=== block 1 ===
[src/rtl/fib_pkg.sv]
// Shared types and datapath select encodings for the Fibonacci controller.
package fib_pkg;

    typedef enum logic [3:0] {
        ST_IDLE     = 4'd0,
        ST_FLUSH    = 4'd1,
        ST_LOAD     = 4'd2,
        ST_CALL     = 4'd3,
        ST_PUSHF    = 4'd4,
        ST_PUSHN    = 4'd5,
        ST_PUSHR    = 4'd6,
        ST_DEC      = 4'd7,
        ST_RET      = 4'd8,
        ST_POPR     = 4'd9,
        ST_POPN     = 4'd10,
        ST_POPF     = 4'd11,
        ST_DISPATCH = 4'd12,
        ST_DONE     = 4'd13
    } state_t;

    localparam logic [1:0] SS_F      = 2'd0;
    localparam logic [1:0] SS_N      = 2'd1;
    localparam logic [1:0] SS_RES    = 2'd2;

    localparam logic [1:0] ADDL_ZERO = 2'd0;
    localparam logic [1:0] ADDL_N    = 2'd1;
    localparam logic [1:0] ADDL_RES  = 2'd2;

    localparam logic [1:0] ADDR_RET  = 2'd1;
    localparam logic [1:0] ADDR_ONE  = 2'd2;
    localparam logic [1:0] ADDR_TWO  = 2'd3;

    localparam logic [1:0] RETS_ONE  = 2'd0;
    localparam logic [1:0] RETS_SUM  = 2'd1;

    localparam logic ADDSUB_ADD = 1'b0;
    localparam logic ADDSUB_SUB = 1'b1;

    typedef struct packed {
        logic       push;
        logic       pop;
        logic       addsub;
        logic       ress;
        logic       resld;
        logic       resrst;
        logic       retld;
        logic       retrst;
        logic       ns;
        logic       nld;
        logic       nrst;
        logic       fs;
        logic       fld;
        logic       frst;
        logic [1:0] rets;
        logic [1:0] addrs;
        logic [1:0] addls;
        logic [1:0] ss;
    } ctrl_t;

endpackage

[src/rtl/fib_ctrl_decode.sv]
// Combinational decode of controller state and datapath status into datapath controls.
module fib_ctrl_decode
    import fib_pkg::*;
(
    input  state_t i_state,
    input  logic   i_go,
    input  logic   i_cnt_zero,
    input  logic   i_f_zero,
    input  logic   i_lt,
    input  logic   i_eq,
    input  logic   i_ready,
    output ctrl_t  o_ctrl
);

    // Per-state control decode; everything idles at zero unless asserted here
    always_comb begin
        o_ctrl = '0;
        case (i_state)
            ST_IDLE: begin
                if (i_go && i_ready) begin
                    o_ctrl.nrst   = 1'b1;
                    o_ctrl.resrst = 1'b1;
                    o_ctrl.retrst = 1'b1;
                    o_ctrl.frst   = 1'b1;
                end else begin
                    o_ctrl.nrst   = 1'b0;
                end
            end
            ST_FLUSH: begin
                if (!i_ready) begin
                    o_ctrl.pop    = 1'b1;
                end else begin
                    o_ctrl.nrst   = 1'b1;
                    o_ctrl.resrst = 1'b1;
                    o_ctrl.retrst = 1'b1;
                    o_ctrl.frst   = 1'b1;
                end
            end
            ST_LOAD: begin
                if (!i_cnt_zero) begin
                    o_ctrl.addls  = ADDL_N;
                    o_ctrl.addrs  = ADDR_ONE;
                    o_ctrl.addsub = ADDSUB_ADD;
                    o_ctrl.ns     = 1'b0;
                    o_ctrl.nld    = 1'b1;
                end else begin
                    o_ctrl.nld    = 1'b0;
                end
            end
            ST_CALL: begin
                if (i_lt || i_eq) begin
                    o_ctrl.rets  = RETS_ONE;
                    o_ctrl.retld = 1'b1;
                end else begin
                    o_ctrl.retld = 1'b0;
                end
            end
            ST_PUSHF: begin
                o_ctrl.push = 1'b1;
                o_ctrl.ss   = SS_F;
            end
            ST_PUSHN: begin
                o_ctrl.push = 1'b1;
                o_ctrl.ss   = SS_N;
            end
            ST_PUSHR: begin
                o_ctrl.push = 1'b1;
                o_ctrl.ss   = SS_RES;
            end
            ST_DEC: begin
                o_ctrl.addls  = ADDL_N;
                o_ctrl.addrs  = i_f_zero ? ADDR_ONE : ADDR_TWO;
                o_ctrl.addsub = ADDSUB_SUB;
                o_ctrl.ns     = 1'b0;
                o_ctrl.nld    = 1'b1;
                o_ctrl.frst   = 1'b1;
            end
            ST_POPR: begin
                o_ctrl.pop   = 1'b1;
                o_ctrl.ress  = 1'b1;
                o_ctrl.resld = 1'b1;
            end
            ST_POPN: begin
                o_ctrl.pop = 1'b1;
                o_ctrl.ns  = 1'b1;
                o_ctrl.nld = 1'b1;
            end
            ST_POPF: begin
                o_ctrl.pop = 1'b1;
                o_ctrl.fs  = 1'b1;
                o_ctrl.fld = 1'b1;
            end
            ST_DISPATCH: begin
                // First return of a frame saves fib(n-1) and schedules the n-2 call
                if (i_f_zero) begin
                    o_ctrl.addls  = ADDL_ZERO;
                    o_ctrl.addrs  = ADDR_RET;
                    o_ctrl.addsub = ADDSUB_ADD;
                    o_ctrl.ress   = 1'b0;
                    o_ctrl.resld  = 1'b1;
                    o_ctrl.fs     = 1'b0;
                    o_ctrl.fld    = 1'b1;
                end else begin
                    o_ctrl.addls  = ADDL_RES;
                    o_ctrl.addrs  = ADDR_RET;
                    o_ctrl.addsub = ADDSUB_ADD;
                    o_ctrl.rets   = RETS_SUM;
                    o_ctrl.retld  = 1'b1;
                end
            end
            default: begin
                o_ctrl = '0;
            end
        endcase
    end

endmodule

[src/rtl/fib_controller.sv]
// Recursive Fibonacci controller driving an external stack/adder datapath.
// Optional argument range check enabled by defining FIB_CTRL_NCHECK_EN.
module fib_controller
    import fib_pkg::*;
#(
    parameter int WORDSIZE = 8,
    parameter int MAX_N    = 12
) (
    input  logic                clk,
    input  logic                rst,
    input  logic                start,
    input  logic [WORDSIZE-1:0] nin,
    output logic                busy,
    output logic                done,
`ifdef FIB_CTRL_NCHECK_EN
    output logic                err,
`endif
    output logic                push,
    output logic                pop,
    output logic                addsub,
    output logic                ress,
    output logic                resld,
    output logic                resrst,
    output logic                retld,
    output logic                retrst,
    output logic                ns,
    output logic                nld,
    output logic                nrst,
    output logic                fs,
    output logic                fld,
    output logic                frst,
    output logic [1:0]          rets,
    output logic [1:0]          addrs,
    output logic [1:0]          addls,
    output logic [1:0]          ss,
    input  logic                lt,
    input  logic                gt,
    input  logic                eq,
    input  logic                ready,
    input  logic [WORDSIZE-1:0] f,
    input  logic [WORDSIZE-1:0] n
);

    localparam logic [WORDSIZE-1:0] MAX_N_W = WORDSIZE'(MAX_N);

    state_t              r_state;
    state_t              w_next_state;
    logic [WORDSIZE-1:0] r_cnt;
    logic                r_busy;
    logic                r_done;
    logic                w_start_idle;
    logic                w_accept;
    logic                w_cnt_zero;
    logic                w_f_zero;
    logic                w_unused;
    ctrl_t               w_ctrl;

    // Gating with rst keeps every control low while reset is held
    assign w_start_idle = start && rst && (r_state == ST_IDLE);
    assign w_cnt_zero   = (r_cnt == '0);
    assign w_f_zero     = (f == '0);

`ifdef FIB_CTRL_NCHECK_EN
    logic r_err;
    logic w_reject;
    assign w_accept = w_start_idle && (nin <= MAX_N_W);
    assign w_reject = w_start_idle && (nin > MAX_N_W);
    assign err      = r_err;
    assign w_unused = ^n;
`else
    assign w_accept = w_start_idle;
    assign w_unused = ^{n, MAX_N_W};
`endif

    // Next-state logic
    always_comb begin
        w_next_state = r_state;
        case (r_state)
            ST_IDLE:     if (w_accept) w_next_state = ready ? ST_LOAD : ST_FLUSH;
                         else          w_next_state = ST_IDLE;
            ST_FLUSH:    if (ready)    w_next_state = ST_LOAD;
                         else          w_next_state = ST_FLUSH;
            ST_LOAD:     if (w_cnt_zero) w_next_state = ST_CALL;
                         else            w_next_state = ST_LOAD;
            ST_CALL:     if (lt || eq)   w_next_state = ST_RET;
                         else if (gt)    w_next_state = ST_PUSHF;
                         else            w_next_state = ST_CALL;
            ST_PUSHF:    w_next_state = ST_PUSHN;
            ST_PUSHN:    w_next_state = ST_PUSHR;
            ST_PUSHR:    w_next_state = ST_DEC;
            ST_DEC:      w_next_state = ST_CALL;
            ST_RET:      if (ready)    w_next_state = ST_DONE;
                         else          w_next_state = ST_POPR;
            ST_POPR:     w_next_state = ST_POPN;
            ST_POPN:     w_next_state = ST_POPF;
            ST_POPF:     w_next_state = ST_DISPATCH;
            ST_DISPATCH: if (w_f_zero) w_next_state = ST_PUSHF;
                         else          w_next_state = ST_RET;
            ST_DONE:     w_next_state = ST_IDLE;
            default:     w_next_state = ST_IDLE;
        endcase
    end

    // State, load counter and registered status outputs
    always_ff @(posedge clk or negedge rst) begin
        if (!rst) begin
            r_state <= ST_IDLE;
            r_cnt   <= '0;
            r_busy  <= 1'b0;
            r_done  <= 1'b0;
`ifdef FIB_CTRL_NCHECK_EN
            r_err   <= 1'b0;
`endif
        end else begin
            r_state <= w_next_state;
            r_busy  <= (w_next_state != ST_IDLE);
            r_done  <= (w_next_state == ST_DONE);
`ifdef FIB_CTRL_NCHECK_EN
            r_err   <= w_reject;
`endif
            if (w_accept) begin
                r_cnt <= nin;
            end else if ((r_state == ST_LOAD) && !w_cnt_zero) begin
                r_cnt <= r_cnt - WORDSIZE'(1);
            end else begin
                r_cnt <= r_cnt;
            end
        end
    end

    fib_ctrl_decode u_decode (
        .i_state    (r_state),
        .i_go       (w_accept),
        .i_cnt_zero (w_cnt_zero),
        .i_f_zero   (w_f_zero),
        .i_lt       (lt),
        .i_eq       (eq),
        .i_ready    (ready),
        .o_ctrl     (w_ctrl)
    );

    assign busy   = r_busy;
    assign done   = r_done;
    assign push   = w_ctrl.push;
    assign pop    = w_ctrl.pop;
    assign addsub = w_ctrl.addsub;
    assign ress   = w_ctrl.ress;
    assign resld  = w_ctrl.resld;
    assign resrst = w_ctrl.resrst;
    assign retld  = w_ctrl.retld;
    assign retrst = w_ctrl.retrst;
    assign ns     = w_ctrl.ns;
    assign nld    = w_ctrl.nld;
    assign nrst   = w_ctrl.nrst;
    assign fs     = w_ctrl.fs;
    assign fld    = w_ctrl.fld;
    assign frst   = w_ctrl.frst;
    assign rets   = w_ctrl.rets;
    assign addrs  = w_ctrl.addrs;
    assign addls  = w_ctrl.addls;
    assign ss     = w_ctrl.ss;

endmodule
[config.mk]
export PLATFORM = sky130hd
export DESIGN_NAME = fib_controller
export DESIGN_NICKNAME = d
export VERILOG_FILES = /design/src/rtl/fib_pkg.sv /design/src/rtl/fib_ctrl_decode.sv /design/src/rtl/fib_controller.sv
export SDC_FILE = /design/constraint.sdc
export NUM_CORES = 1
export LEC_CHECK = 0
export CAP_MARGIN = 20
export CORE_MARGIN = 2
export CORE_UTILIZATION = 36
export DETAILED_ROUTE_END_ITERATION = 12
export PLACE_DENSITY_LB_ADDON = 0.25
export SYNTH_ARGS = -nofsm -noshare
export SYNTH_HDL_FRONTEND = slang
export SYNTH_SLANG_ARGS = --single-unit
[constraint.sdc]
create_clock -name clk -period 2.1 [get_ports clk]
set_input_delay 0.525 -clock clk [delete_from_list [all_inputs] [get_ports clk]]
set_output_delay 0.525 -clock clk [all_outputs]
set_load 0.1 [all_outputs]
==> block_1/congestion_map.png <==
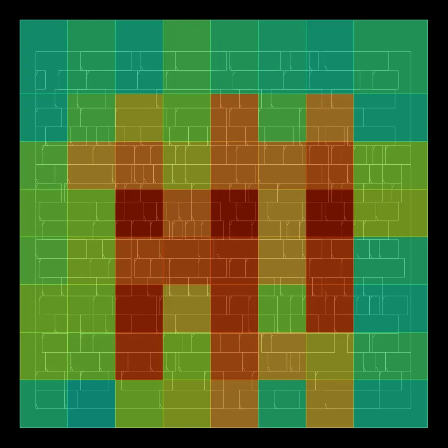
drt wl/cell: 16.6 um
Total GRT Usage: 0.241
GR Layer Usage met2: 0.443
final core utilization: 0.815

==> block_1/layers.png <==
Scale: 8 px per um. Only two layers are drawn.
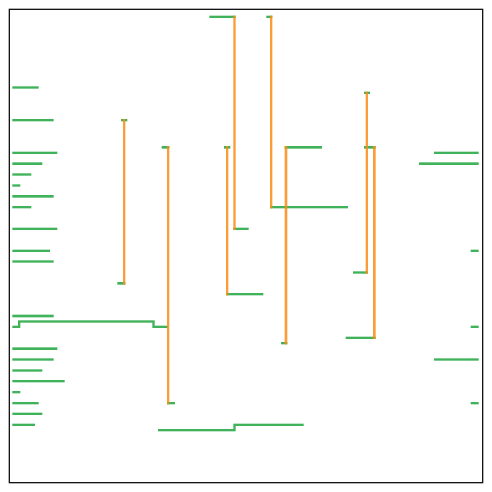
orange -> M4  # wire length 192 um
green -> M3  # wire length 166 um

==> block_1/ff_map.png <==
Scale: 8 px per um. Other sequential cells in the stronger gray, the rest of the logic in the fainter gray.
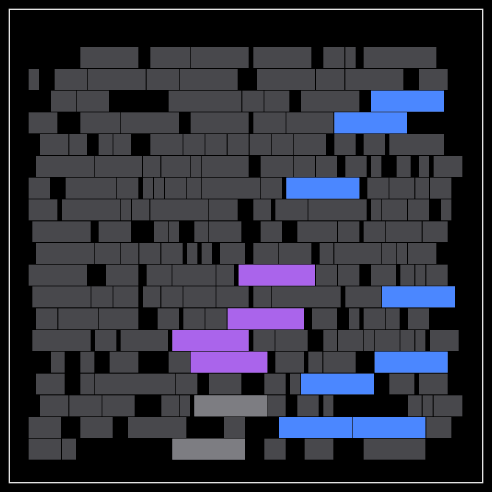
purple -> r_state  # flops 4
blue -> r_cnt  # flops 8
not colored = 2

## path summary, 6_finish.rpt
path,to,slack [ns]
max in group asynchronous,r_state[0]$_DFF_PN0_,1.48
max reg2reg,busy$_DFF_PN0_,0.11
min reg2reg,r_cnt[3]$_DFFE_PN0P_,0.67
min,r_state[1]$_DFF_PN0_,0.42
min in group clk,r_cnt[3]$_DFFE_PN0P_,0.67
max,retld,-0.31
## area by class of cell
type / count / share of cell area
Clock buffer: 4 / 0.0159
Inverter: 5 / 0.00985
Multi-Input combinational cell: 99 / 0.394
Sequential cell: 14 / 0.155
Tap cell: 31 / 0.0170
Timing Repair Buffer: 82 / 0.408
==> results.py <==
# Synthesis and PnR figures
metrics = {
    "outcome": {
        "outcome": "finished, violations left",
        "failed_checks": "negative setup slack",
    },
    "power_and_ir_drop": {
        "internal-power_uw": 1680,
        "irDropWorstVdd_mv": 1.21,
        "switchingPower_uw": 2000,
    },
    "die": {
        "dieArea_um2": 3480,
    },
    "layout": {
        "drive_gt1_frac": 0.569,
        "largestRegisters": "r_cnt x8, r_state x4",
        "comb_area_um2": 901,
        "fin_cells": 235,
    },
    "clock_tree": {
        "h-tree-depth": 1,
        "insertion_delay_ns": 0.30,
        "cts_hold_buf": 0,
    },
    "timing": {
        "max_freq_ghz": 0.415,
        "setup_ws_ns": -0.308,
        "setup_viol": 14,
        "clock_skew_ns": 0.00674,
    },
    "grt": {
        "grt_max_degree": 17,
        "use_met3": 0.0415,
    },
    "drt": {
        "firstDrtPassIters": 4,
    },
    "synthesis": {
        "synthTopCellsByCount": "nor2_1 (23), dfrtp_1 (14), a21oi_1 (12), buf_4 (6)",
        "yosys_warnings": 0,
        "syn_inst": 128,
        "ys_sh_mux": 0,
        "xor_area_frac": 0.0563,
        "async_flop_share": 1.00,
    },
}

=== block 2 ===
==> block_2/m1.png <==
Scale: 8 px per um. Supply wires on this layer in gray.
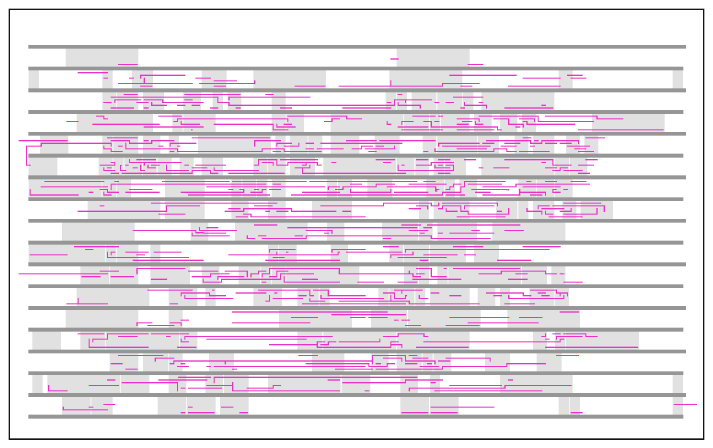
==> block_2/ff_map.png <==
Scale: 8 px per um. Other sequential cells in the stronger gray, the rest of the logic in the fainter gray.
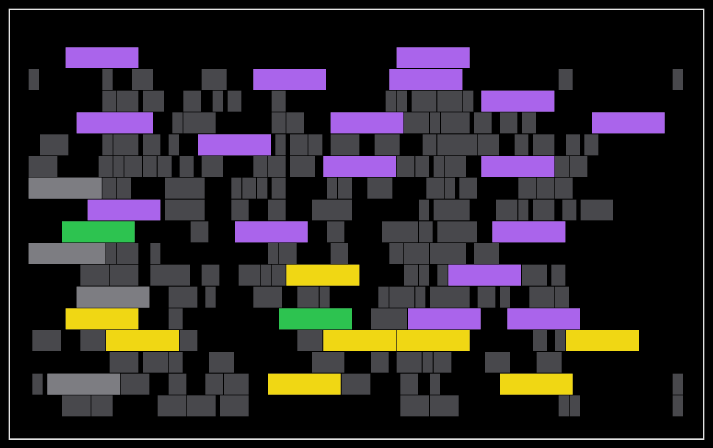
==> block_2/layers.png <==
Scale: 8 px per um. Only two layers are drawn.
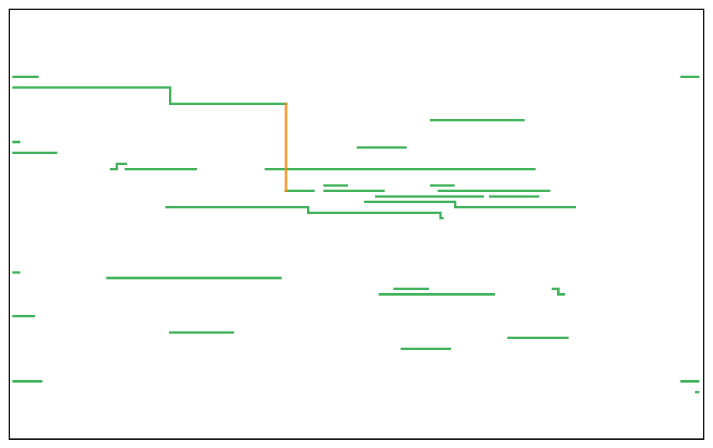
### src/rtl/pll_ctrl_pkg.sv
// Shared types for the ECP5 PLL sequencer: main/step state encodings,
// relock counter width and a small helper used to size the shared counter.
package pll_ctrl_pkg;

  localparam int RELOCK_W = 8;

  typedef enum logic [1:0] {
    MS_PLLRST    = 2'd0,
    MS_WAIT_LOCK = 2'd1,
    MS_STABLE    = 2'd2,
    MS_RUN       = 2'd3
  } main_state_t;

  typedef enum logic [1:0] {
    SS_IDLE  = 2'd0,
    SS_SETUP = 2'd1,
    SS_PULSE = 2'd2,
    SS_HOLD  = 2'd3
  } step_state_t;

  // Largest of three cycle counts; the shared down-counter must hold it.
  function automatic int unsigned max3(input int unsigned a,
                                       input int unsigned b,
                                       input int unsigned c);
    int unsigned m;
    m = a;
    if (b > m) m = b;
    if (c > m) m = c;
    return m;
  endfunction

endpackage

### src/rtl/pll_ctrl_sync.sv
// Two-flop synchronizer for the asynchronous PLL LOCK signal.
// Both stages clear to 0 so a fresh reset always starts "unlocked".
module pll_ctrl_sync (
  input  logic clk,
  input  logic rst_n,
  input  logic d,
  output logic q
);

  logic meta;

  // Shift the async input through two flops before anyone looks at it.
  always_ff @(posedge clk or negedge rst_n) begin
    if (!rst_n) begin
      meta <= 1'b0;
      q    <= 1'b0;
    end else begin
      meta <= d;
      q    <= meta;
    end
  end

endmodule

### src/rtl/pll_ctrl.sv
// PLL sequencer for the ECP5 EHXPLLL: pulses the PLL reset, waits for and
// qualifies lock, and holds sys_rst_n low until lock has been stable.
// Lock loss or a lock timeout re-sequences and bumps relock_count.
// Optional dynamic phase stepping is built when PLL_CTRL_PHASE_STEP_EN is
// defined; otherwise the step ports exist but are inert.
//
// Step handshake: step_req is a single-cycle request qualified by step_sel
// and step_dir in the same cycle. It is taken only when ready=1 and
// step_busy=0; otherwise it is dropped. step_busy is high from the cycle
// after acceptance until completion, and step_ack pulses for one cycle when
// a step finishes normally (never on abort).
module pll_ctrl
  import pll_ctrl_pkg::*;
#(
  parameter int unsigned STABLE_CYCLES   = 1024,
  parameter int unsigned LOCK_TIMEOUT    = 65536,
  parameter int unsigned PLL_RST_CYCLES  = 16,
  parameter int unsigned STEP_LOW_CYCLES = 4
) (
  input  logic                clk,
  input  logic                rst_n,
  input  logic                pll_locked,
  output logic                pll_rst,
  output logic                sys_rst_n,
  output logic                ready,
  output logic [RELOCK_W-1:0] relock_count,
  input  logic                step_req,
  input  logic                step_dir,
  input  logic [1:0]          step_sel,
  output logic                step_busy,
  output logic                step_ack,
  output logic [1:0]          pll_phasesel,
  output logic                pll_phasedir,
  output logic                pll_phasestep,
  output logic                pll_phaseloadreg
);

  localparam int unsigned CNT_MAX = max3(STABLE_CYCLES, LOCK_TIMEOUT, PLL_RST_CYCLES);
  localparam int          CNT_W   = $clog2(CNT_MAX + 1);

  main_state_t         state;
  logic [CNT_W-1:0]    cnt;
  logic                cnt_last;
  logic                locked_s;
  logic [RELOCK_W-1:0] relock_next;

  pll_ctrl_sync u_lock_sync (
    .clk   (clk),
    .rst_n (rst_n),
    .d     (pll_locked),
    .q     (locked_s)
  );

  assign cnt_last    = (cnt == CNT_W'(1));
  assign relock_next = (relock_count == '1) ? relock_count : relock_count + 1'b1;

  // Main sequencer: one shared down-counter times the reset pulse, the lock
  // timeout and the stability window; outputs are registered with the state.
  always_ff @(posedge clk or negedge rst_n) begin
    if (!rst_n) begin
      state        <= MS_PLLRST;
      cnt          <= CNT_W'(PLL_RST_CYCLES);
      pll_rst      <= 1'b1;
      sys_rst_n    <= 1'b0;
      ready        <= 1'b0;
      relock_count <= '0;
    end else begin
      case (state)
        MS_PLLRST: begin
          if (cnt_last) begin
            state   <= MS_WAIT_LOCK;
            cnt     <= CNT_W'(LOCK_TIMEOUT);
            pll_rst <= 1'b0;
          end else begin
            cnt <= cnt - 1'b1;
          end
        end
        MS_WAIT_LOCK: begin
          // Lock seen on the timeout cycle still counts as lock.
          if (locked_s) begin
            state <= MS_STABLE;
            cnt   <= CNT_W'(STABLE_CYCLES);
          end else if (cnt_last) begin
            state        <= MS_PLLRST;
            cnt          <= CNT_W'(PLL_RST_CYCLES);
            pll_rst      <= 1'b1;
            relock_count <= relock_next;
          end else begin
            cnt <= cnt - 1'b1;
          end
        end
        MS_STABLE: begin
          // A dropout restarts qualification without re-pulsing the PLL.
          if (!locked_s) begin
            state <= MS_WAIT_LOCK;
            cnt   <= CNT_W'(LOCK_TIMEOUT);
          end else if (cnt_last) begin
            state     <= MS_RUN;
            sys_rst_n <= 1'b1;
            ready     <= 1'b1;
          end else begin
            cnt <= cnt - 1'b1;
          end
        end
        MS_RUN: begin
          if (!locked_s) begin
            state        <= MS_PLLRST;
            cnt          <= CNT_W'(PLL_RST_CYCLES);
            pll_rst      <= 1'b1;
            sys_rst_n    <= 1'b0;
            ready        <= 1'b0;
            relock_count <= relock_next;
          end
        end
        default: begin
          state     <= MS_PLLRST;
          cnt       <= CNT_W'(PLL_RST_CYCLES);
          pll_rst   <= 1'b1;
          sys_rst_n <= 1'b0;
          ready     <= 1'b0;
        end
      endcase
    end
  end

`ifdef PLL_CTRL_PHASE_STEP_EN
  localparam int SCNT_W = $clog2(STEP_LOW_CYCLES + 1);

  step_state_t       step_state;
  logic [SCNT_W-1:0] scnt;

  assign pll_phaseloadreg = 1'b1;

  // Phase-step sequencer: SETUP presents sel/dir, PULSE drives phasestep low,
  // HOLD keeps sel/dir one more cycle. Losing RUN aborts without an ack.
  always_ff @(posedge clk or negedge rst_n) begin
    if (!rst_n) begin
      step_state    <= SS_IDLE;
      scnt          <= '0;
      step_busy     <= 1'b0;
      step_ack      <= 1'b0;
      pll_phasesel  <= 2'd0;
      pll_phasedir  <= 1'b0;
      pll_phasestep <= 1'b1;
    end else begin
      step_ack <= 1'b0;
      if ((step_state != SS_IDLE) && !ready) begin
        step_state    <= SS_IDLE;
        step_busy     <= 1'b0;
        pll_phasestep <= 1'b1;
      end else begin
        case (step_state)
          SS_IDLE: begin
            if (step_req && ready && !step_busy) begin
              step_state   <= SS_SETUP;
              step_busy    <= 1'b1;
              pll_phasesel <= step_sel;
              pll_phasedir <= step_dir;
            end
          end
          SS_SETUP: begin
            step_state    <= SS_PULSE;
            scnt          <= SCNT_W'(STEP_LOW_CYCLES);
            pll_phasestep <= 1'b0;
          end
          SS_PULSE: begin
            if (scnt == SCNT_W'(1)) begin
              step_state    <= SS_HOLD;
              pll_phasestep <= 1'b1;
            end else begin
              scnt <= scnt - 1'b1;
            end
          end
          SS_HOLD: begin
            step_state <= SS_IDLE;
            step_busy  <= 1'b0;
            step_ack   <= 1'b1;
          end
          default: begin
            step_state    <= SS_IDLE;
            step_busy     <= 1'b0;
            pll_phasestep <= 1'b1;
          end
        endcase
      end
    end
  end
`else
  logic unused_step;

  assign step_busy        = 1'b0;
  assign step_ack         = 1'b0;
  assign pll_phasesel     = 2'd0;
  assign pll_phasedir     = 1'b1;
  assign pll_phasestep    = 1'b1;
  assign pll_phaseloadreg = 1'b1;
  assign unused_step      = ^{step_req, step_dir, step_sel, STEP_LOW_CYCLES[0]};
`endif

endmodule
### config.mk
export PLATFORM = sky130hd
export DESIGN_NAME = pll_ctrl
export DESIGN_NICKNAME = d
export VERILOG_FILES = /design/src/rtl/pll_ctrl_pkg.sv /design/src/rtl/pll_ctrl_sync.sv /design/src/rtl/pll_ctrl.sv
export SDC_FILE = /design/constraint.sdc
export NUM_CORES = 1
export LEC_CHECK = 0
export ABC_AREA = 0
export ABC_CLOCK_PERIOD_IN_PS = 3160
export CAP_MARGIN = 20
export CELL_PAD_IN_SITES_DETAIL_PLACEMENT = 0
export CELL_PAD_IN_SITES_GLOBAL_PLACEMENT = 1
export CORE_ASPECT_RATIO = 0.6
export CORE_MARGIN = 2
export CORE_UTILIZATION = 43
export CTS_BUF_LIST = sky130_fd_sc_hd__clkbuf_8
export DETAILED_ROUTE_END_ITERATION = 8
export PLACE_DENSITY_LB_ADDON = 0.1
export SYNTH_ARGS = -nofsm -noshare
export SYNTH_HDL_FRONTEND = slang
export SYNTH_HIERARCHICAL = 1
export SYNTH_SLANG_ARGS = --single-unit
### constraint.sdc
create_clock -name clk -period 3.16 [get_ports clk]
set_input_delay 0.948 -clock clk [delete_from_list [all_inputs] [get_ports clk]]
set_output_delay 0.948 -clock clk [all_outputs]
set_load 0.02 [all_outputs]
==> results.py <==
# Synthesis and PnR figures
metrics = {
    "outcome": {
        "outcome": "completed",
    },
    "placement": {
        "pre_cts_slack_ns": 0.531,
        "hpwl_mm": 2.87,
    },
    "clock_tree": {
        "cts_resized": 0,
    },
    "grt": {
        "grt_pass1_wl_mm": 6.95,
        "busiest_layer": "met1",
        "antenna_found_initial": 0,
    },
    "synthesis": {
        "ys_seq_elements": 31,
        "top_cells_by_area": "dfrtp_1 (41%), a21oi_1 (3.7%), xnor2_1 (3.5%), buf_4 (3.4%), dfstp_2 (3.0%)",
        "async_flop_share": 1.00,
        "top_area_cell": "dfrtp_1",
        "ys_cells": 188,
        "xor_area_frac": 0.0597,
    },
    "die": {
        "placement_rows": 17,
        "fp.coreArea_um2": 3790,
        "taps": 47,
    },
    "drt": {
        "wl_met1_mm": 2.08,
    },
    "timing": {
        "setup_viol": 0,
        "fin_crit_sh": 0.838,
        "min_period_ns": 2.65,
    },
    "worst_setup_path": {
        "r2r_slack_ns": 0.51,
        "reg2reg_from": "cnt[1]$_DFFE_PN0P_",
        "path_delay_family": "simple AND/OR/NAND/NOR gates",
    },
    "power_and_ir_drop": {
        "irDropWorstVdd_mv": 0.236,
        "powerDensity_nw_per_um2": 532,
    },
    "worst_hold_path": {
        "hold_depth": 0,
    },
    "layout": {
        "fill_cells": 363,
        "drive_gt1_frac": 0.0808,
    },
}
About block_2/m1.png:
longest straight run = 25.3 um
main direction = horizontal
wire length on this layer = 2080 um
nets with wire on the layer = 184
Routed Wire Length: 4.10 mm
met1 usage: 0.292
DR vias: 1457

About block_2/ff_map.png:
green -> state  # flops 2
purple -> cnt  # flops 17
yellow -> relock_count  # flops 8

About block_2/layers.png:
green -> M3  # wire length 294 um
orange -> M4  # wire length 10.9 um
Total GRT Usage: 0.200
drt wl/cell: 16.7 um

[power by group through the flow]
stage / sequential [uW] / clock [uW] / combinational (uW)
5_1_grt: 516 / 376 / 228
4_1_cts: 507 / 346 / 201
3_3_place_gp: 509 / 0 / 189
2_1_floorplan: 495 / 0 / 169
3_5_place_dp: 514 / 0 / 201
6_report: 510 / 339 / 201
[sequential cells by signal, indices dropped and copies added (netlist names)]
name and cells:
cnt 17, pll_rst 1, ready 1, relock_count 8, state 2, u_lock_sync/meta 1, u_lock_sync/q 1

=== block 3 ===
[src/rtl/branch_resolve.sv]
`default_nettype none
// ============================================================================
// Module      : branch_resolve
// Description : Execute-stage branch resolution unit. Evaluates the six
//               B-type conditions, forms target / fall-through addresses,
//               checks the fetch prediction and registers the result (one
//               cycle latency, single output register, valid/ready on both
//               sides). Also owns a 2-bit saturating BHT that fetch reads
//               combinationally and that is trained on each accepted legal
//               branch.
// Optional    : BRANCH_PERF_EN adds perf_branches / perf_mispredicts
//               counters (handshakes and mispredicted handshakes).
// Ports       : clk, rst (async, active-high)
//               in_valid/in_ready, pc, data1, data2, imm, branch_op,
//               pred_taken, pred_target           : request side
//               out_valid/out_ready, out_taken, out_redirect,
//               out_mispredict, out_illegal       : result side
//               lookup_pc -> lookup_taken         : fetch BHT query
//               perf_branches, perf_mispredicts   : BRANCH_PERF_EN only
// Revision    : 1.0 - initial release
// ============================================================================
module branch_resolve #(
    parameter int XLEN        = 32,
    parameter int BHT_ENTRIES = 16,
    parameter int CNT_W       = 32
) (
    input  logic             clk,
    input  logic             rst,
    input  logic             in_valid,
    output logic             in_ready,
    input  logic [XLEN-1:0]  pc,
    input  logic [XLEN-1:0]  data1,
    input  logic [XLEN-1:0]  data2,
    input  logic [XLEN-1:0]  imm,
    input  logic [2:0]       branch_op,
    input  logic             pred_taken,
    input  logic [XLEN-1:0]  pred_target,
    output logic             out_valid,
    input  logic             out_ready,
    output logic             out_taken,
    output logic [XLEN-1:0]  out_redirect,
    output logic             out_mispredict,
    output logic             out_illegal,
    input  logic [XLEN-1:0]  lookup_pc,
    output logic             lookup_taken
`ifdef BRANCH_PERF_EN
    ,
    output logic [CNT_W-1:0] perf_branches,
    output logic [CNT_W-1:0] perf_mispredicts
`endif
);

    localparam int c_IDX_W = $clog2(BHT_ENTRIES);

    localparam logic [2:0] c_OP_BEQ  = 3'd0;
    localparam logic [2:0] c_OP_BNE  = 3'd1;
    localparam logic [2:0] c_OP_BLT  = 3'd2;
    localparam logic [2:0] c_OP_BGE  = 3'd3;
    localparam logic [2:0] c_OP_BLTU = 3'd4;
    localparam logic [2:0] c_OP_BGEU = 3'd5;

    localparam logic [1:0] c_CNT_RESET = 2'b01;
    localparam logic [1:0] c_CNT_MAX   = 2'b11;
    localparam logic [1:0] c_CNT_MIN   = 2'b00;

    // ------------------------------------------------------------------
    // Condition evaluation and address arithmetic
    // ------------------------------------------------------------------
    logic            w_eq;
    logic            w_lt_s;
    logic            w_lt_u;
    logic            w_taken;
    logic            w_illegal;
    logic [XLEN-1:0] w_target;
    logic [XLEN-1:0] w_fall;
    logic [XLEN-1:0] w_redirect;
    logic            w_mispredict;
    logic            w_accept;

    assign w_eq   = (data1 == data2);
    assign w_lt_s = ($signed(data1) < $signed(data2));
    assign w_lt_u = (data1 < data2);

    always_comb begin
        w_taken   = 1'b0;
        w_illegal = 1'b0;
        case (branch_op)
            c_OP_BEQ:  w_taken = w_eq;
            c_OP_BNE:  w_taken = !w_eq;
            c_OP_BLT:  w_taken = w_lt_s;
            c_OP_BGE:  w_taken = !w_lt_s;
            c_OP_BLTU: w_taken = w_lt_u;
            c_OP_BGEU: w_taken = !w_lt_u;
            default:   w_illegal = 1'b1;
        endcase
    end

    assign w_target     = pc + imm;
    assign w_fall       = pc + XLEN'(4);
    assign w_redirect   = w_taken ? w_target : w_fall;
    // A taken branch with the right direction but wrong target still flushes.
    assign w_mispredict = (w_taken != pred_taken) ||
                          (w_taken && (pred_target != w_target));

    // ------------------------------------------------------------------
    // Handshake: single output register, no skid buffer
    // ------------------------------------------------------------------
    assign in_ready = !out_valid || out_ready;
    assign w_accept = in_valid && in_ready;

    always_ff @(posedge clk or posedge rst) begin
        if (rst) begin
            out_valid      <= 1'b0;
            out_taken      <= 1'b0;
            out_redirect   <= '0;
            out_mispredict <= 1'b0;
            out_illegal    <= 1'b0;
        end else if (w_accept) begin
            out_valid      <= 1'b1;
            out_taken      <= w_taken;
            out_redirect   <= w_redirect;
            out_mispredict <= w_mispredict;
            out_illegal    <= w_illegal;
        end else if (out_ready) begin
            // Only the valid flag drops; payload simply goes stale.
            out_valid      <= 1'b0;
        end
    end

    // ------------------------------------------------------------------
    // Branch history table
    // ------------------------------------------------------------------
    logic [1:0]         r_bht [BHT_ENTRIES];
    logic [c_IDX_W-1:0] w_upd_idx;
    logic [c_IDX_W-1:0] w_lkp_idx;
    logic [1:0]         w_cnt_cur;
    logic [1:0]         w_cnt_next;
    logic               w_unused_lookup;

    assign w_upd_idx = pc[c_IDX_W+1:2];
    assign w_lkp_idx = lookup_pc[c_IDX_W+1:2];
    assign w_cnt_cur = r_bht[w_upd_idx];

    always_comb begin
        w_cnt_next = w_cnt_cur;
        if (w_taken) begin
            if (w_cnt_cur != c_CNT_MAX) begin
                w_cnt_next = w_cnt_cur + 2'd1;
            end
        end else begin
            if (w_cnt_cur != c_CNT_MIN) begin
                w_cnt_next = w_cnt_cur - 2'd1;
            end
        end
    end

    always_ff @(posedge clk or posedge rst) begin
        if (rst) begin
            for (int i = 0; i < BHT_ENTRIES; i++) begin
                r_bht[i] <= c_CNT_RESET;
            end
        end else if (w_accept && !w_illegal) begin
            r_bht[w_upd_idx] <= w_cnt_next;
        end
    end

    // Read straight from the array: a same-cycle update is not yet visible,
    // so fetch sees the pre-update counter.
    assign lookup_taken = r_bht[w_lkp_idx][1];

    // Address bits outside the index slice take no part in the lookup.
    assign w_unused_lookup = ^{lookup_pc[XLEN-1:c_IDX_W+2], lookup_pc[1:0]};

`ifdef BRANCH_PERF_EN
    // ------------------------------------------------------------------
    // Performance counters (wrap naturally)
    // ------------------------------------------------------------------
    always_ff @(posedge clk or posedge rst) begin
        if (rst) begin
            perf_branches    <= '0;
            perf_mispredicts <= '0;
        end else if (out_valid && out_ready) begin
            perf_branches <= perf_branches + CNT_W'(1);
            if (out_mispredict) begin
                perf_mispredicts <= perf_mispredicts + CNT_W'(1);
            end
        end
    end
`endif

endmodule
`default_nettype wire

[config.mk]
export PLATFORM = sky130hd
export DESIGN_NAME = branch_resolve
export DESIGN_NICKNAME = d
export VERILOG_FILES = /design/src/rtl/branch_resolve.sv
export SDC_FILE = /design/constraint.sdc
export NUM_CORES = 1
export LEC_CHECK = 0
export CAP_MARGIN = 0
export CORE_MARGIN = 8
export CORE_UTILIZATION = 39
export CTS_CLUSTER_SIZE = 28
export DETAILED_ROUTE_END_ITERATION = 16
export PLACE_DENSITY = 0.8
export SYNTH_ARGS = -nofsm -noshare
export SYNTH_HDL_FRONTEND = slang
export SYNTH_SLANG_ARGS = --single-unit
[constraint.sdc]
create_clock -name clk -period 7 [get_ports clk]
set_clock_uncertainty 0.2 [all_clocks]
set_input_delay 0.7 -clock clk [delete_from_list [all_inputs] [get_ports clk]]
set_output_delay 0.7 -clock clk [all_outputs]
set_load 0.01 [all_outputs]
==> block_3/m1.png <==
Scale: 4 px per um. Supply wires on this layer in gray.
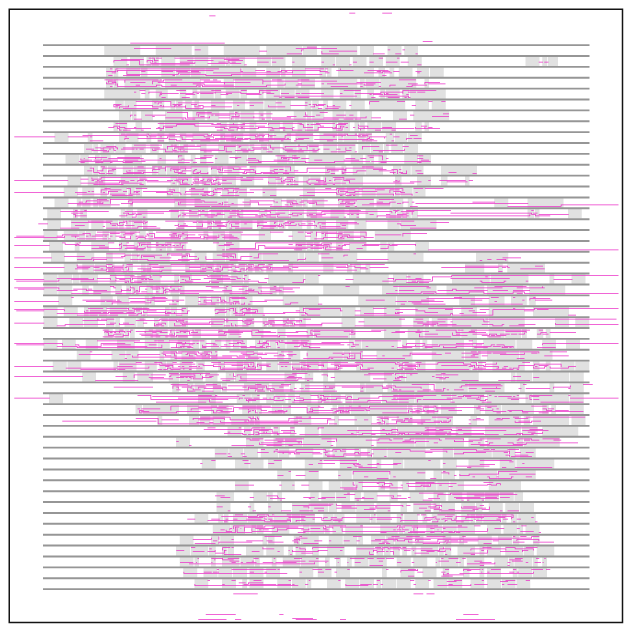
longest straight run = 47.4 um
share of all routed wire = 43%
main direction = horizontal
DR vias: 7331
met1 usage: 0.253
Routed Wire Length: 24.2 mm

==> results.py <==
# Synthesis and PnR figures
metrics = {
    "timing": {
        "setup_viol": 0,
        "fin_crit_sh": 0.684,
        "hold_slack_ns": 0.276,
        "max-slew-margin-rel": 0.396,
    },
    "synthesis": {
        "yosys.area_share.adder": 0.120,
        "synth-main-ff-cell": "dfrtp_1",
        "ys_seq_elements": 68,
        "syn_inst": 874,
    },
    "layout": {
        "regArea_um2": 1720,
        "clkbuf_count": 10,
        "inverters": 48,
        "largestClassByArea": "combinational gates",
    },
    "clock_tree": {
        "cts_resized": 0,
        "cts_setup_buffers": 0,
        "cts_sinks": 68,
    },
    "die": {
        "placement_rows": 50,
        "die_h_um": 153,
    },
    "drt": {
        "wl_per_cell_um": 18.6,
        "route.met3.wl_mm": 1.28,
        "firstDrtPassIters": 5,
    },
    "power_and_ir_drop": {
        "power_top_consumer": "combinational cells",
        "pwr-share-clk": 0.252,
    },
    "worst_hold_path": {
        "holdPathEnd": "out_redirect[29]$_DFFE_PP0P_",
    },
    "outcome": {
        "outcome": "completed",
    },
    "worst_setup_path": {
        "end_kind": "register",
    },
    "grt": {
        "grt_overflow": 0,
    },
}
critical path, stage by stage:
cell and delay [ns]:
clkdlybuf4s50_1 0.87, ha_1 0.64, o211ai_1 0.17, o211ai_1 0.36
a21oi_1 0.16, o21bai_1 0.40, a21bo_2 0.25, xor3_1 0.28
a2111oi_0 0.39, nand4_1 0.21, nor4_1 0.22, a31oi_1 0.13
registers in the layout, indices dropped and copies added, names as in the netlist:
signal          count
out_illegal         1
out_mispredict      1
out_redirect       32
out_taken           1
out_valid           1
r_bht              32

=== block 4 ===
==> block_4/m1.png <==
Scale: 8 px per um. Supply wires on this layer in gray.
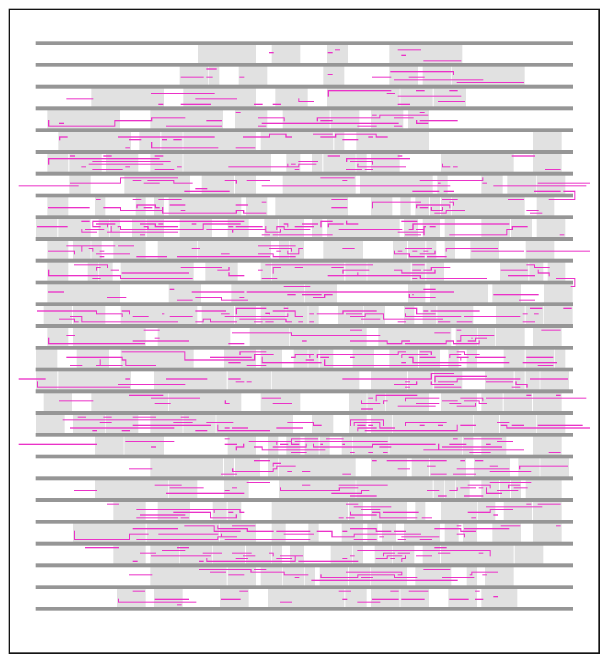
==> block_4/ff_map.png <==
Scale: 6 px per um. Other sequential cells in the stronger gray, the rest of the logic in the fainter gray.
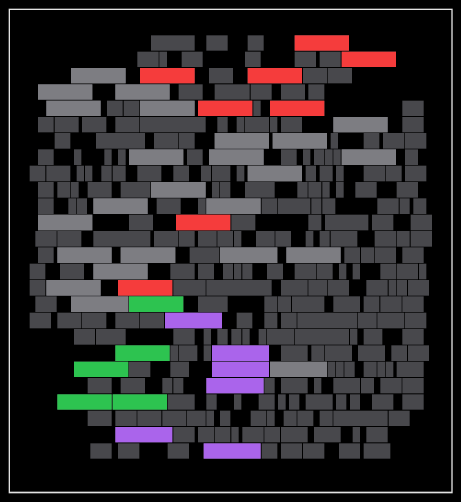
--- config.mk ---
export PLATFORM = sky130hd
export DESIGN_NAME = cmd_dispatch_fsm
export DESIGN_NICKNAME = d
export VERILOG_FILES = /design/src/rtl/cmd_dispatch_pkg.sv /design/src/rtl/dispatch_resource_check.sv /design/src/rtl/cmd_dispatch_fsm.sv
export SDC_FILE = /design/constraint.sdc
export NUM_CORES = 1
export LEC_CHECK = 0
export CAP_MARGIN = 10
export CORE_ASPECT_RATIO = 1.1
export CORE_MARGIN = 3
export CORE_UTILIZATION = 45
export CTS_CLUSTER_DIAMETER = 120
export CTS_CLUSTER_SIZE = 16
export DETAILED_ROUTE_END_ITERATION = 12
export PLACE_DENSITY = 0.8
export SLEW_MARGIN = 20
export SYNTH_ARGS = -nofsm -noshare
export SYNTH_HDL_FRONTEND = slang
export SYNTH_SLANG_ARGS = --single-unit
--- constraint.sdc ---
create_clock -name clk -period 1.93 [get_ports clk]
set_clock_uncertainty 0.15 [all_clocks]
set_input_delay 0.2895 -clock clk [delete_from_list [all_inputs] [get_ports clk]]
set_output_delay 0.2895 -clock clk [all_outputs]
set_load 0.05 [all_outputs]
--- src/rtl/cmd_dispatch_pkg.sv ---
// Shared opcode, select, error and state encodings for the command dispatch controller.
package cmd_dispatch_pkg;

    localparam logic [7:0] OP_STP = 8'h00;
    localparam logic [7:0] OP_EVP = 8'h01;
    localparam logic [7:0] OP_EVB = 8'h02;
    localparam logic [7:0] OP_RST = 8'h03;

    typedef enum logic [2:0] {
        SEL_STP = 3'd0,
        SEL_EVP = 3'd1,
        SEL_EVB = 3'd2,
        SEL_RST = 3'd3,
        SEL_ERR = 3'd4
    } op_sel_e;

    typedef enum logic [1:0] {
        ERR_NONE   = 2'd0,
        ERR_OPCODE = 2'd1,
        ERR_SLOT   = 2'd2
    } err_code_e;

    typedef enum logic [2:0] {
        ST_IDLE      = 3'd0,
        ST_FETCH     = 3'd1,
        ST_WAIT_CMD  = 3'd2,
        ST_DECODE    = 3'd3,
        ST_CHECK     = 3'd4,
        ST_ISSUE     = 3'd5,
        ST_WAIT_EXEC = 3'd6
    } state_e;

    typedef struct packed {
        op_sel_e   sel;
        err_code_e err;
    } decode_t;

    // Occupancy width must match the fetch stage: one extra bit so "full" is representable.
    function automatic int pw_width(input int depth);
        return $clog2(depth) + 1;
    endfunction

    // Invalid opcode takes precedence over an empty-slot evaluation.
    function automatic decode_t decode_cmd(input logic [7:0] instr, input logic slot_ok);
        decode_t d;
        d.sel = SEL_ERR;
        d.err = ERR_OPCODE;
        case (instr)
            OP_STP: begin d.sel = SEL_STP; d.err = ERR_NONE; end
            OP_RST: begin d.sel = SEL_RST; d.err = ERR_NONE; end
            OP_EVP: begin
                d.sel = slot_ok ? SEL_EVP  : SEL_ERR;
                d.err = slot_ok ? ERR_NONE : ERR_SLOT;
            end
            OP_EVB: begin
                d.sel = slot_ok ? SEL_EVB  : SEL_ERR;
                d.err = slot_ok ? ERR_NONE : ERR_SLOT;
            end
            default: begin d.sel = SEL_ERR; d.err = ERR_OPCODE; end
        endcase
        return d;
    endfunction

endpackage

--- src/rtl/dispatch_resource_check.sv ---
// Combinational go/stall decision: does the decoded operation have the FIFO room it needs.
module dispatch_resource_check
    import cmd_dispatch_pkg::*;
#(
    parameter int PW = 11
) (
    input  logic [2:0]    op_sel,
    input  logic [5:0]    op_count,
    input  logic [PW-1:0] data_population,
    input  logic [PW-1:0] result_free,
    output logic          go
);

    logic [PW-1:0] n_ext;

    always_comb begin
        n_ext = PW'(op_count);
        go    = 1'b0;
        case (op_sel_e'(op_sel))
            SEL_STP: go = (data_population >= n_ext);
            SEL_EVP: go = (data_population != '0) && (result_free != '0);
            SEL_EVB: go = (data_population >= n_ext) && (result_free >= n_ext);
            SEL_RST: go = 1'b1;
            SEL_ERR: go = (result_free != '0);
            default: go = 1'b0;
        endcase
    end

endmodule

--- src/rtl/cmd_dispatch_fsm.sv ---
// Fetches one command at a time, decodes it, waits for FIFO resources, issues it and
// tracks which polynomial slots hold valid coefficients.
module cmd_dispatch_fsm
    import cmd_dispatch_pkg::*;
#(
    parameter  int buffer_size = 1024,
    localparam int PW          = pw_width(buffer_size)
) (
    input  logic          clk,
    input  logic          rst,
    input  logic [PW-1:0] cmd_population,
    input  logic [PW-1:0] data_population,
    input  logic [PW-1:0] result_free,
    output logic          start_get_cmd,
    input  logic          done_get_cmd,
    input  logic [7:0]    instr,
    input  logic [2:0]    arg1,
    input  logic [4:0]    arg2,
    output logic          start_exec,
    output logic [2:0]    op_sel,
    output logic [2:0]    op_slot,
    output logic [5:0]    op_count,
    output logic [1:0]    err_code,
    input  logic          exec_done,
    output logic [7:0]    slot_valid,
    output logic          busy
);

    state_e     state_reg;
    logic [7:0] instr_reg;
    logic [2:0] arg1_reg;
    logic [4:0] arg2_reg;
    logic       go;
    decode_t    dec;

    assign dec  = decode_cmd(instr_reg, slot_valid[arg1_reg]);
    assign busy = (state_reg != ST_IDLE);

    dispatch_resource_check #(.PW(PW)) u_check (
        .op_sel          (op_sel),
        .op_count        (op_count),
        .data_population (data_population),
        .result_free     (result_free),
        .go              (go)
    );

    // Request pulses are registered, so each appears in the cycle after its state.
    always_ff @(posedge clk or posedge rst) begin
        if (rst) begin
            state_reg     <= ST_IDLE;
            start_get_cmd <= 1'b0;
            start_exec    <= 1'b0;
            op_sel        <= '0;
            op_slot       <= '0;
            op_count      <= '0;
            err_code      <= '0;
            slot_valid    <= '0;
            instr_reg     <= '0;
            arg1_reg      <= '0;
            arg2_reg      <= '0;
        end else begin
            start_get_cmd <= 1'b0;
            start_exec    <= 1'b0;
            case (state_reg)
                ST_IDLE: begin
                    if (cmd_population != '0)
                        state_reg <= ST_FETCH;
                end
                ST_FETCH: begin
                    start_get_cmd <= 1'b1;
                    state_reg     <= ST_WAIT_CMD;
                end
                ST_WAIT_CMD: begin
                    if (done_get_cmd) begin
                        instr_reg <= instr;
                        arg1_reg  <= arg1;
                        arg2_reg  <= arg2;
                        state_reg <= ST_DECODE;
                    end
                end
                ST_DECODE: begin
                    op_sel    <= dec.sel;
                    err_code  <= dec.err;
                    op_slot   <= arg1_reg;
                    op_count  <= 6'(arg2_reg) + 6'd1;
                    state_reg <= ST_CHECK;
                end
                ST_CHECK: begin
                    if (go)
                        state_reg <= ST_ISSUE;
                end
                ST_ISSUE: begin
                    start_exec <= 1'b1;
                    state_reg  <= ST_WAIT_EXEC;
                end
                ST_WAIT_EXEC: begin
                    if (exec_done) begin
                        if (op_sel == SEL_STP)
                            slot_valid[op_slot] <= 1'b1;
                        else if (op_sel == SEL_RST)
                            slot_valid[op_slot] <= 1'b0;
                        state_reg <= ST_IDLE;
                    end
                end
                default: state_reg <= ST_IDLE;
            endcase
        end
    end

endmodule

==> results.py <==
# Synthesis and PnR figures
metrics = {
    "worst_setup_path": {
        "cp_data_required_time_ns": 1.95,
        "r2r_end": "state_reg[0]$_DFFE_PP0P_",
    },
    "timing": {
        "setup_ws_ns": -0.00964,
        "setup_viol": 1,
        "setup_tns_ns": -0.00964,
        "hold_slack_ns": 0.209,
    },
    "synthesis": {
        "top_area_cell": "dfrtp_1",
        "synth_cell_type_count": 37,
        "ys_seq_elements": 43,
        "async_flop_share": 1.00,
    },
    "outcome": {
        "outcome": "finished, violations left",
        "failed_checks": "negative setup slack",
    },
    "power_and_ir_drop": {
        "cellLeakagePower_uw": 0.00148,
        "fin_total_pwr_uw": 4520,
    },
    "layout": {
        "lay_top_cells": "clkdlybuf4s50_1 (51), dfrtp_1 (34), buf_4 (33)",
        "drive_gt1_frac": 0.328,
        "antennaDiodeCount": 0,
    },
    "die": {
        "die_h_um": 80.3,
        "pin_count": 78,
        "placement_rows": 26,
    },
    "drt": {
        "drt.antenna.violating_nets": 0,
    },
}
Notes on block_4/m1.png above:
share of all routed wire = 42%
main direction = horizontal
nets with wire on the layer = 309
Routed Wire Length: 5.16 mm
met1 usage: 0.230
DR vias: 1856

Notes on block_4/ff_map.png above:
green -> arg2_reg  # flops 5
purple -> op_count  # flops 6, where bottom middle
red -> instr_reg  # flops 8
not colored = 24

==> metal layers <==
layer / routed length (um) / up-vias / GRT usage
li1: - / 910 / -
met1: 2150 / 880 / 0.230
met2: 2580 / 60 / 0.318
met3: 379 / 6 / 0.0438
met4: 51 / 0 / 0.0489
met5: 0 / - / 0
==> worst max-delay path: cells and delay by family <==
family	cells	cell delay, ns
AND/OR/NAND/NOR	2	0.50
buffers and inverters	1	0.44
AND-OR/OR-AND	2	0.41
adder cells (fa/ha/maj)	1	0.32
==> power by group <==
part	internal, uW	switching, uW
Combinational	952	1210
Clock	517	281
Sequential	1260	305

=== block 5 ===
===== config.mk =====
export PLATFORM = sky130hd
export DESIGN_NAME = bytes2bits_stream
export DESIGN_NICKNAME = d
export VERILOG_FILES = /design/src/rtl/conv_pkg.sv /design/src/rtl/bytes2bits_buf.sv /design/src/rtl/bytes2bits_stream.sv
export SDC_FILE = /design/constraint.sdc
export NUM_CORES = 1
export LEC_CHECK = 0
export CELL_PAD_IN_SITES_DETAIL_PLACEMENT = 1
export CELL_PAD_IN_SITES_GLOBAL_PLACEMENT = 1
export CORE_UTILIZATION = 38
export CTS_CLUSTER_SIZE = 20
export DETAILED_ROUTE_END_ITERATION = 16
export PLACE_DENSITY_LB_ADDON = 0.1
export SYNTH_ARGS = -nofsm -noshare
export SYNTH_HDL_FRONTEND = slang
export SYNTH_SLANG_ARGS = --single-unit

===== constraint.sdc =====
create_clock -name clk_i -period 2.8 [get_ports clk_i]
set_input_delay 0.56 -clock clk_i [delete_from_list [all_inputs] [get_ports clk_i]]
set_output_delay 0.56 -clock clk_i [all_outputs]
set_load 0.03 [all_outputs]

===== src/rtl/conv_pkg.sv =====
// conv_pkg: shared FSM type and constants for the byte/bit conversion datapath
package conv_pkg;
  localparam int B2B_MAX_OUT_W = 12;
  typedef enum logic {B2B_S_RUN, B2B_S_DRAIN} b2b_state_e;
  function automatic int b2b_fill_w(input int buf_w);
    return $clog2(buf_w + 1);
  endfunction
endpackage


===== src/rtl/bytes2bits_buf.sv =====
// bytes2bits_buf: LSB-first bit buffer with byte insert at the fill point and word shift-out
module bytes2bits_buf
  import conv_pkg::*;
#(
  parameter int OUT_W = 12,
  parameter int BUF_W = OUT_W + 15,
  parameter int FW = b2b_fill_w(BUF_W)
) (
  input  logic             clk_i,
  input  logic             rst_ni,
  input  logic             push,
  input  logic             pop,
  input  logic             clear,
  input  logic [7:0]       din,
  output logic [OUT_W-1:0] word,
  output logic [FW-1:0]    fill
);
  localparam logic [FW-1:0] BYTE_BITS = FW'(8);
  localparam logic [FW-1:0] WORD_BITS = FW'(OUT_W);
  logic [BUF_W-1:0] bits, shifted, bits_d;
  logic [FW-1:0] base, fill_d;
  assign word = bits[OUT_W-1:0];
  // zero fill on shift keeps every bit at or above fill cleared
  always_comb begin
    shifted = pop ? bits >> OUT_W : bits;
    base = pop ? fill - WORD_BITS : fill;
    bits_d = clear ? '0 : push ? shifted | (BUF_W'(din) << base) : shifted;
    fill_d = clear ? '0 : fill + (push ? BYTE_BITS : '0) - (pop ? WORD_BITS : '0);
  end
  always_ff @(posedge clk_i or negedge rst_ni) begin
    if (!rst_ni) begin
      bits <= '0;
      fill <= '0;
    end else begin
      bits <= bits_d;
      fill <= fill_d;
    end
  end
endmodule


===== src/rtl/bytes2bits_stream.sv =====
// bytes2bits_stream: byte-to-word unpacker; define BYTES2BITS_PAD_EN to emit the residual as a zero-padded last word
module bytes2bits_stream
  import conv_pkg::*;
#(
  parameter int OUT_W = 12
) (
  input  logic             clk_i,
  input  logic             rst_ni,
  input  logic             in_valid_i,
  output logic             in_ready_o,
  input  logic [7:0]       in_byte_i,
  input  logic             in_last_i,
  output logic             out_valid_o,
  input  logic             out_ready_i,
  output logic [OUT_W-1:0] out_data_o,
  output logic             out_last_o,
  output logic             len_err_o
);
  localparam int BUF_W = OUT_W + 15;
  localparam int FW = b2b_fill_w(BUF_W);
  localparam logic [FW-1:0] IN_LIMIT = FW'(BUF_W - 8);
  localparam logic [FW-1:0] WORD = FW'(OUT_W);
  b2b_state_e state_q, state_d;
  logic [FW-1:0] fill;
  logic accept, pop, drop, clear;
  assign in_ready_o = state_q == B2B_S_RUN && fill <= IN_LIMIT;
  assign accept = in_valid_i & in_ready_o;
  assign pop = out_valid_o & out_ready_i;
`ifdef BYTES2BITS_PAD_EN
  assign out_valid_o = fill >= WORD || (state_q == B2B_S_DRAIN && fill != '0);
  assign out_last_o = out_valid_o && state_q == B2B_S_DRAIN && fill <= WORD;
  assign drop = 1'b0;
  assign len_err_o = 1'b0;
`else
  localparam logic [FW-1:0] TWO_WORDS = FW'(2 * OUT_W);
  assign out_valid_o = fill >= WORD;
  assign out_last_o = out_valid_o && state_q == B2B_S_DRAIN && fill < TWO_WORDS;
  // a message too short for any word is discarded in the first drain cycle
  assign drop = state_q == B2B_S_DRAIN && fill < WORD;
  assign len_err_o = (pop && out_last_o && fill != WORD) || drop;
`endif
  always_comb begin
    clear = state_q == B2B_S_DRAIN && ((pop && out_last_o) || drop);
    state_d = clear ? B2B_S_RUN : (accept && in_last_i) ? B2B_S_DRAIN : state_q;
  end
  always_ff @(posedge clk_i or negedge rst_ni) begin
    if (!rst_ni) state_q <= B2B_S_RUN;
    else state_q <= state_d;
  end
  bytes2bits_buf #(.OUT_W(OUT_W), .BUF_W(BUF_W), .FW(FW)) u_buf (
    .clk_i (clk_i),
    .rst_ni(rst_ni),
    .push  (accept),
    .pop   (pop),
    .clear (clear),
    .din   (in_byte_i),
    .word  (out_data_o),
    .fill  (fill)
  );
endmodule


==> block_5/ff_map.png <==
Scale: 6 px per um. Other sequential cells in the stronger gray, the rest of the logic in the fainter gray.
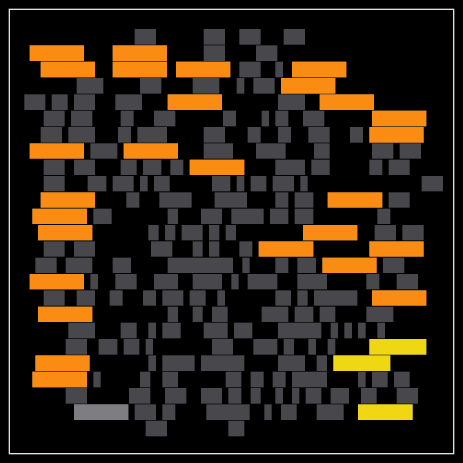
orange -> u_buf.bits  # flops 27
yellow -> u_buf.fill  # flops 3
not colored = 1

==> block_5/layers.png <==
Scale: 6 px per um. Only two layers are drawn.
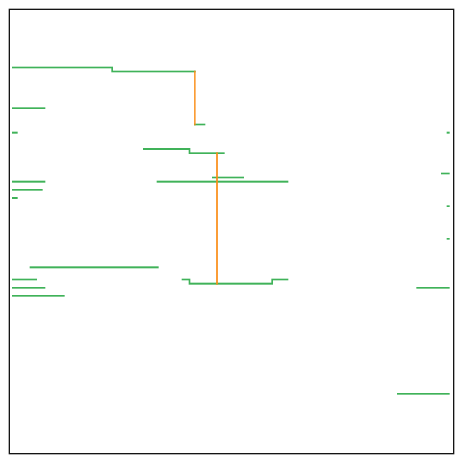
orange -> M4  # wire length 30.6 um
green -> M3  # wire length 164 um
Routed Wire Length: 4.84 mm
Total GRT Usage: 0.199
drt wl/cell: 17.7 um

==> results.py <==
# Synthesis and PnR figures
metrics = {
    "power_and_ir_drop": {
        "power_top_consumer": "combinational cells",
        "pg_clk_uw": 455,
    },
    "die": {
        "fp_util": 0.404,
        "die_w_um": 73.8,
        "placement_rows": 25,
        "pin_count": 29,
        "dieArea_um2": 5450,
    },
    "worst_setup_path": {
        "path_delay_family": "buffers and inverters",
        "r2r_slack_ns": 0.21,
        "crit_path_end": "out_valid_o",
        "r2r_cells": 12,
        "cp_data_required_time_ns": 2.24,
    },
    "placement": {
        "dp.cells": 266,
    },
    "timing": {
        "setup_tns_ns": 0,
        "rsz0062_at_grt": "false",
        "max-slew-margin-rel": 0.516,
        "fin_crit_sh": 0.958,
        "hold_slack_ns": 0.499,
    },
    "synthesis": {
        "ys_sh_mux": 0.157,
        "most_common_cell": "dfrtp_1",
        "ys_seq_share": 0.396,
        "yosys_warnings": 0,
    },
    "layout": {
        "antennaDiodeCount": 0,
        "regArea_um2": 778,
        "regMostFlops": "u_buf.bits",
    },
    "worst_hold_path": {
        "holdPathEnd": "u_buf.bits[16]$_DFF_PN0_",
    },
    "outcome": {
        "outcome": "completed",
    },
    "clock_tree": {
        "insertion_delay_ns": 0.28,
        "root_buffer": "clkbuf_8",
    },
    "drt": {
        "drt.antenna.violating_nets": 0,
    },
}
==> block_5/m1.png <==
Scale: 8 px per um. Supply wires on this layer in gray.
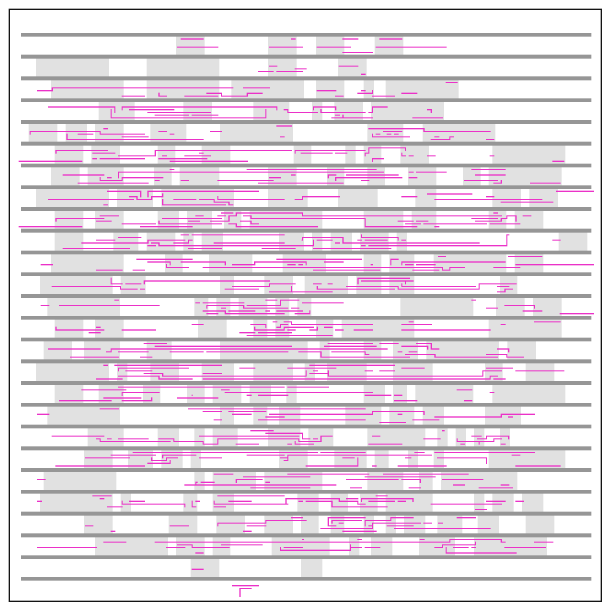
main direction = horizontal
wire length on this layer = 2380 um
longest straight run = 36.8 um

## metal layers
layer,track usage,up-vias,part of all wire
met3,0.0343,4,0.034
met4,0.0342,0,0.0062
met1,0.284,720,0.49
met2,0.319,26,0.47
met5,0,-,0
li1,-,677,-
## final cells by class
cell class,count,share of cell area
multi-input combinational,116,0.414
clock inverter,2,0.0146
timing repair buffer,44,0.165
tap,67,0.0349
clock buffer,6,0.0344
inverter,8,0.0135
sequential,31,0.324
## timing repair
item                       CTS  global route
setup endpoints to repair    1             0
buffers inserted             0             0
gates resized                1             0

=== block 6 ===
<file path="src/rtl/key_scan_encoder.sv">
// key_scan_encoder: synchronises and debounces N raw key inputs, maps the
// selected held key to a code through a run-time map, and posts one press
// event per debounced key-down into a single valid/ready slot.
module key_scan_encoder #(
  parameter int unsigned N_KEYS   = 8,
  parameter int unsigned CODE_W   = 3,
  parameter int unsigned DEBOUNCE = 4,
  parameter int unsigned IDX_W    = $clog2(N_KEYS)
) (
  input  logic                       clk,
  input  logic                       rst_n,
  input  logic [N_KEYS-1:0]          keys,
  input  logic [N_KEYS*CODE_W-1:0]   key_map,
  input  logic                       mode,
  output logic [CODE_W-1:0]          code,
  output logic                       held,
  output logic                       evt_valid,
  output logic [CODE_W-1:0]          evt_code,
  output logic [IDX_W-1:0]           evt_idx,
  input  logic                       evt_ready,
  output logic                       overflow
);

  localparam int unsigned CNT_W = (DEBOUNCE > 1) ? $clog2(DEBOUNCE) : 1;
  localparam logic [CNT_W-1:0] CNT_MAX = CNT_W'(DEBOUNCE - 1);

  logic [N_KEYS-1:0] sync1;
  logic [N_KEYS-1:0] sync2;
  logic [N_KEYS-1:0] deb;
  logic [N_KEYS-1:0] deb_d;
  logic [CNT_W-1:0]  cnt [N_KEYS];
  logic [IDX_W-1:0]  last_idx;

  logic [CODE_W-1:0] map_arr [N_KEYS];
  logic [N_KEYS-1:0] rise;
  logic              any_rise;
  logic [IDX_W-1:0]  rise_idx;
  logic [IDX_W-1:0]  low_idx;
  logic [IDX_W-1:0]  sel;
  logic              held_next;
  logic [CODE_W-1:0] code_next;
  logic              evt_load;
  logic              evt_drop;

  // Lowest set bit index of a key vector; 0 when the vector is empty.
  function automatic logic [IDX_W-1:0] lowest(input logic [N_KEYS-1:0] v);
    logic [IDX_W-1:0] r;
    r = '0;
    for (int i = int'(N_KEYS) - 1; i >= 0; i--) begin
      if (v[i]) r = IDX_W'(i);
    end
    return r;
  endfunction

  // Two-flop synchronisers, per-key debounce counters and delayed debounce level.
  always_ff @(posedge clk) begin
    if (!rst_n) begin
      sync1 <= '0;
      sync2 <= '0;
      deb   <= '0;
      deb_d <= '0;
      for (int i = 0; i < int'(N_KEYS); i++) cnt[i] <= '0;
    end else begin
      sync1 <= keys;
      sync2 <= sync1;
      deb_d <= deb;
      for (int i = 0; i < int'(N_KEYS); i++) begin
        if (sync2[i] == deb[i]) begin
          cnt[i] <= '0;
        end else if (cnt[i] == CNT_MAX) begin
          deb[i] <= ~deb[i];
          cnt[i] <= '0;
        end else begin
          cnt[i] <= cnt[i] + CNT_W'(1);
        end
      end
    end
  end

  // Unpack the flat key map into one code per key.
  always_comb begin
    for (int i = 0; i < int'(N_KEYS); i++) begin
      map_arr[i] = key_map[i*CODE_W +: CODE_W];
    end
  end

  // Rise detection, priority selection and event-slot decisions.
  always_comb begin
    rise      = deb & ~deb_d;
    any_rise  = |rise;
    rise_idx  = lowest(rise);
    low_idx   = lowest(deb);
    sel       = (mode && deb[last_idx]) ? last_idx : low_idx;
    held_next = |deb;
    code_next = held_next ? map_arr[sel] : '0;
    evt_load  = any_rise && (!evt_valid || evt_ready);
    evt_drop  = any_rise && evt_valid && !evt_ready;
  end

  // Registered outputs, last-pressed tracking and the single event slot.
  always_ff @(posedge clk) begin
    if (!rst_n) begin
      code      <= '0;
      held      <= 1'b0;
      last_idx  <= '0;
      evt_valid <= 1'b0;
      evt_code  <= '0;
      evt_idx   <= '0;
      overflow  <= 1'b0;
    end else begin
      code <= code_next;
      held <= held_next;
      if (any_rise) last_idx <= rise_idx;
      if (evt_load) begin
        evt_valid <= 1'b1;
        evt_idx   <= rise_idx;
        evt_code  <= map_arr[rise_idx];
      end else if (evt_valid && evt_ready) begin
        evt_valid <= 1'b0;
      end
      if (evt_drop) overflow <= 1'b1;
    end
  end

endmodule

</file>
<file path="config.mk">
export PLATFORM = sky130hd
export DESIGN_NAME = key_scan_encoder
export DESIGN_NICKNAME = d
export VERILOG_FILES = /design/src/rtl/key_scan_encoder.sv
export SDC_FILE = /design/constraint.sdc
export NUM_CORES = 1
export LEC_CHECK = 0
export ABC_AREA = 1
export CAP_MARGIN = 20
export CORE_UTILIZATION = 40
export DETAILED_ROUTE_END_ITERATION = 10
export HOLD_SLACK_MARGIN = 0.1
export PLACE_DENSITY_LB_ADDON = 0.08
export SYNTH_ARGS = -nofsm -noshare
export SYNTH_HDL_FRONTEND = slang
export SYNTH_SLANG_ARGS = --single-unit
</file>
<file path="constraint.sdc">
create_clock -name clk -period 1.5 [get_ports clk]
set_input_delay 0.225 -clock clk [delete_from_list [all_inputs] [get_ports clk]]
set_output_delay 0.225 -clock clk [all_outputs]
set_load 0.05 [all_outputs]
</file>
==> block_6/m3.png <==
Scale: 4 px per um.
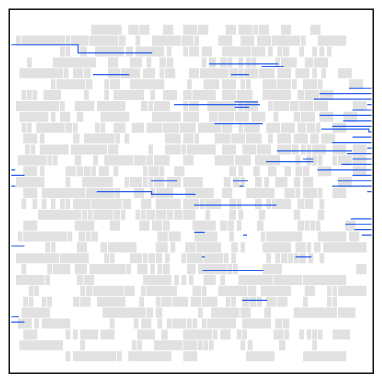
nets with wire on the layer = 43
longest straight run = 21.2 um
share of all routed wire = 5.1%
wire length on this layer = 406 um
main direction = horizontal

==> results.py <==
# Synthesis and PnR figures
metrics = {
    "outcome": {
        "outcome": "finished, violations left",
        "failed_checks": "negative setup slack",
    },
    "worst_setup_path": {
        "arrival_ns": 1.93,
        "cp_cell_sequence": "o211ai_1 -> nand3_2 -> nand3_4 -> nand2_2 -> o21ai_4 -> nand3_1 -> nand3_1 -> nand2_1 -> nor2_1",
    },
    "power_and_ir_drop": {
        "pg_clk_uw": 1680,
        "power_top_consumer": "registers",
        "p_comb_frac": 0.283,
        "p_seq_uw": 1920,
        "pg_comb_uw": 1420,
    },
    "drt": {
        "wl_per_cell_um": 12.7,
    },
    "clock_tree": {
        "cts_inserted_buffers": 9,
    },
    "timing": {
        "setup_ws_ns": -0.152,
        "setup_viol": 6,
        "fin_crit_sh": 1.10,
        "rsz0062_at_grt": "true",
    },
    "synthesis": {
        "ys_cells": 419,
        "yosys_warnings": 0,
        "synth-compound-area-share": 0.106,
    },
    "die": {
        "fp_util": 0.424,
    },
    "layout": {
        "area_delta_synth_final_pct": 49.3,
        "seq_share": 0.307,
    },
}
## per-layer routing
layer | wire length (um) | vias to the layer above | part of all wire | global-route usage
li1 | - | 1538 | - | -
met2 | 3900 | 68 | 0.49 | 0.333
met4 | 129 | 0 | 0.016 | 0.0833
met5 | 0 | - | 0 | 0
met1 | 3520 | 1343 | 0.44 | 0.252
met3 | 406 | 12 | 0.051 | 0.0589
## per-stage QoR
step	hold slack, ns	util	total power [uW]
after floorplan	0.323	-	2720
after global placement	0.394	0.538	3110
after detailed placement	0.399	0.538	3130
after CTS	0.394	0.612	4990
after global routing	0.392	0.633	5300
final	0.408	0.633	5020

=== block 7 ===
--- src/rtl/us_sched_pkg.sv ---
// Shared types for the ultrasonic ranger scheduler: FSM states, channel indices and distance limit.
package us_sched_pkg;

  typedef enum logic [2:0] {
    IDLE,
    TRIG,
    WAIT_RISE,
    MEASURE,
    GAP
  } state_t;

  localparam logic [9:0] MAX_CM   = 10'd999;
  localparam logic [1:0] CH_FRONT = 2'd0;
  localparam logic [1:0] CH_RIGHT = 2'd1;
  localparam logic [1:0] CH_LEFT  = 2'd2;

  // Round-robin order front -> right -> left -> front.
  function automatic logic [1:0] next_ch(input logic [1:0] ch);
    return (ch == CH_LEFT) ? CH_FRONT : ch + 2'd1;
  endfunction

endpackage

--- src/rtl/us_tick_gen.sv ---
// 1 us tick divider; tick is a one-cycle pulse every CLK_HZ/1e6 clocks, restarted by clr.
module us_tick_gen #(
  parameter int CLK_HZ = 100_000_000
) (
  input  logic clk,
  input  logic reset_p,
  input  logic clr,
  output logic tick
);

  localparam int DIV = CLK_HZ / 1_000_000;
  localparam int CW  = (DIV > 1) ? $clog2(DIV) : 1;

  logic [CW-1:0] cnt;

  // Combinational tick so a state lasting N ticks spans exactly N*DIV clocks after a clear.
  assign tick = (cnt == CW'(DIV - 1));

  always_ff @(posedge clk) begin
    if (reset_p || clr || tick) begin
      cnt <= '0;
    end else begin
      cnt <= cnt + 1'b1;
    end
  end

endmodule

--- src/rtl/ultrasonic_scheduler.sv ---
// Time-multiplexed scheduler for three echo rangers with one shared us/cm counter pair.
// Optional macro US_AVG_EN: average each good result with the previous one per channel.
module ultrasonic_scheduler
  import us_sched_pkg::*;
#(
  parameter int CLK_HZ     = 100_000_000,
  parameter int TRIG_US    = 10,
  parameter int TIMEOUT_US = 30000,
  parameter int GAP_US     = 10000,
  parameter int US_PER_CM  = 58
) (
  input  logic        clk,
  input  logic        reset_p,
  input  logic        enable,
  input  logic [2:0]  echo,
  output logic [2:0]  trig,
  output logic [15:0] distance_front,
  output logic [15:0] distance_right,
  output logic [15:0] distance_left,
  output logic [2:0]  dist_valid,
  output logic [2:0]  timeout,
  output logic        busy
);

  localparam int TMAX = (TIMEOUT_US > GAP_US)
                        ? ((TIMEOUT_US > TRIG_US) ? TIMEOUT_US : TRIG_US)
                        : ((GAP_US > TRIG_US) ? GAP_US : TRIG_US);
  localparam int TW = $clog2(TMAX + 1);
  localparam int UW = (US_PER_CM > 1) ? $clog2(US_PER_CM) : 1;

  state_t        state, state_next;
  logic [1:0]    sel;
  logic [TW-1:0] tcnt, limit;
  logic [UW-1:0] us_cnt;
  logic [9:0]    cm_cnt, cm_final;
  logic [2:0]    echo_m, echo_s, echo_d;
  logic          echo_rise, echo_fall;
  logic          tick, entry, tick_clr, timer_done, cm_inc;
  logic          wr_en, wr_timeout;
  logic [15:0]   filt, wr_value;
  logic [15:0]   dist_q [3];

  us_tick_gen #(.CLK_HZ(CLK_HZ)) u_tick (
    .clk     (clk),
    .reset_p (reset_p),
    .clr     (tick_clr),
    .tick    (tick)
  );

  always_ff @(posedge clk) begin
    if (reset_p) begin
      echo_m <= '0;
      echo_s <= '0;
      echo_d <= '0;
    end else begin
      echo_m <= echo;
      echo_s <= echo_m;
      echo_d <= echo_s;
    end
  end

  assign echo_rise = echo_s[sel] & ~echo_d[sel];
  assign echo_fall = ~echo_s[sel] & echo_d[sel];

  always_comb begin
    limit = '0;
    case (state)
      TRIG:              limit = TW'(TRIG_US - 1);
      WAIT_RISE, MEASURE: limit = TW'(TIMEOUT_US - 1);
      GAP:               limit = TW'(GAP_US - 1);
      default:           limit = '0;
    endcase
    timer_done = tick && (tcnt == limit);
  end

  // A falling edge wins over a coinciding timeout so a complete echo is never discarded.
  always_comb begin
    state_next = state;
    wr_en      = 1'b0;
    wr_timeout = 1'b0;
    case (state)
      IDLE:      if (enable) state_next = TRIG;
      TRIG:      if (timer_done) state_next = WAIT_RISE;
      WAIT_RISE: begin
        if (echo_rise) begin
          state_next = MEASURE;
        end else if (timer_done) begin
          state_next = GAP;
          wr_en      = 1'b1;
          wr_timeout = 1'b1;
        end
      end
      MEASURE: begin
        if (echo_fall) begin
          state_next = GAP;
          wr_en      = 1'b1;
        end else if (timer_done) begin
          state_next = GAP;
          wr_en      = 1'b1;
          wr_timeout = 1'b1;
        end
      end
      GAP:       if (timer_done) state_next = enable ? TRIG : IDLE;
      default:   state_next = IDLE;
    endcase
  end

  assign entry    = (state_next != state);
  assign tick_clr = entry || (state == IDLE);

  always_ff @(posedge clk) begin
    if (reset_p) begin
      state <= IDLE;
    end else begin
      state <= state_next;
    end
  end

  always_ff @(posedge clk) begin
    if (reset_p || entry) begin
      tcnt <= '0;
    end else if (tick) begin
      tcnt <= tcnt + 1'b1;
    end
  end

  // cm_final folds in a centimetre completed on the very cycle the echo falls.
  assign cm_inc   = tick && (us_cnt == UW'(US_PER_CM - 1));
  assign cm_final = (cm_inc && (cm_cnt != MAX_CM)) ? cm_cnt + 10'd1 : cm_cnt;

  always_ff @(posedge clk) begin
    if (reset_p || entry) begin
      us_cnt <= '0;
      cm_cnt <= '0;
    end else if ((state == MEASURE) && tick) begin
      us_cnt <= cm_inc ? '0 : us_cnt + 1'b1;
      cm_cnt <= cm_final;
    end
  end

`ifdef US_AVG_EN
  logic [2:0]  have_q;
  logic [16:0] avg_sum;

  assign avg_sum = {1'b0, dist_q[sel]} + {7'd0, cm_final};
  assign filt    = have_q[sel] ? 16'(avg_sum >> 1) : {6'd0, cm_final};

  always_ff @(posedge clk) begin
    if (reset_p) begin
      have_q <= '0;
    end else if (wr_en) begin
      have_q[sel] <= ~wr_timeout;
    end
  end
`else
  assign filt = {6'd0, cm_final};
`endif

  assign wr_value = wr_timeout ? {6'd0, MAX_CM} : filt;

  always_ff @(posedge clk) begin
    if (reset_p) begin
      dist_q     <= '{default: '0};
      dist_valid <= '0;
      timeout    <= '0;
      sel        <= CH_FRONT;
    end else begin
      dist_valid <= '0;
      if (wr_en) begin
        dist_q[sel]     <= wr_value;
        dist_valid[sel] <= 1'b1;
        timeout[sel]    <= wr_timeout;
      end
      if ((state == GAP) && timer_done) begin
        sel <= next_ch(sel);
      end
    end
  end

  assign trig           = (state == TRIG) ? 3'(3'b001 << sel) : 3'b000;
  assign busy           = (state != IDLE);
  assign distance_front = dist_q[CH_FRONT];
  assign distance_right = dist_q[CH_RIGHT];
  assign distance_left  = dist_q[CH_LEFT];

endmodule

--- config.mk ---
export PLATFORM = sky130hd
export DESIGN_NAME = ultrasonic_scheduler
export DESIGN_NICKNAME = d
export VERILOG_FILES = /design/src/rtl/us_sched_pkg.sv /design/src/rtl/us_tick_gen.sv /design/src/rtl/ultrasonic_scheduler.sv
export SDC_FILE = /design/constraint.sdc
export NUM_CORES = 1
export LEC_CHECK = 0
export ABC_CLOCK_PERIOD_IN_PS = 6600
export CAP_MARGIN = 10
export CORE_MARGIN = 2
export CORE_UTILIZATION = 50
export CTS_CLUSTER_DIAMETER = 100
export DETAILED_ROUTE_END_ITERATION = 12
export PLACE_DENSITY_LB_ADDON = 0.1
export REMOVE_ABC_BUFFERS = 1
export SYNTH_ARGS = -nofsm -noshare
export SYNTH_HDL_FRONTEND = slang
export SYNTH_SLANG_ARGS = --single-unit
--- constraint.sdc ---
create_clock -name clk -period 6.6 [get_ports clk]
set_input_delay 0.99 -clock clk [delete_from_list [all_inputs] [get_ports clk]]
set_output_delay 0.99 -clock clk [all_outputs]
set_load 0.005 [all_outputs]
==> block_7/ff_map.png <==
Scale: 4 px per um. Other sequential cells in the stronger gray, the rest of the logic in the fainter gray.
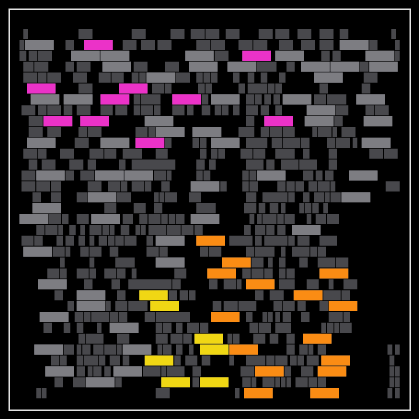
yellow -> u_tick.cnt  # flops 7, where bottom middle
orange -> tcnt  # flops 15
magenta -> distance_front  # flops 10

==> results.py <==
# Synthesis and PnR figures
metrics = {
    "synthesis": {
        "synth-main-ff-cell": "dfxtp_1",
        "avgSynthCellArea_um2": 8.99,
    },
    "drt": {
        "viasPerCell": 5.80,
    },
    "power_and_ir_drop": {
        "pg_clk_uw": 430,
        "fin_total_pwr_uw": 1010,
    },
    "outcome": {
        "outcome": "completed",
    },
    "timing": {
        "setup_tns_ns": 0,
        "setup_ws_ns": 3.32,
        "setup_viol": 0,
    },
    "layout": {
        "seq_share": 0.342,
        "fill_cells": 814,
        "nonClockBufferCount": 47,
        "area_delta_synth_final_pct": 12.2,
        "inverters": 8,
    },
    "worst_setup_path": {
        "r2r_end": "cm_cnt[4]$_SDFFE_PP0P_",
        "cp-startpoint": "state[0]$_SDFF_PP0_",
        "end_kind": "register",
    },
    "clock_tree": {
        "root_buffer": "clkbuf_8",
        "clk_pin_slew_ns": 0.09,
    },
    "worst_hold_path": {
        "hold_depth": 1,
        "holdPathEnd": "echo_s[0]$_SDFF_PP0_",
    },
    "die": {
        "dieArea_um2": 9970,
    },
    "grt": {
        "antenna_found_initial": 0,
    },
}
==> block_7/congestion_map.png <==
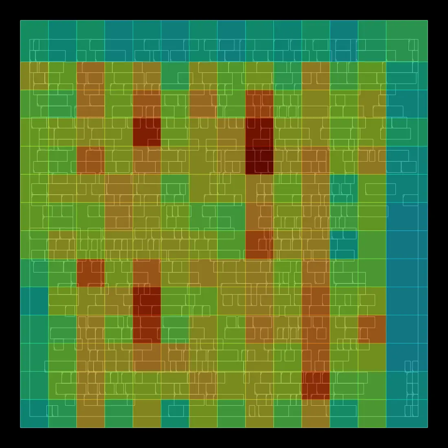
drt wl/cell: 15.5 um
Most Crowded Layer GR: met2

-- cell families (layout without fill, tap and decap cells) --
| group | count (synthesis) | in the layout | share of synthesized area |
|---|---|---|---|
| AND-OR/OR-AND | 77 | 77 | 0.122 |
| XOR/XNOR | 37 | 37 | 0.0705 |
| adder cells (fa/ha/maj) | 5 | 5 | 0.0136 |
| buffers and inverters | 62 | 71 | 0.0798 |
| flip-flops | 88 | 88 | 0.383 |
| multiplexers | 19 | 19 | 0.0414 |
| other | 1 | 18 | 0.000816 |
| AND/OR/NAND/NOR | 222 | 222 | 0.289 |

=== block 8 ===
==> block_8/ff_map.png <==
Scale: 6 px per um. Other sequential cells in the stronger gray, the rest of the logic in the fainter gray.
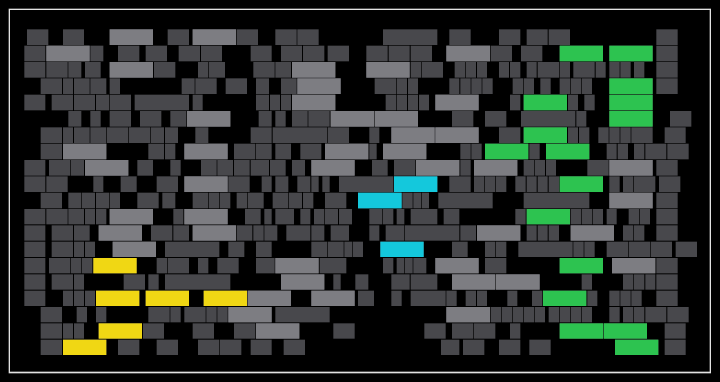
==> block_8/congestion_map.png <==
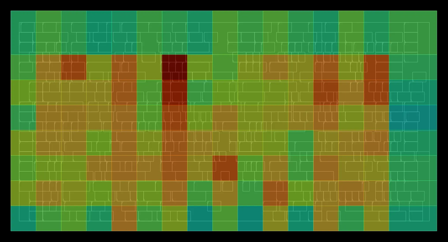
### config.mk
export PLATFORM = sky130hd
export DESIGN_NAME = ram_port_arbiter
export DESIGN_NICKNAME = d
export VERILOG_FILES = /design/src/rtl/cpu_mem_pkg.sv /design/src/rtl/rr_pick2.sv /design/src/rtl/ram_port_arbiter.sv
export SDC_FILE = /design/constraint.sdc
export NUM_CORES = 1
export LEC_CHECK = 0
export CAP_MARGIN = 40
export CORE_ASPECT_RATIO = 0.5
export CORE_MARGIN = 2
export CORE_UTILIZATION = 44
export CTS_CLUSTER_SIZE = 40
export DETAILED_ROUTE_END_ITERATION = 10
export PLACE_DENSITY_LB_ADDON = 0.05
export SKIP_CTS_REPAIR_TIMING = 1
export SLEW_MARGIN = 5
export SYNTH_ARGS = -nofsm -noshare
export SYNTH_HDL_FRONTEND = slang
export SYNTH_SLANG_ARGS = --single-unit
### constraint.sdc
create_clock -name clk -period 2.2 [get_ports clk]
set_input_delay 0.55 -clock clk [delete_from_list [all_inputs] [get_ports clk]]
set_output_delay 0.55 -clock clk [all_outputs]
set_load 0.01 [all_outputs]
### src/rtl/cpu_mem_pkg.sv
// Shared types and constants for the data-RAM port arbiter.
package cpu_mem_pkg;
   localparam int ADDR_W_DFLT = 6;
   localparam int DATA_W_DFLT = 16;

   typedef enum logic [1:0] {
      ARB_IDLE,
      ARB_ISSUE,
      ARB_WAIT
   } arb_state_t;

   localparam logic M_CPU = 1'b0;
   localparam logic M_LDR = 1'b1;
endpackage

### src/rtl/rr_pick2.sv
// Two-way round-robin pick: the pointed master wins if requesting, else the other.
// Purely combinational; the caller owns the pointer.
module rr_pick2 (
   input  logic [1:0] req_i,
   input  logic       ptr_i,
   output logic       vld_o,
   output logic       win_o
);
   assign vld_o = |req_i;
   assign win_o = req_i[ptr_i] ? ptr_i : ~ptr_i;
endmodule

### src/rtl/ram_port_arbiter.sv
// Round-robin arbiter/sequencer for the single-port data RAM, one command in flight.
// Strobes and grant appear the cycle after the IDLE sample; read data returns RD_LAT+1 cycles after issue.
module ram_port_arbiter
   import cpu_mem_pkg::*;
#(
   parameter int ADDR_W = ADDR_W_DFLT,
   parameter int DATA_W = DATA_W_DFLT,
   parameter int RD_LAT = 1
) (
   input  logic              clk,
   input  logic              reset,
   input  logic              m0_req,
   input  logic              m0_we,
   input  logic [ADDR_W-1:0] m0_addr,
   input  logic [DATA_W-1:0] m0_wdata,
   output logic              m0_gnt,
   output logic              m0_rvalid,
   output logic [DATA_W-1:0] m0_rdata,
   input  logic              m1_req,
   input  logic              m1_we,
   input  logic [ADDR_W-1:0] m1_addr,
   input  logic [DATA_W-1:0] m1_wdata,
   output logic              m1_gnt,
   output logic              m1_rvalid,
   output logic [DATA_W-1:0] m1_rdata,
   output logic              ram_write,
   output logic              ram_read,
   output logic [ADDR_W-1:0] ram_addr,
   output logic [DATA_W-1:0] ram_data_out,
   input  logic [DATA_W-1:0] ram_data_in,
   output logic              busy
);
   localparam int CNT_W = 3;
   localparam logic [CNT_W-1:0] LAT_INIT = CNT_W'(RD_LAT);

   arb_state_t        state_q;
   logic              ptr_q;
   logic              win_q;
   logic              we_q;
   logic [CNT_W-1:0]  cnt_q;
   logic [1:0]        gnt_q;
   logic [1:0]        rvalid_q;
   logic [DATA_W-1:0] m0_rdata_q;
   logic [DATA_W-1:0] m1_rdata_q;
   logic              ram_write_q;
   logic              ram_read_q;
   logic [ADDR_W-1:0] ram_addr_q;
   logic [DATA_W-1:0] ram_dout_q;
   logic              busy_q;

   logic              pick_vld;
   logic              pick_win;
   logic              sel_we;
   logic [ADDR_W-1:0] sel_addr;
   logic [DATA_W-1:0] sel_wdata;

   rr_pick2 u_pick (
      .req_i ({m1_req, m0_req}),
      .ptr_i (ptr_q),
      .vld_o (pick_vld),
      .win_o (pick_win)
   );

   assign sel_we    = pick_win ? m1_we    : m0_we;
   assign sel_addr  = pick_win ? m1_addr  : m0_addr;
   assign sel_wdata = pick_win ? m1_wdata : m0_wdata;

   // Strobes, address and grant are loaded on the IDLE->ISSUE edge so they are
   // registered and visible for exactly the ISSUE cycle.
   always_ff @(posedge clk) begin
      if (reset) begin
         state_q     <= ARB_IDLE;
         ptr_q       <= M_CPU;
         win_q       <= M_CPU;
         we_q        <= 1'b0;
         cnt_q       <= '0;
         gnt_q       <= 2'b00;
         rvalid_q    <= 2'b00;
         m0_rdata_q  <= '0;
         m1_rdata_q  <= '0;
         ram_write_q <= 1'b0;
         ram_read_q  <= 1'b0;
         ram_addr_q  <= '0;
         ram_dout_q  <= '0;
         busy_q      <= 1'b0;
      end else begin
         gnt_q       <= 2'b00;
         rvalid_q    <= 2'b00;
         ram_write_q <= 1'b0;
         ram_read_q  <= 1'b0;
         ram_addr_q  <= '0;
         ram_dout_q  <= '0;
         case (state_q)
            ARB_IDLE: begin
               if (pick_vld) begin
                  win_q           <= pick_win;
                  we_q            <= sel_we;
                  gnt_q[pick_win] <= 1'b1;
                  ram_write_q     <= sel_we;
                  ram_read_q      <= ~sel_we;
                  ram_addr_q      <= sel_addr;
                  ram_dout_q      <= sel_we ? sel_wdata : '0;
                  busy_q          <= 1'b1;
                  state_q         <= ARB_ISSUE;
               end
            end
            ARB_ISSUE: begin
               ptr_q <= ~win_q;
               if (we_q) begin
                  busy_q  <= 1'b0;
                  state_q <= ARB_IDLE;
               end else begin
                  cnt_q   <= LAT_INIT;
                  state_q <= ARB_WAIT;
               end
            end
            ARB_WAIT: begin
               cnt_q <= cnt_q - 1'b1;
               // cnt_q == 1 marks the cycle in which ram_data_in is valid
               if (cnt_q == CNT_W'(1)) begin
                  if (win_q == M_LDR) m1_rdata_q <= ram_data_in;
                  else                m0_rdata_q <= ram_data_in;
                  rvalid_q[win_q] <= 1'b1;
                  cnt_q           <= '0;
                  busy_q          <= 1'b0;
                  state_q         <= ARB_IDLE;
               end
            end
            default: begin
               busy_q  <= 1'b0;
               state_q <= ARB_IDLE;
            end
         endcase
      end
   end

   assign m0_gnt       = gnt_q[0];
   assign m1_gnt       = gnt_q[1];
   assign m0_rvalid    = rvalid_q[0];
   assign m1_rvalid    = rvalid_q[1];
   assign m0_rdata     = m0_rdata_q;
   assign m1_rdata     = m1_rdata_q;
   assign ram_write    = ram_write_q;
   assign ram_read     = ram_read_q;
   assign ram_addr     = ram_addr_q;
   assign ram_data_out = ram_dout_q;
   assign busy         = busy_q;
endmodule

==> results.py <==
# Synthesis and PnR figures
metrics = {
    "power_and_ir_drop": {
        "fin_total_pwr_uw": 3450,
        "pg_comb_uw": 556,
        "cellLeakagePower_uw": 0.00152,
    },
    "layout": {
        "lay_top_cells": "clkdlybuf4s50_1 (126), dfxtp_1 (69), a21oi_1 (62)",
        "fin_cells": 530,
        "mostFrequentLayoutCell": "clkdlybuf4s50_1",
    },
    "drt": {
        "drtIter0Drc": 273,
        "viasPerCell": 5.48,
    },
    "grt": {
        "grt_pass1_vias": 2639,
    },
    "synthesis": {
        "yosys.area_share.adder": 0.00897,
        "avgSynthCellArea_um2": 8.69,
        "synthTopCellsByCount": "dfxtp_1 (69), a21oi_1 (62), nand3_1 (41), o21ai_0 (37)",
        "top_area_cell": "dfxtp_1",
        "top_area_frac": 0.495,
        "top_cells_by_area": "dfxtp_1 (50%), a21oi_1 (11%), nand3_1 (7.4%), o21ai_0 (6.6%), o211ai_1 (4.3%)",
        "synth.logic.top_family": "AND-OR/OR-AND gates",
    },
    "worst_setup_path": {
        "crit_path_end": "m1_rdata[8]$_SDFFE_PP0P_",
        "path_delay_family": "simple AND/OR/NAND/NOR gates",
        "cp_cell_sequence": "inv_1 -> ha_1 -> nand4bb_2 -> o21ai_0 -> a21oi_1",
    },
    "timing": {
        "hold_slack_ns": 0.464,
        "fin_crit_sh": 0.889,
    },
    "clock_tree": {
        "cts_sinks": 69,
        "clk_pin_slew_ns": 0.06,
    },
    "run": {
        "warning_count": 27,
    },
    "outcome": {
        "outcome": "completed",
    },
    "die": {
        "fp.coreArea_um2": 6110,
    },
    "placement": {
        "dp.cells": 514,
        "io_buffers": 126,
    },
}
About block_8/ff_map.png:
cyan -> cnt_q  # flops 3
yellow -> ram_addr  # flops 6, where bottom left
green -> m1_rdata  # flops 16
final core utilization: 0.725
FF+latch area: 1380 um2
P_seq: 1340 uW
sequential share of cell area: 0.312

About block_8/congestion_map.png:
GR Layer Usage met2: 0.369
Total GRT Usage: 0.241
Most Crowded Layer GR: met2
met3 usage in global routing: 0.0943

## cell type report
type / count / area, um2 / area share
clock buffers: 9 / 225 / 0.0509
clock inverters: 7 / 98.8 / 0.0223
inverters: 6 / 22.5 / 0.00509
multi-input cells: 210 / 1210 / 0.274
flip-flops and latches: 69 / 1380 / 0.312
well taps: 88 / 110 / 0.0249
repair buffers: 141 / 1370 / 0.310

=== block 9 ===
## src/rtl/arbitro_memoria_datos_if.sv

```systemverilog
// Bus bundle of the data memory arbiter. It carries the pipeline and debug
// request/response signals and the memory-side strobes and data.
// slave  : the arbiter's view.
// master : the view of the requesters and the memory.
interface arbitro_memoria_datos_if #(
  parameter int NBITS = 32
);
  // Pipeline MEM stage requester
  logic             i_PipeReq;
  logic             i_PipeWe;
  logic [NBITS-1:0] i_PipeDir;
  logic [NBITS-1:0] i_PipeDato;
  // Debug unit requester
  logic             i_DebugReq;
  logic             i_DebugWe;
  logic [NBITS-1:0] i_DebugDir;
  logic [NBITS-1:0] i_DebugDato;
  logic             i_DebugHalt;
  // Memory side
  logic [NBITS-1:0] i_DatoLeido;
  logic [NBITS-1:0] o_MemDireccion;
  logic [NBITS-1:0] o_MemDato;
  logic             o_MemRead;
  logic             o_MemWrite;
  // Responses
  logic             o_PipeAck;
  logic             o_DebugAck;
  logic [NBITS-1:0] o_DatoLeido;
  logic             o_StallPipeline;
  logic             o_Error;

  modport slave (
    input  i_PipeReq, i_PipeWe, i_PipeDir, i_PipeDato,
    input  i_DebugReq, i_DebugWe, i_DebugDir, i_DebugDato, i_DebugHalt,
    input  i_DatoLeido,
    output o_MemDireccion, o_MemDato, o_MemRead, o_MemWrite,
    output o_PipeAck, o_DebugAck, o_DatoLeido, o_StallPipeline, o_Error
  );

  modport master (
    output i_PipeReq, i_PipeWe, i_PipeDir, i_PipeDato,
    output i_DebugReq, i_DebugWe, i_DebugDir, i_DebugDato, i_DebugHalt,
    output i_DatoLeido,
    input  o_MemDireccion, o_MemDato, o_MemRead, o_MemWrite,
    input  o_PipeAck, o_DebugAck, o_DatoLeido, o_StallPipeline, o_Error
  );
endinterface

```

## src/rtl/arbitro_memoria_datos.sv

```systemverilog
// arbitro_memoria_datos: shares the single-port data memory between the
// pipeline MEM stage (P) and the debug unit (D), one access at a time.
// Writes take 2 cycles (IDLE, ACCESS), reads take 3 (IDLE, ACCESS, RESP).
// Optional macro ARBITRO_ROUND_ROBIN_EN: on a P/D tie the requester not
// granted last wins. Without it, P always wins a tie.
module arbitro_memoria_datos #(
  parameter int NBITS  = 32,
  parameter int CELDAS = 10
) (
  input logic                    i_clk,
  input logic                    i_reset,
  arbitro_memoria_datos_if.slave bus
);

  typedef enum logic [1:0] {IDLE, ACCESS, RESP} state_t;

  localparam logic             OWN_P  = 1'b0;
  localparam logic             OWN_D  = 1'b1;
  localparam logic [NBITS-1:0] LIMITE = NBITS'(CELDAS);

  state_t           state_q;
  logic             owner_q;
  logic             we_q;
  logic [NBITS-1:0] dir_q;
  logic [NBITS-1:0] dato_q;
  logic [NBITS-1:0] dato_leido_q;
  logic             mem_read_q;
  logic             mem_write_q;
  logic             pipe_ack_q;
  logic             debug_ack_q;
  logic             error_q;
`ifdef ARBITRO_ROUND_ROBIN_EN
  logic             last_owner_q;
`endif

  logic             p_elig;
  logic             d_elig;
  logic             win_d;
  logic             sel_we;
  logic             sel_err;
  logic [NBITS-1:0] sel_dir;
  logic [NBITS-1:0] sel_dato;

  // Pick the winner among eligible requesters and select its fields
  always_comb begin
    p_elig = bus.i_PipeReq && !bus.i_DebugHalt;
    d_elig = bus.i_DebugReq;
`ifdef ARBITRO_ROUND_ROBIN_EN
    win_d  = d_elig && (!p_elig || (last_owner_q == OWN_P));
`else
    win_d  = d_elig && !p_elig;
`endif
    sel_we   = win_d ? bus.i_DebugWe   : bus.i_PipeWe;
    sel_dir  = win_d ? bus.i_DebugDir  : bus.i_PipeDir;
    sel_dato = win_d ? bus.i_DebugDato : bus.i_PipeDato;
    sel_err  = (sel_dir >= LIMITE);
  end

  // Sequencer: grant, memory access and response, all outputs registered
  always_ff @(posedge i_clk) begin
    if (i_reset) begin
      state_q      <= IDLE;
      owner_q      <= OWN_P;
      we_q         <= 1'b0;
      dir_q        <= '0;
      dato_q       <= '0;
      dato_leido_q <= '0;
      mem_read_q   <= 1'b0;
      mem_write_q  <= 1'b0;
      pipe_ack_q   <= 1'b0;
      debug_ack_q  <= 1'b0;
      error_q      <= 1'b0;
`ifdef ARBITRO_ROUND_ROBIN_EN
      last_owner_q <= OWN_D;
`endif
    end else begin
      // Strobes, acks and error are single-cycle unless set below
      mem_read_q  <= 1'b0;
      mem_write_q <= 1'b0;
      pipe_ack_q  <= 1'b0;
      debug_ack_q <= 1'b0;
      error_q     <= 1'b0;
      case (state_q)
        IDLE: begin
          if (p_elig || d_elig) begin
            owner_q <= win_d;
            we_q    <= sel_we;
            dir_q   <= sel_dir;
            dato_q  <= sel_dato;
            state_q <= ACCESS;
`ifdef ARBITRO_ROUND_ROBIN_EN
            last_owner_q <= win_d;
`endif
            if (sel_err) begin
              // Out of range: no strobe, acknowledge right away with error
              error_q     <= 1'b1;
              pipe_ack_q  <= !win_d;
              debug_ack_q <= win_d;
              if (!sel_we) begin
                dato_leido_q <= '0;
              end
            end else begin
              mem_write_q <= sel_we;
              mem_read_q  <= !sel_we;
              // A write completes in the ACCESS cycle itself
              if (sel_we) begin
                pipe_ack_q  <= !win_d;
                debug_ack_q <= win_d;
              end
            end
          end
        end
        ACCESS: begin
          if (!error_q && !we_q) begin
            state_q     <= RESP;
            pipe_ack_q  <= (owner_q == OWN_P);
            debug_ack_q <= (owner_q == OWN_D);
          end else begin
            state_q <= IDLE;
          end
        end
        RESP: begin
          dato_leido_q <= bus.i_DatoLeido;
          state_q      <= IDLE;
        end
        default: state_q <= IDLE;
      endcase
    end
  end

  // Strobes are dropped while reset is high so a pending write never lands
  assign bus.o_MemRead       = mem_read_q && !i_reset;
  assign bus.o_MemWrite      = mem_write_q && !i_reset;
  assign bus.o_MemDireccion  = dir_q;
  assign bus.o_MemDato       = dato_q;
  assign bus.o_PipeAck       = pipe_ack_q;
  assign bus.o_DebugAck      = debug_ack_q;
  assign bus.o_Error         = error_q;
  // Read data passes straight through in RESP and is held afterwards
  assign bus.o_DatoLeido     = (state_q == RESP) ? bus.i_DatoLeido : dato_leido_q;
  assign bus.o_StallPipeline = bus.i_PipeReq && !pipe_ack_q;

endmodule
```

## src/flat_wrapper.sv

```systemverilog
// flat-port wrapper written by rule: the top's interface ports become plain ports
module arbitro_memoria_datos_flat 
#(
  parameter int NBITS  = 32,
  parameter int CELDAS = 10
)
  (i_clk, i_reset, bus_i_PipeReq, bus_i_PipeWe, bus_i_PipeDir, bus_i_PipeDato, bus_i_DebugReq, bus_i_DebugWe, bus_i_DebugDir, bus_i_DebugDato, bus_i_DebugHalt, bus_i_DatoLeido, bus_o_MemDireccion, bus_o_MemDato, bus_o_MemRead, bus_o_MemWrite, bus_o_PipeAck, bus_o_DebugAck, bus_o_DatoLeido, bus_o_StallPipeline, bus_o_Error);
  arbitro_memoria_datos_if #(.NBITS(NBITS)) bus_i ();
  input logic i_clk;
  input logic i_reset;
  input wire logic [$bits(bus_i.i_PipeReq)-1:0] bus_i_PipeReq;
  input wire logic [$bits(bus_i.i_PipeWe)-1:0] bus_i_PipeWe;
  input wire logic [$bits(bus_i.i_PipeDir)-1:0] bus_i_PipeDir;
  input wire logic [$bits(bus_i.i_PipeDato)-1:0] bus_i_PipeDato;
  input wire logic [$bits(bus_i.i_DebugReq)-1:0] bus_i_DebugReq;
  input wire logic [$bits(bus_i.i_DebugWe)-1:0] bus_i_DebugWe;
  input wire logic [$bits(bus_i.i_DebugDir)-1:0] bus_i_DebugDir;
  input wire logic [$bits(bus_i.i_DebugDato)-1:0] bus_i_DebugDato;
  input wire logic [$bits(bus_i.i_DebugHalt)-1:0] bus_i_DebugHalt;
  input wire logic [$bits(bus_i.i_DatoLeido)-1:0] bus_i_DatoLeido;
  output wire logic [$bits(bus_i.o_MemDireccion)-1:0] bus_o_MemDireccion;
  output wire logic [$bits(bus_i.o_MemDato)-1:0] bus_o_MemDato;
  output wire logic [$bits(bus_i.o_MemRead)-1:0] bus_o_MemRead;
  output wire logic [$bits(bus_i.o_MemWrite)-1:0] bus_o_MemWrite;
  output wire logic [$bits(bus_i.o_PipeAck)-1:0] bus_o_PipeAck;
  output wire logic [$bits(bus_i.o_DebugAck)-1:0] bus_o_DebugAck;
  output wire logic [$bits(bus_i.o_DatoLeido)-1:0] bus_o_DatoLeido;
  output wire logic [$bits(bus_i.o_StallPipeline)-1:0] bus_o_StallPipeline;
  output wire logic [$bits(bus_i.o_Error)-1:0] bus_o_Error;
  assign bus_i.i_PipeReq = bus_i_PipeReq;
  assign bus_i.i_PipeWe = bus_i_PipeWe;
  assign bus_i.i_PipeDir = bus_i_PipeDir;
  assign bus_i.i_PipeDato = bus_i_PipeDato;
  assign bus_i.i_DebugReq = bus_i_DebugReq;
  assign bus_i.i_DebugWe = bus_i_DebugWe;
  assign bus_i.i_DebugDir = bus_i_DebugDir;
  assign bus_i.i_DebugDato = bus_i_DebugDato;
  assign bus_i.i_DebugHalt = bus_i_DebugHalt;
  assign bus_i.i_DatoLeido = bus_i_DatoLeido;
  assign bus_o_MemDireccion = bus_i.o_MemDireccion;
  assign bus_o_MemDato = bus_i.o_MemDato;
  assign bus_o_MemRead = bus_i.o_MemRead;
  assign bus_o_MemWrite = bus_i.o_MemWrite;
  assign bus_o_PipeAck = bus_i.o_PipeAck;
  assign bus_o_DebugAck = bus_i.o_DebugAck;
  assign bus_o_DatoLeido = bus_i.o_DatoLeido;
  assign bus_o_StallPipeline = bus_i.o_StallPipeline;
  assign bus_o_Error = bus_i.o_Error;
  arbitro_memoria_datos #(.NBITS(NBITS), .CELDAS(CELDAS)) u_core (.i_clk(i_clk), .i_reset(i_reset), .bus(bus_i));
endmodule
```

## config.mk

```make
export PLATFORM = sky130hd
export DESIGN_NAME = arbitro_memoria_datos_flat
export DESIGN_NICKNAME = d
export VERILOG_FILES = /design/src/rtl/arbitro_memoria_datos_if.sv /design/src/rtl/arbitro_memoria_datos.sv /design/src/flat_wrapper.sv
export SDC_FILE = /design/constraint.sdc
export NUM_CORES = 1
export LEC_CHECK = 0
export CORE_ASPECT_RATIO = 0.75
export CORE_MARGIN = 1.5
export CORE_UTILIZATION = 42
export CTS_CLUSTER_DIAMETER = 50
export DETAILED_ROUTE_END_ITERATION = 12
export MAX_ROUTING_LAYER = met4
export PLACE_DENSITY = 0.89
export SLEW_MARGIN = 20
export SYNTH_ARGS = -nofsm -noshare
export SYNTH_HDL_FRONTEND = slang
export SYNTH_SLANG_ARGS = --single-unit
```

## constraint.sdc

```tcl
create_clock -name i_clk -period 2.7 [get_ports i_clk]
set_input_delay 0.54 -clock i_clk [delete_from_list [all_inputs] [get_ports i_clk]]
set_output_delay 0.54 -clock i_clk [all_outputs]
set_load 0.03 [all_outputs]
```

==> block_9/ff_map.png <==
Scale: 4 px per um. Other sequential cells in the stronger gray, the rest of the logic in the fainter gray.
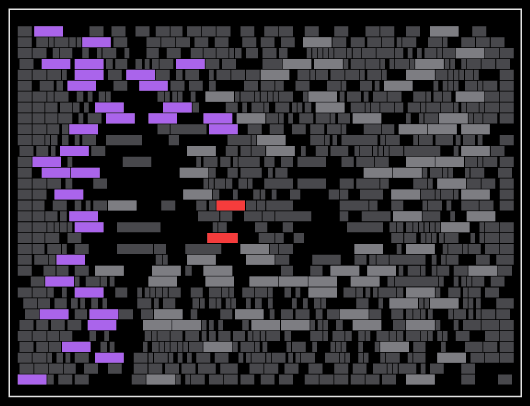
red -> u_core.state_q  # flops 2
purple -> u_core.bus.o_MemDato  # flops 32, where a vertical strip on the left
not colored = 71

==> results.py <==
# Synthesis and PnR figures
metrics = {
    "synthesis": {
        "top_cells_by_area": "dfxtp_1 (43%), nand2_1 (15%), a21oi_1 (6.9%), o221ai_1 (5.9%), a311oi_1 (5.6%)",
        "synthTopCellsByCount": "nand2_1 (193), dfxtp_1 (105), a21oi_1 (67), nor2_1 (39), o221ai_1 (33)",
        "synth-compound-area-share": 0.258,
        "syn_inst": 611,
        "top_area_cell": "dfxtp_1",
    },
    "drt": {
        "viasPerCell": 5.67,
        "drc_errors": 0,
        "wl_met1_mm": 6.75,
    },
    "die": {
        "dieArea_um2": 12300,
        "die_h_um": 96.5,
        "placement_rows": 33,
    },
    "layout": {
        "design_area_um2": 8000,
        "area_delta_synth_final_pct": 63.5,
        "drive_gt1_frac": 0.0660,
    },
    "placement": {
        "pre_cts_slack_ns": -0.127,
    },
    "timing": {
        "final-hold-violation-count": 0,
        "rsz0062_at_grt": "false",
    },
    "grt": {
        "busiest_layer": "met2",
        "grt_use_met1": 0.317,
    },
    "worst_setup_path": {
        "path_max_fanout": 64,
    },
    "power_and_ir_drop": {
        "cellLeakagePower_uw": 0.00308,
    },
    "outcome": {
        "outcome": "completed",
    },
    "run": {
        "drv_cap": 0,
    },
    "clock_tree": {
        "cts_tree": "yes",
    },
}
==> block_9/layers.png <==
Scale: 4 px per um. Only two layers are drawn.
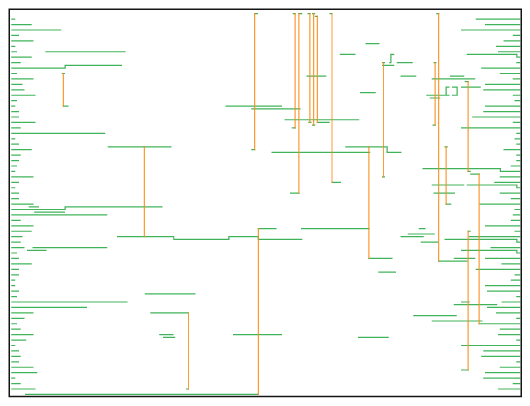
green -> M3  # wire length 1270 um
orange -> M4  # wire length 565 um

## cell type report
class / count / area, um2 / area share
clock inverters: 6 / 90.1 / 0.0113
clock buffers: 10 / 229 / 0.0286
inverters: 1 / 3.75 / 0.000469
flip-flops and latches: 105 / 2100 / 0.263
repair buffers: 283 / 2900 / 0.363
well taps: 140 / 175 / 0.0219
multi-input cells: 444 / 2500 / 0.312
## power breakdown
group	leakage (uW)	internal [uW]	total, uW	switching [uW]
logic	0.00207	559	1190	636
registers	0.000861	1660	1720	62.0
clock network	0.000153	817	1400	580
total	0.00308	3040	4310	1280

=== block 10 ===
==> block_10/m3.png <==
Scale: 4 px per um.
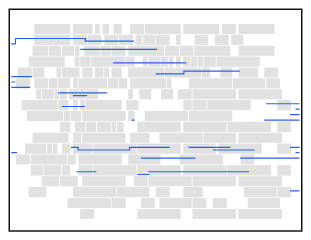
==> block_10/ff_map.png <==
Scale: 6 px per um. Other sequential cells in the stronger gray, the rest of the logic in the fainter gray.
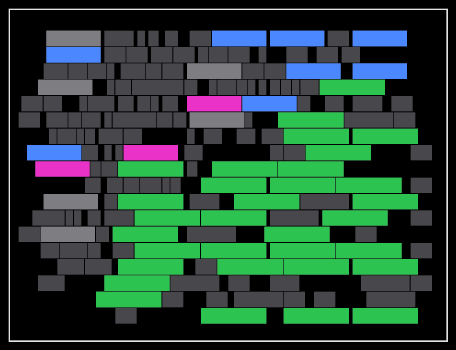
==> block_10/layers.png <==
Scale: 6 px per um. Only two layers are drawn.
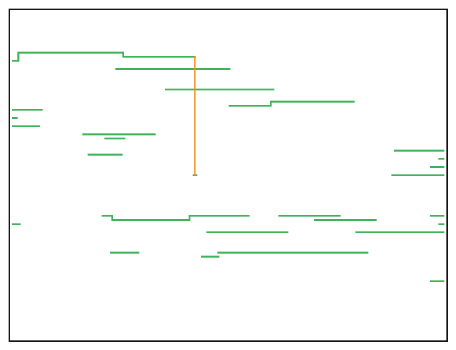
### src/rtl/link_pkg.sv
// Shared definitions for the 4-phase req/ack link (responder and master).
package link_pkg;

  localparam int LINK_DATA_W = 8;

  // Responder handshake FSM encodings
  typedef enum logic {
    ST_IDLE  = 1'b0,
    ST_ACKED = 1'b1
  } link_state_t;

  // Phases of one 4-phase transaction as seen on the {req, ack} wire pair
  typedef enum logic [1:0] {
    PH_REST    = 2'b00,  // req=0 ack=0
    PH_REQUEST = 2'b10,  // req=1 ack=0
    PH_ACCEPT  = 2'b11,  // req=1 ack=1
    PH_RELEASE = 2'b01   // req=0 ack=1
  } link_phase_t;

endpackage

### src/rtl/link_fifo.sv
// Synchronous FIFO with registered pointers and occupancy; head is read from storage.
module link_fifo
  import link_pkg::*;
#(
  parameter int DATA_W = LINK_DATA_W,
  parameter int DEPTH  = 4
) (
  input  logic                     clk,
  input  logic                     rst,
  input  logic                     wr_en,
  input  logic [DATA_W-1:0]        wr_data,
  input  logic                     rd_en,
  output logic [DATA_W-1:0]        rd_data,
  output logic [$clog2(DEPTH):0]   level
);

  localparam int AW = $clog2(DEPTH);
  localparam int LW = AW + 1;
  localparam logic [LW-1:0] FULL_LVL = LW'(DEPTH);

  logic [DATA_W-1:0] mem [DEPTH];
  logic [AW-1:0]     wr_ptr;
  logic [AW-1:0]     rd_ptr;
  logic              do_wr;
  logic              do_rd;

  // A pop from empty is dropped; a push into full only succeeds alongside a pop.
  assign do_rd   = rd_en && (level != '0);
  assign do_wr   = wr_en && ((level != FULL_LVL) || do_rd);
  assign rd_data = mem[rd_ptr];

  // Pointer and occupancy bookkeeping; pointers wrap naturally (DEPTH is a power of two).
  always_ff @(posedge clk or posedge rst) begin
    if (rst) begin
      wr_ptr <= '0;
      rd_ptr <= '0;
      level  <= '0;
    end else begin
      if (do_wr) wr_ptr <= wr_ptr + AW'(1);
      if (do_rd) rd_ptr <= rd_ptr + AW'(1);
      case ({do_wr, do_rd})
        2'b10:   level <= level + LW'(1);
        2'b01:   level <= level - LW'(1);
        default: level <= level;
      endcase
    end
  end

  // Storage is not reset; contents are only meaningful below the occupancy mark.
  always_ff @(posedge clk) begin
    if (do_wr) mem[wr_ptr] <= wr_data;
  end

endmodule

### src/rtl/link_rx_buffer.sv
// Responder end of the 4-phase req/ack link, buffering received words for a valid/ready consumer.
//
//   state    | meaning
//   ST_IDLE  | ack low, waiting for req with room in the buffer
//   ST_ACKED | word captured, ack high until master drops req
module link_rx_buffer
  import link_pkg::*;
#(
  parameter int DATA_W = LINK_DATA_W,
  parameter int DEPTH  = 4
) (
  input  logic                     clk,
  input  logic                     rst,
  input  logic                     req,
  input  logic [DATA_W-1:0]        data,
  output logic                     ack,
  output logic                     out_valid,
  input  logic                     out_ready,
  output logic [DATA_W-1:0]        out_data,
  output logic [$clog2(DEPTH):0]   level,
  output logic [7:0]               rx_count
);

  localparam int LW = $clog2(DEPTH) + 1;
  localparam logic [LW-1:0] FULL_LVL = LW'(DEPTH);

  link_state_t state;
  logic        pop;
  logic        push_ok;
  logic        capture;

  // A full buffer still accepts a word when the consumer frees a slot on the same edge.
  assign out_valid = (level != '0);
  assign pop       = out_valid && out_ready;
  assign push_ok   = (level != FULL_LVL) || pop;
  assign capture   = (state == ST_IDLE) && req && push_ok;

  link_fifo #(
    .DATA_W (DATA_W),
    .DEPTH  (DEPTH)
  ) u_fifo (
    .clk     (clk),
    .rst     (rst),
    .wr_en   (capture),
    .wr_data (data),
    .rd_en   (pop),
    .rd_data (out_data),
    .level   (level)
  );

  // Handshake FSM with registered ack and the accepted-word counter.
  always_ff @(posedge clk or posedge rst) begin
    if (rst) begin
      state    <= ST_IDLE;
      ack      <= 1'b0;
      rx_count <= 8'd0;
    end else begin
      case (state)
        ST_IDLE: begin
          if (capture) begin
            state    <= ST_ACKED;
            ack      <= 1'b1;
            rx_count <= rx_count + 8'd1;
          end
        end
        ST_ACKED: begin
          if (!req) begin
            state <= ST_IDLE;
            ack   <= 1'b0;
          end
        end
        default: begin
          state <= ST_IDLE;
          ack   <= 1'b0;
        end
      endcase
    end
  end

endmodule

### config.mk
export PLATFORM = sky130hd
export DESIGN_NAME = link_rx_buffer
export DESIGN_NICKNAME = d
export VERILOG_FILES = /design/src/rtl/link_pkg.sv /design/src/rtl/link_fifo.sv /design/src/rtl/link_rx_buffer.sv
export SDC_FILE = /design/constraint.sdc
export NUM_CORES = 1
export LEC_CHECK = 0
export CORE_ASPECT_RATIO = 0.75
export CORE_UTILIZATION = 57
export CTS_CLUSTER_SIZE = 28
export DETAILED_ROUTE_END_ITERATION = 8
export PLACE_DENSITY = 0.86
export SYNTH_ARGS = -nofsm -noshare
export SYNTH_HDL_FRONTEND = slang
export SYNTH_HIERARCHICAL = 1
export SYNTH_SLANG_ARGS = --single-unit
export TNS_END_PERCENT = 1
### constraint.sdc
create_clock -name clk -period 3.7 [get_ports clk]
set_input_delay 0.37 -clock clk [delete_from_list [all_inputs] [get_ports clk]]
set_output_delay 0.37 -clock clk [all_outputs]
set_load 0.02 [all_outputs]
==> results.py <==
# Synthesis and PnR figures
metrics = {
    "outcome": {
        "outcome": "completed",
    },
    "grt": {
        "antenna_found_initial": 0,
    },
    "timing": {
        "max_freq_ghz": 0.360,
        "max-slew-margin-rel": 0.607,
    },
    "synthesis": {
        "ys_seq_elements": 49,
        "synthTopCellsByCount": "edfxtp_1 (32), dfrtp_1 (17), inv_1 (9), mux4_2 (8), xnor2_1 (8)",
        "syn_inst": 136,
        "ys_area_um2": 2140,
    },
    "layout": {
        "largest_reg_flops": 32,
        "numSequentialCells": 49,
        "regMostFlops": "u_fifo/mem",
        "bufAreaShareNonClock": 0.126,
        "inverters": 10,
        "regArea_um2": 1390,
    },
    "clock_tree": {
        "cts_inserted_buffers": 5,
        "h-tree-depth": 2,
        "insertion_delay_ns": 0.31,
    },
    "worst_setup_path": {
        "arrival_ns": 3.02,
        "cp-startpoint": "u_fifo/level[1]$_DFFE_PP0P_",
    },
    "power_and_ir_drop": {
        "powerDensity_nw_per_um2": 762,
        "pg_clk_uw": 313,
        "switchingPower_uw": 723,
    },
    "worst_hold_path": {
        "min_path_type": "in2async",
    },
    "drt": {
        "wl_met1_mm": 1.70,
    },
}
About block_10/m3.png:
main direction = horizontal
nets with wire on the layer = 24
longest straight run = 24.8 um
DR vias: 1250
met3 usage in global routing: 0.0616
Routed Wire Length: 3.85 mm

About block_10/ff_map.png:
blue -> rx_count  # flops 8
magenta -> u_fifo/level  # flops 3
green -> u_fifo/mem  # flops 32
not colored = 6
sequential share of cell area: 0.533
final core utilization: 0.759

About block_10/layers.png:
green -> M3  # wire length 253 um
orange -> M4  # wire length 19.7 um
Total GRT Usage: 0.224
drt wl/cell: 17.2 um

## critical path, stage by stage, from the launching register on
cell      delay, ns
dfrtp_1        0.53
nor4b_4        0.44
nor3_1         0.09
buf_4          0.19
nor2b_1        0.19
nand2_1        0.09
fa_1           0.44
or4b_1         0.52
o31ai_1        0.09
o21bai_1       0.14
## cell families after synthesis
family | Yosys count | synth area share
simple gates | 34 | 0.104
xor+xnor | 12 | 0.0491
fa+ha+maj | 6 | 0.0386
mux | 10 | 0.0965
flops | 49 | 0.648
buf+inv | 14 | 0.0263
compound gates | 11 | 0.0380

=== block 11 ===
==> block_11/congestion_map.png <==
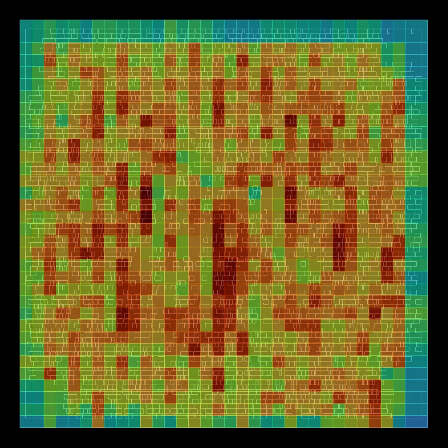
==> block_11/m4.png <==
Scale: 2 px per um. Supply wires on this layer in gray.
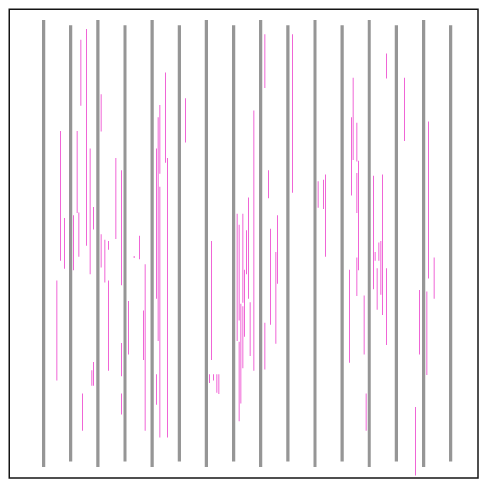
[config.mk]
export PLATFORM = sky130hd
export DESIGN_NAME = matrix_in_loader
export DESIGN_NICKNAME = d
export VERILOG_FILES = /design/src/rtl/matrix_in_loader.sv
export SDC_FILE = /design/constraint.sdc
export NUM_CORES = 1
export LEC_CHECK = 0
export CAP_MARGIN = 20
export CORE_MARGIN = 3
export CORE_UTILIZATION = 48
export CTS_CLUSTER_SIZE = 30
export DETAILED_ROUTE_END_ITERATION = 12
export MAX_ROUTING_LAYER = met4
export PLACE_DENSITY = 0.7
export SETUP_SLACK_MARGIN = 0.02
export SLEW_MARGIN = 20
export SYNTH_ARGS = -nofsm -noshare
export SYNTH_HDL_FRONTEND = slang
export SYNTH_SLANG_ARGS = --single-unit
export TNS_END_PERCENT = 10
[constraint.sdc]
create_clock -name clk_250MHz -period 4.87 [get_ports clk_250MHz]
set_input_delay 1.2175 -clock clk_250MHz [delete_from_list [all_inputs] [get_ports clk_250MHz]]
set_output_delay 1.2175 -clock clk_250MHz [all_outputs]
set_load 0.005 [all_outputs]
[src/rtl/matrix_in_loader.sv]
// matrix_in_loader: packs a serial stream of samples into wide words and
// writes them sequentially into the DAC-side input RAMs (RAM1..RAM8).
module matrix_in_loader #(
  parameter int unsigned SAMP_W  = 10,
  parameter int unsigned LANES   = 25,
  parameter int unsigned NUM_RAM = 8,
  parameter int unsigned ADR_W   = 6
) (
  input  logic                   clk_250MHz,
  input  logic                   rst,
  input  logic                   start,
  input  logic [ADR_W:0]         n_words,
  input  logic                   s_valid,
  output logic                   s_ready,
  input  logic [SAMP_W-1:0]      s_dat,
  output logic [NUM_RAM-1:0]     ram_wen,
  output logic [ADR_W-1:0]       ram_wadrs,
  output logic [255:0]           ram_wdat,
  output logic                   busy,
  output logic                   done,
  output logic [1:0]             STATE
);

  localparam int unsigned WORD_W = 256;
  localparam int unsigned PACK_W = LANES * SAMP_W;
  localparam int unsigned LANE_W = $clog2(LANES);
  localparam int unsigned SEL_W  = $clog2(NUM_RAM);
  localparam int unsigned NW_W   = ADR_W + 1;
  localparam int unsigned DEPTH  = 1 << ADR_W;

  typedef enum logic [1:0] {
    ST_IDLE  = 2'd0,
    ST_LOAD  = 2'd1,
    ST_FLUSH = 2'd2,
    ST_DONE  = 2'd3
  } state_t;

  state_t              state_q, state_d;
  logic [LANE_W-1:0]   lane_q, lane_d;
  logic [ADR_W-1:0]    addr_q, addr_d;
  logic [SEL_W-1:0]    sel_q, sel_d;
  logic [NW_W-1:0]     nw_q, nw_d;
  logic [PACK_W-1:0]   pack_q, pack_d;
  logic [PACK_W-1:0]   pack_ins;
  logic                s_ready_q, s_ready_d;
  logic [NUM_RAM-1:0]  wen_q, wen_d;
  logic [ADR_W-1:0]    wadrs_q, wadrs_d;
  logic [WORD_W-1:0]   wdat_q, wdat_d;
  logic                busy_q, busy_d;
  logic                done_q, done_d;
  logic                last_addr;

  assign last_addr = ({1'b0, addr_q} == (nw_q - NW_W'(1)));

  // State register and all registered outputs
  always_ff @(posedge clk_250MHz) begin
    if (rst) begin
      state_q   <= ST_IDLE;
      lane_q    <= '0;
      addr_q    <= '0;
      sel_q     <= '0;
      nw_q      <= '0;
      pack_q    <= '0;
      s_ready_q <= 1'b0;
      wen_q     <= '0;
      wadrs_q   <= '0;
      wdat_q    <= '0;
      busy_q    <= 1'b0;
      done_q    <= 1'b0;
    end else begin
      state_q   <= state_d;
      lane_q    <= lane_d;
      addr_q    <= addr_d;
      sel_q     <= sel_d;
      nw_q      <= nw_d;
      pack_q    <= pack_d;
      s_ready_q <= s_ready_d;
      wen_q     <= wen_d;
      wadrs_q   <= wadrs_d;
      wdat_q    <= wdat_d;
      busy_q    <= busy_d;
      done_q    <= done_d;
    end
  end

  // Next-state, packing and write-bus generation
  always_comb begin
    state_d  = state_q;
    lane_d   = lane_q;
    addr_d   = addr_q;
    sel_d    = sel_q;
    nw_d     = nw_q;
    pack_d   = pack_q;
    pack_ins = pack_q;
    wen_d    = '0;
    wadrs_d  = wadrs_q;
    wdat_d   = wdat_q;

    case (state_q)
      ST_IDLE: begin
        if (start && (n_words != '0)) begin
          nw_d    = (n_words > NW_W'(DEPTH)) ? NW_W'(DEPTH) : n_words;
          lane_d  = '0;
          addr_d  = '0;
          sel_d   = '0;
          pack_d  = '0;
          state_d = ST_LOAD;
        end
      end
      ST_LOAD: begin
        if (s_valid && s_ready_q) begin
          pack_ins[lane_q*SAMP_W +: SAMP_W] = s_dat;
          if (lane_q == LANE_W'(LANES - 1)) begin
            // Word complete: present it on the write bus next cycle
            wen_d   = NUM_RAM'(1) << sel_q;
            wadrs_d = addr_q;
            wdat_d  = WORD_W'(pack_ins);
            lane_d  = '0;
            pack_d  = '0;
            if (last_addr) begin
              addr_d = '0;
              sel_d  = sel_q + SEL_W'(1);
              if (sel_q == SEL_W'(NUM_RAM - 1)) begin
                state_d = ST_FLUSH;
              end
            end else begin
              addr_d = addr_q + ADR_W'(1);
            end
          end else begin
            lane_d = lane_q + LANE_W'(1);
            pack_d = pack_ins;
          end
        end
      end
      ST_FLUSH: state_d = ST_DONE;
      ST_DONE:  state_d = ST_IDLE;
      default:  state_d = ST_IDLE;
    endcase

    // Status outputs follow the state being entered so they register in step
    s_ready_d = (state_d == ST_LOAD);
    busy_d    = (state_d == ST_LOAD) || (state_d == ST_FLUSH);
    done_d    = (state_d == ST_DONE);
  end

  assign s_ready   = s_ready_q;
  assign ram_wen   = wen_q;
  assign ram_wadrs = wadrs_q;
  assign ram_wdat  = wdat_q;
  assign busy      = busy_q;
  assign done      = done_q;
  assign STATE     = state_q;

endmodule
==> results.py <==
# Synthesis and PnR figures
metrics = {
    "synthesis": {
        "ys_area_um2": 24900,
        "synth_cell_type_count": 97,
        "ys_cells": 2812,
    },
    "drt": {
        "route.met3.wl_mm": 5.56,
        "drtIter0Drc": 2110,
    },
    "layout": {
        "clkbuf_count": 77,
        "design_area_um2": 30900,
        "final_util": 0.610,
        "bufAreaShareNonClock": 0.128,
        "comb_share": 0.422,
        "comb_area_um2": 13100,
    },
    "worst_setup_path": {
        "r2r_end": "ram_wdat[206]$_SDFFE_PP0P_",
        "cp_cell_sequence": "ha_1 -> ha_1 -> a211oi_2 -> or3_1 -> a21oi_1 -> ha_1 -> a311oi_2 -> buf_4 -> o21a_1 -> nand2_1 -> nor2_2 -> nor3_1 -> a2111oi_0",
        "path_delay_family": "AND-OR/OR-AND gates",
    },
    "outcome": {
        "outcome": "completed",
    },
    "grt": {
        "busiest_layer": "met2",
    },
    "die": {
        "pin_count": 296,
        "fp.coreArea_um2": 50700,
    },
    "clock_tree": {
        "cts_inserted_buffers": 56,
        "h-tree-depth": 2,
        "insertion_delay_ns": 0.62,
    },
    "timing": {
        "hold_slack_ns": 0.453,
    },
}
Notes on block_11/congestion_map.png above:
met1 usage: 0.412
GR Layer Usage met2: 0.532

Notes on block_11/m4.png above:
wire length on this layer = 3140 um
nets with wire on the layer = 63
main direction = vertical
share of all routed wire = 3.5%
longest straight run = 139 um

==> power breakdown <==
group | switching (uW) | internal, uW
registers | 7.69 | 4420
logic | 353 | 144
clock network | 1860 | 2910
==> logic make-up (layout without fill, tap and decap cells) <==
kind of cell    Yosys count  count (layout)  share of synthesized area
simple gates            906             906                      0.175
mux                     127             127                     0.0513
fa+ha+maj                19              19                    0.00986
xor+xnor                 23              23                    0.00951
buf+inv                 270             561                     0.0451
other cells               1               7                   0.000151
flops                   540             540                      0.435
compound gates          926             926                      0.274


==> screenshots <==
Routing congestion map.
shot_01.png
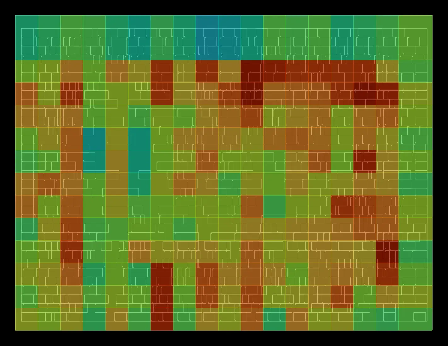
shot_02.png
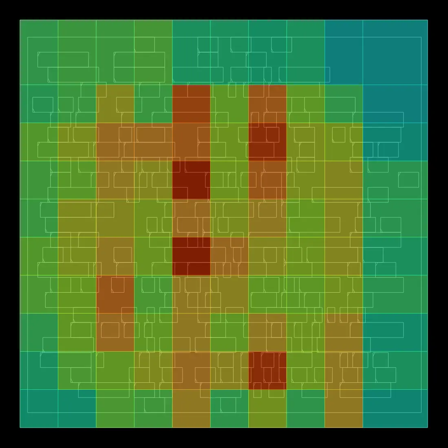
shot_03.png
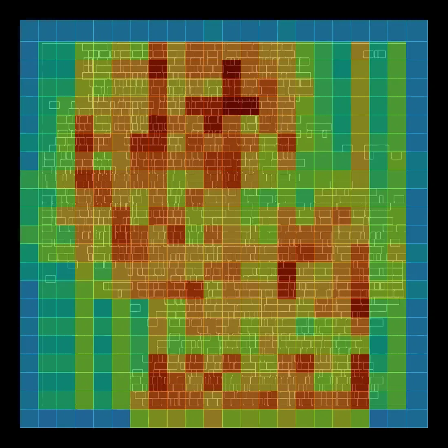
shot_04.png
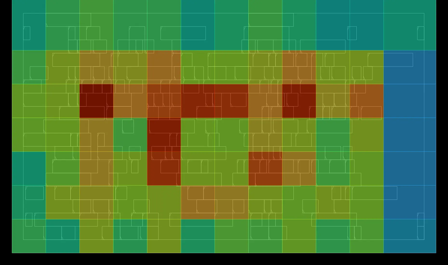
shot_05.png
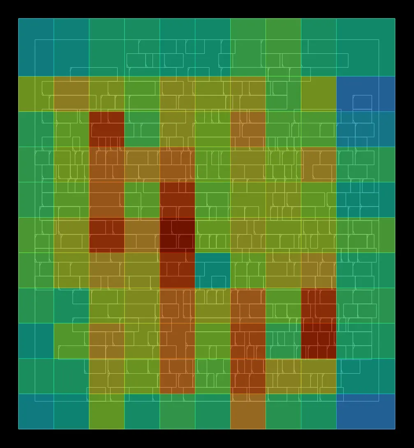
shot_06.png
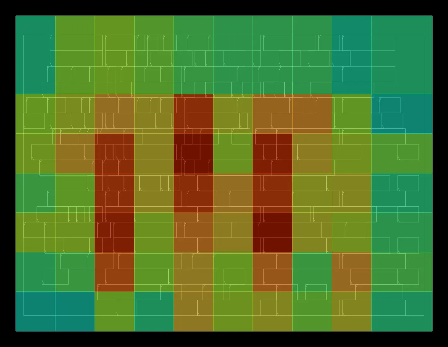
Block 10 is shot_06.png.
Block 2 is shot_04.png.
Block 4 is shot_05.png.
Block 3 is shot_03.png.
Block 9 is shot_01.png.
Block 5 is shot_02.png.
The one with the highest track usage is shot_01.png.


==> layout pictures side by side <==
Signal wires by layer.
(a)
Scale: 4 px per um. Only two layers are drawn.
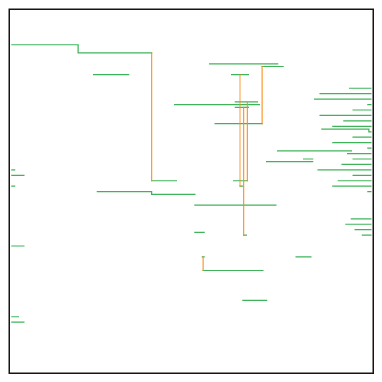
(b)
Scale: 3 px per um. Only two layers are drawn.
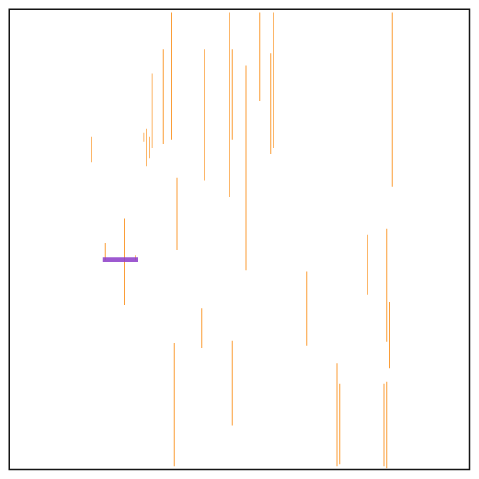
(c)
Scale: 2 px per um. Only two layers are drawn.
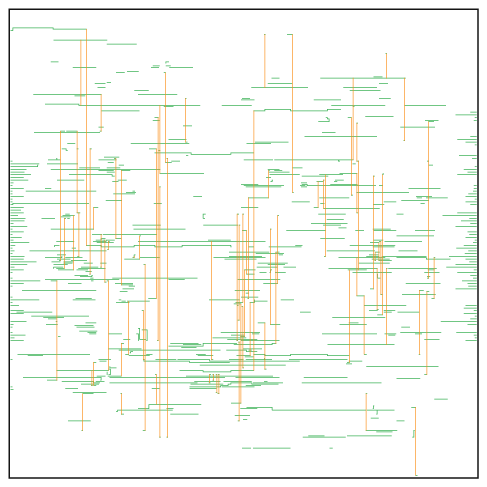
(d)
Scale: 4 px per um. Only two layers are drawn.
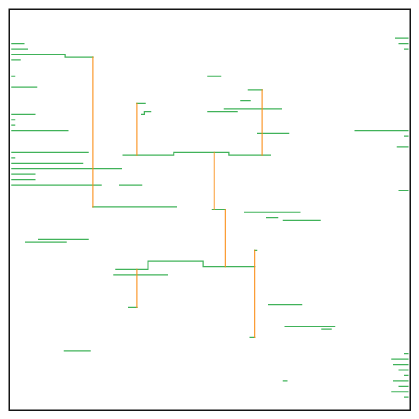
(e)
Scale: 6 px per um. Only two layers are drawn.
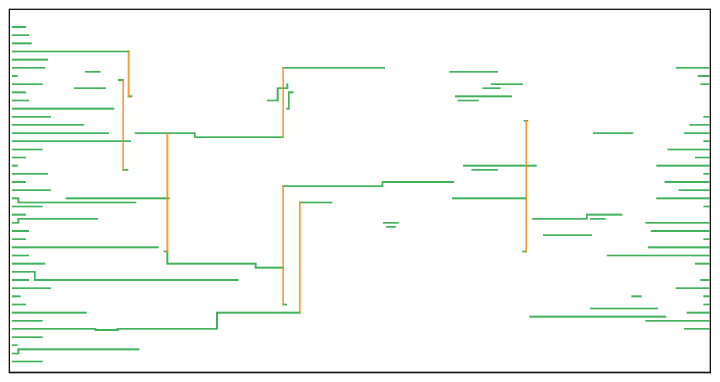
(f)
Scale: 6 px per um. Only two layers are drawn.
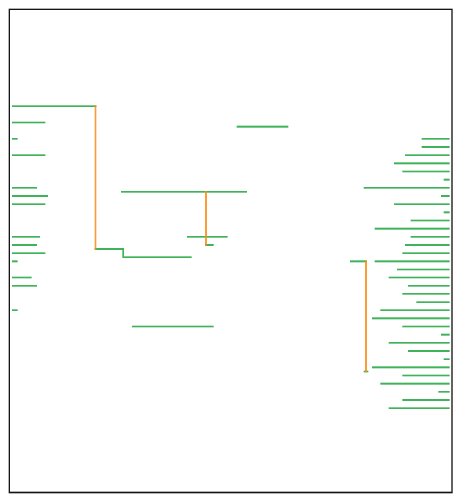
For block 7, see (d).
For block 4, see (f).
For block 6, see (a).
For block 11, see (c).
For block 8, see (e).
For block 3, see (b).
- largest die: (c)
- least wire: (f)

Power and IR drop assume default switching activity.
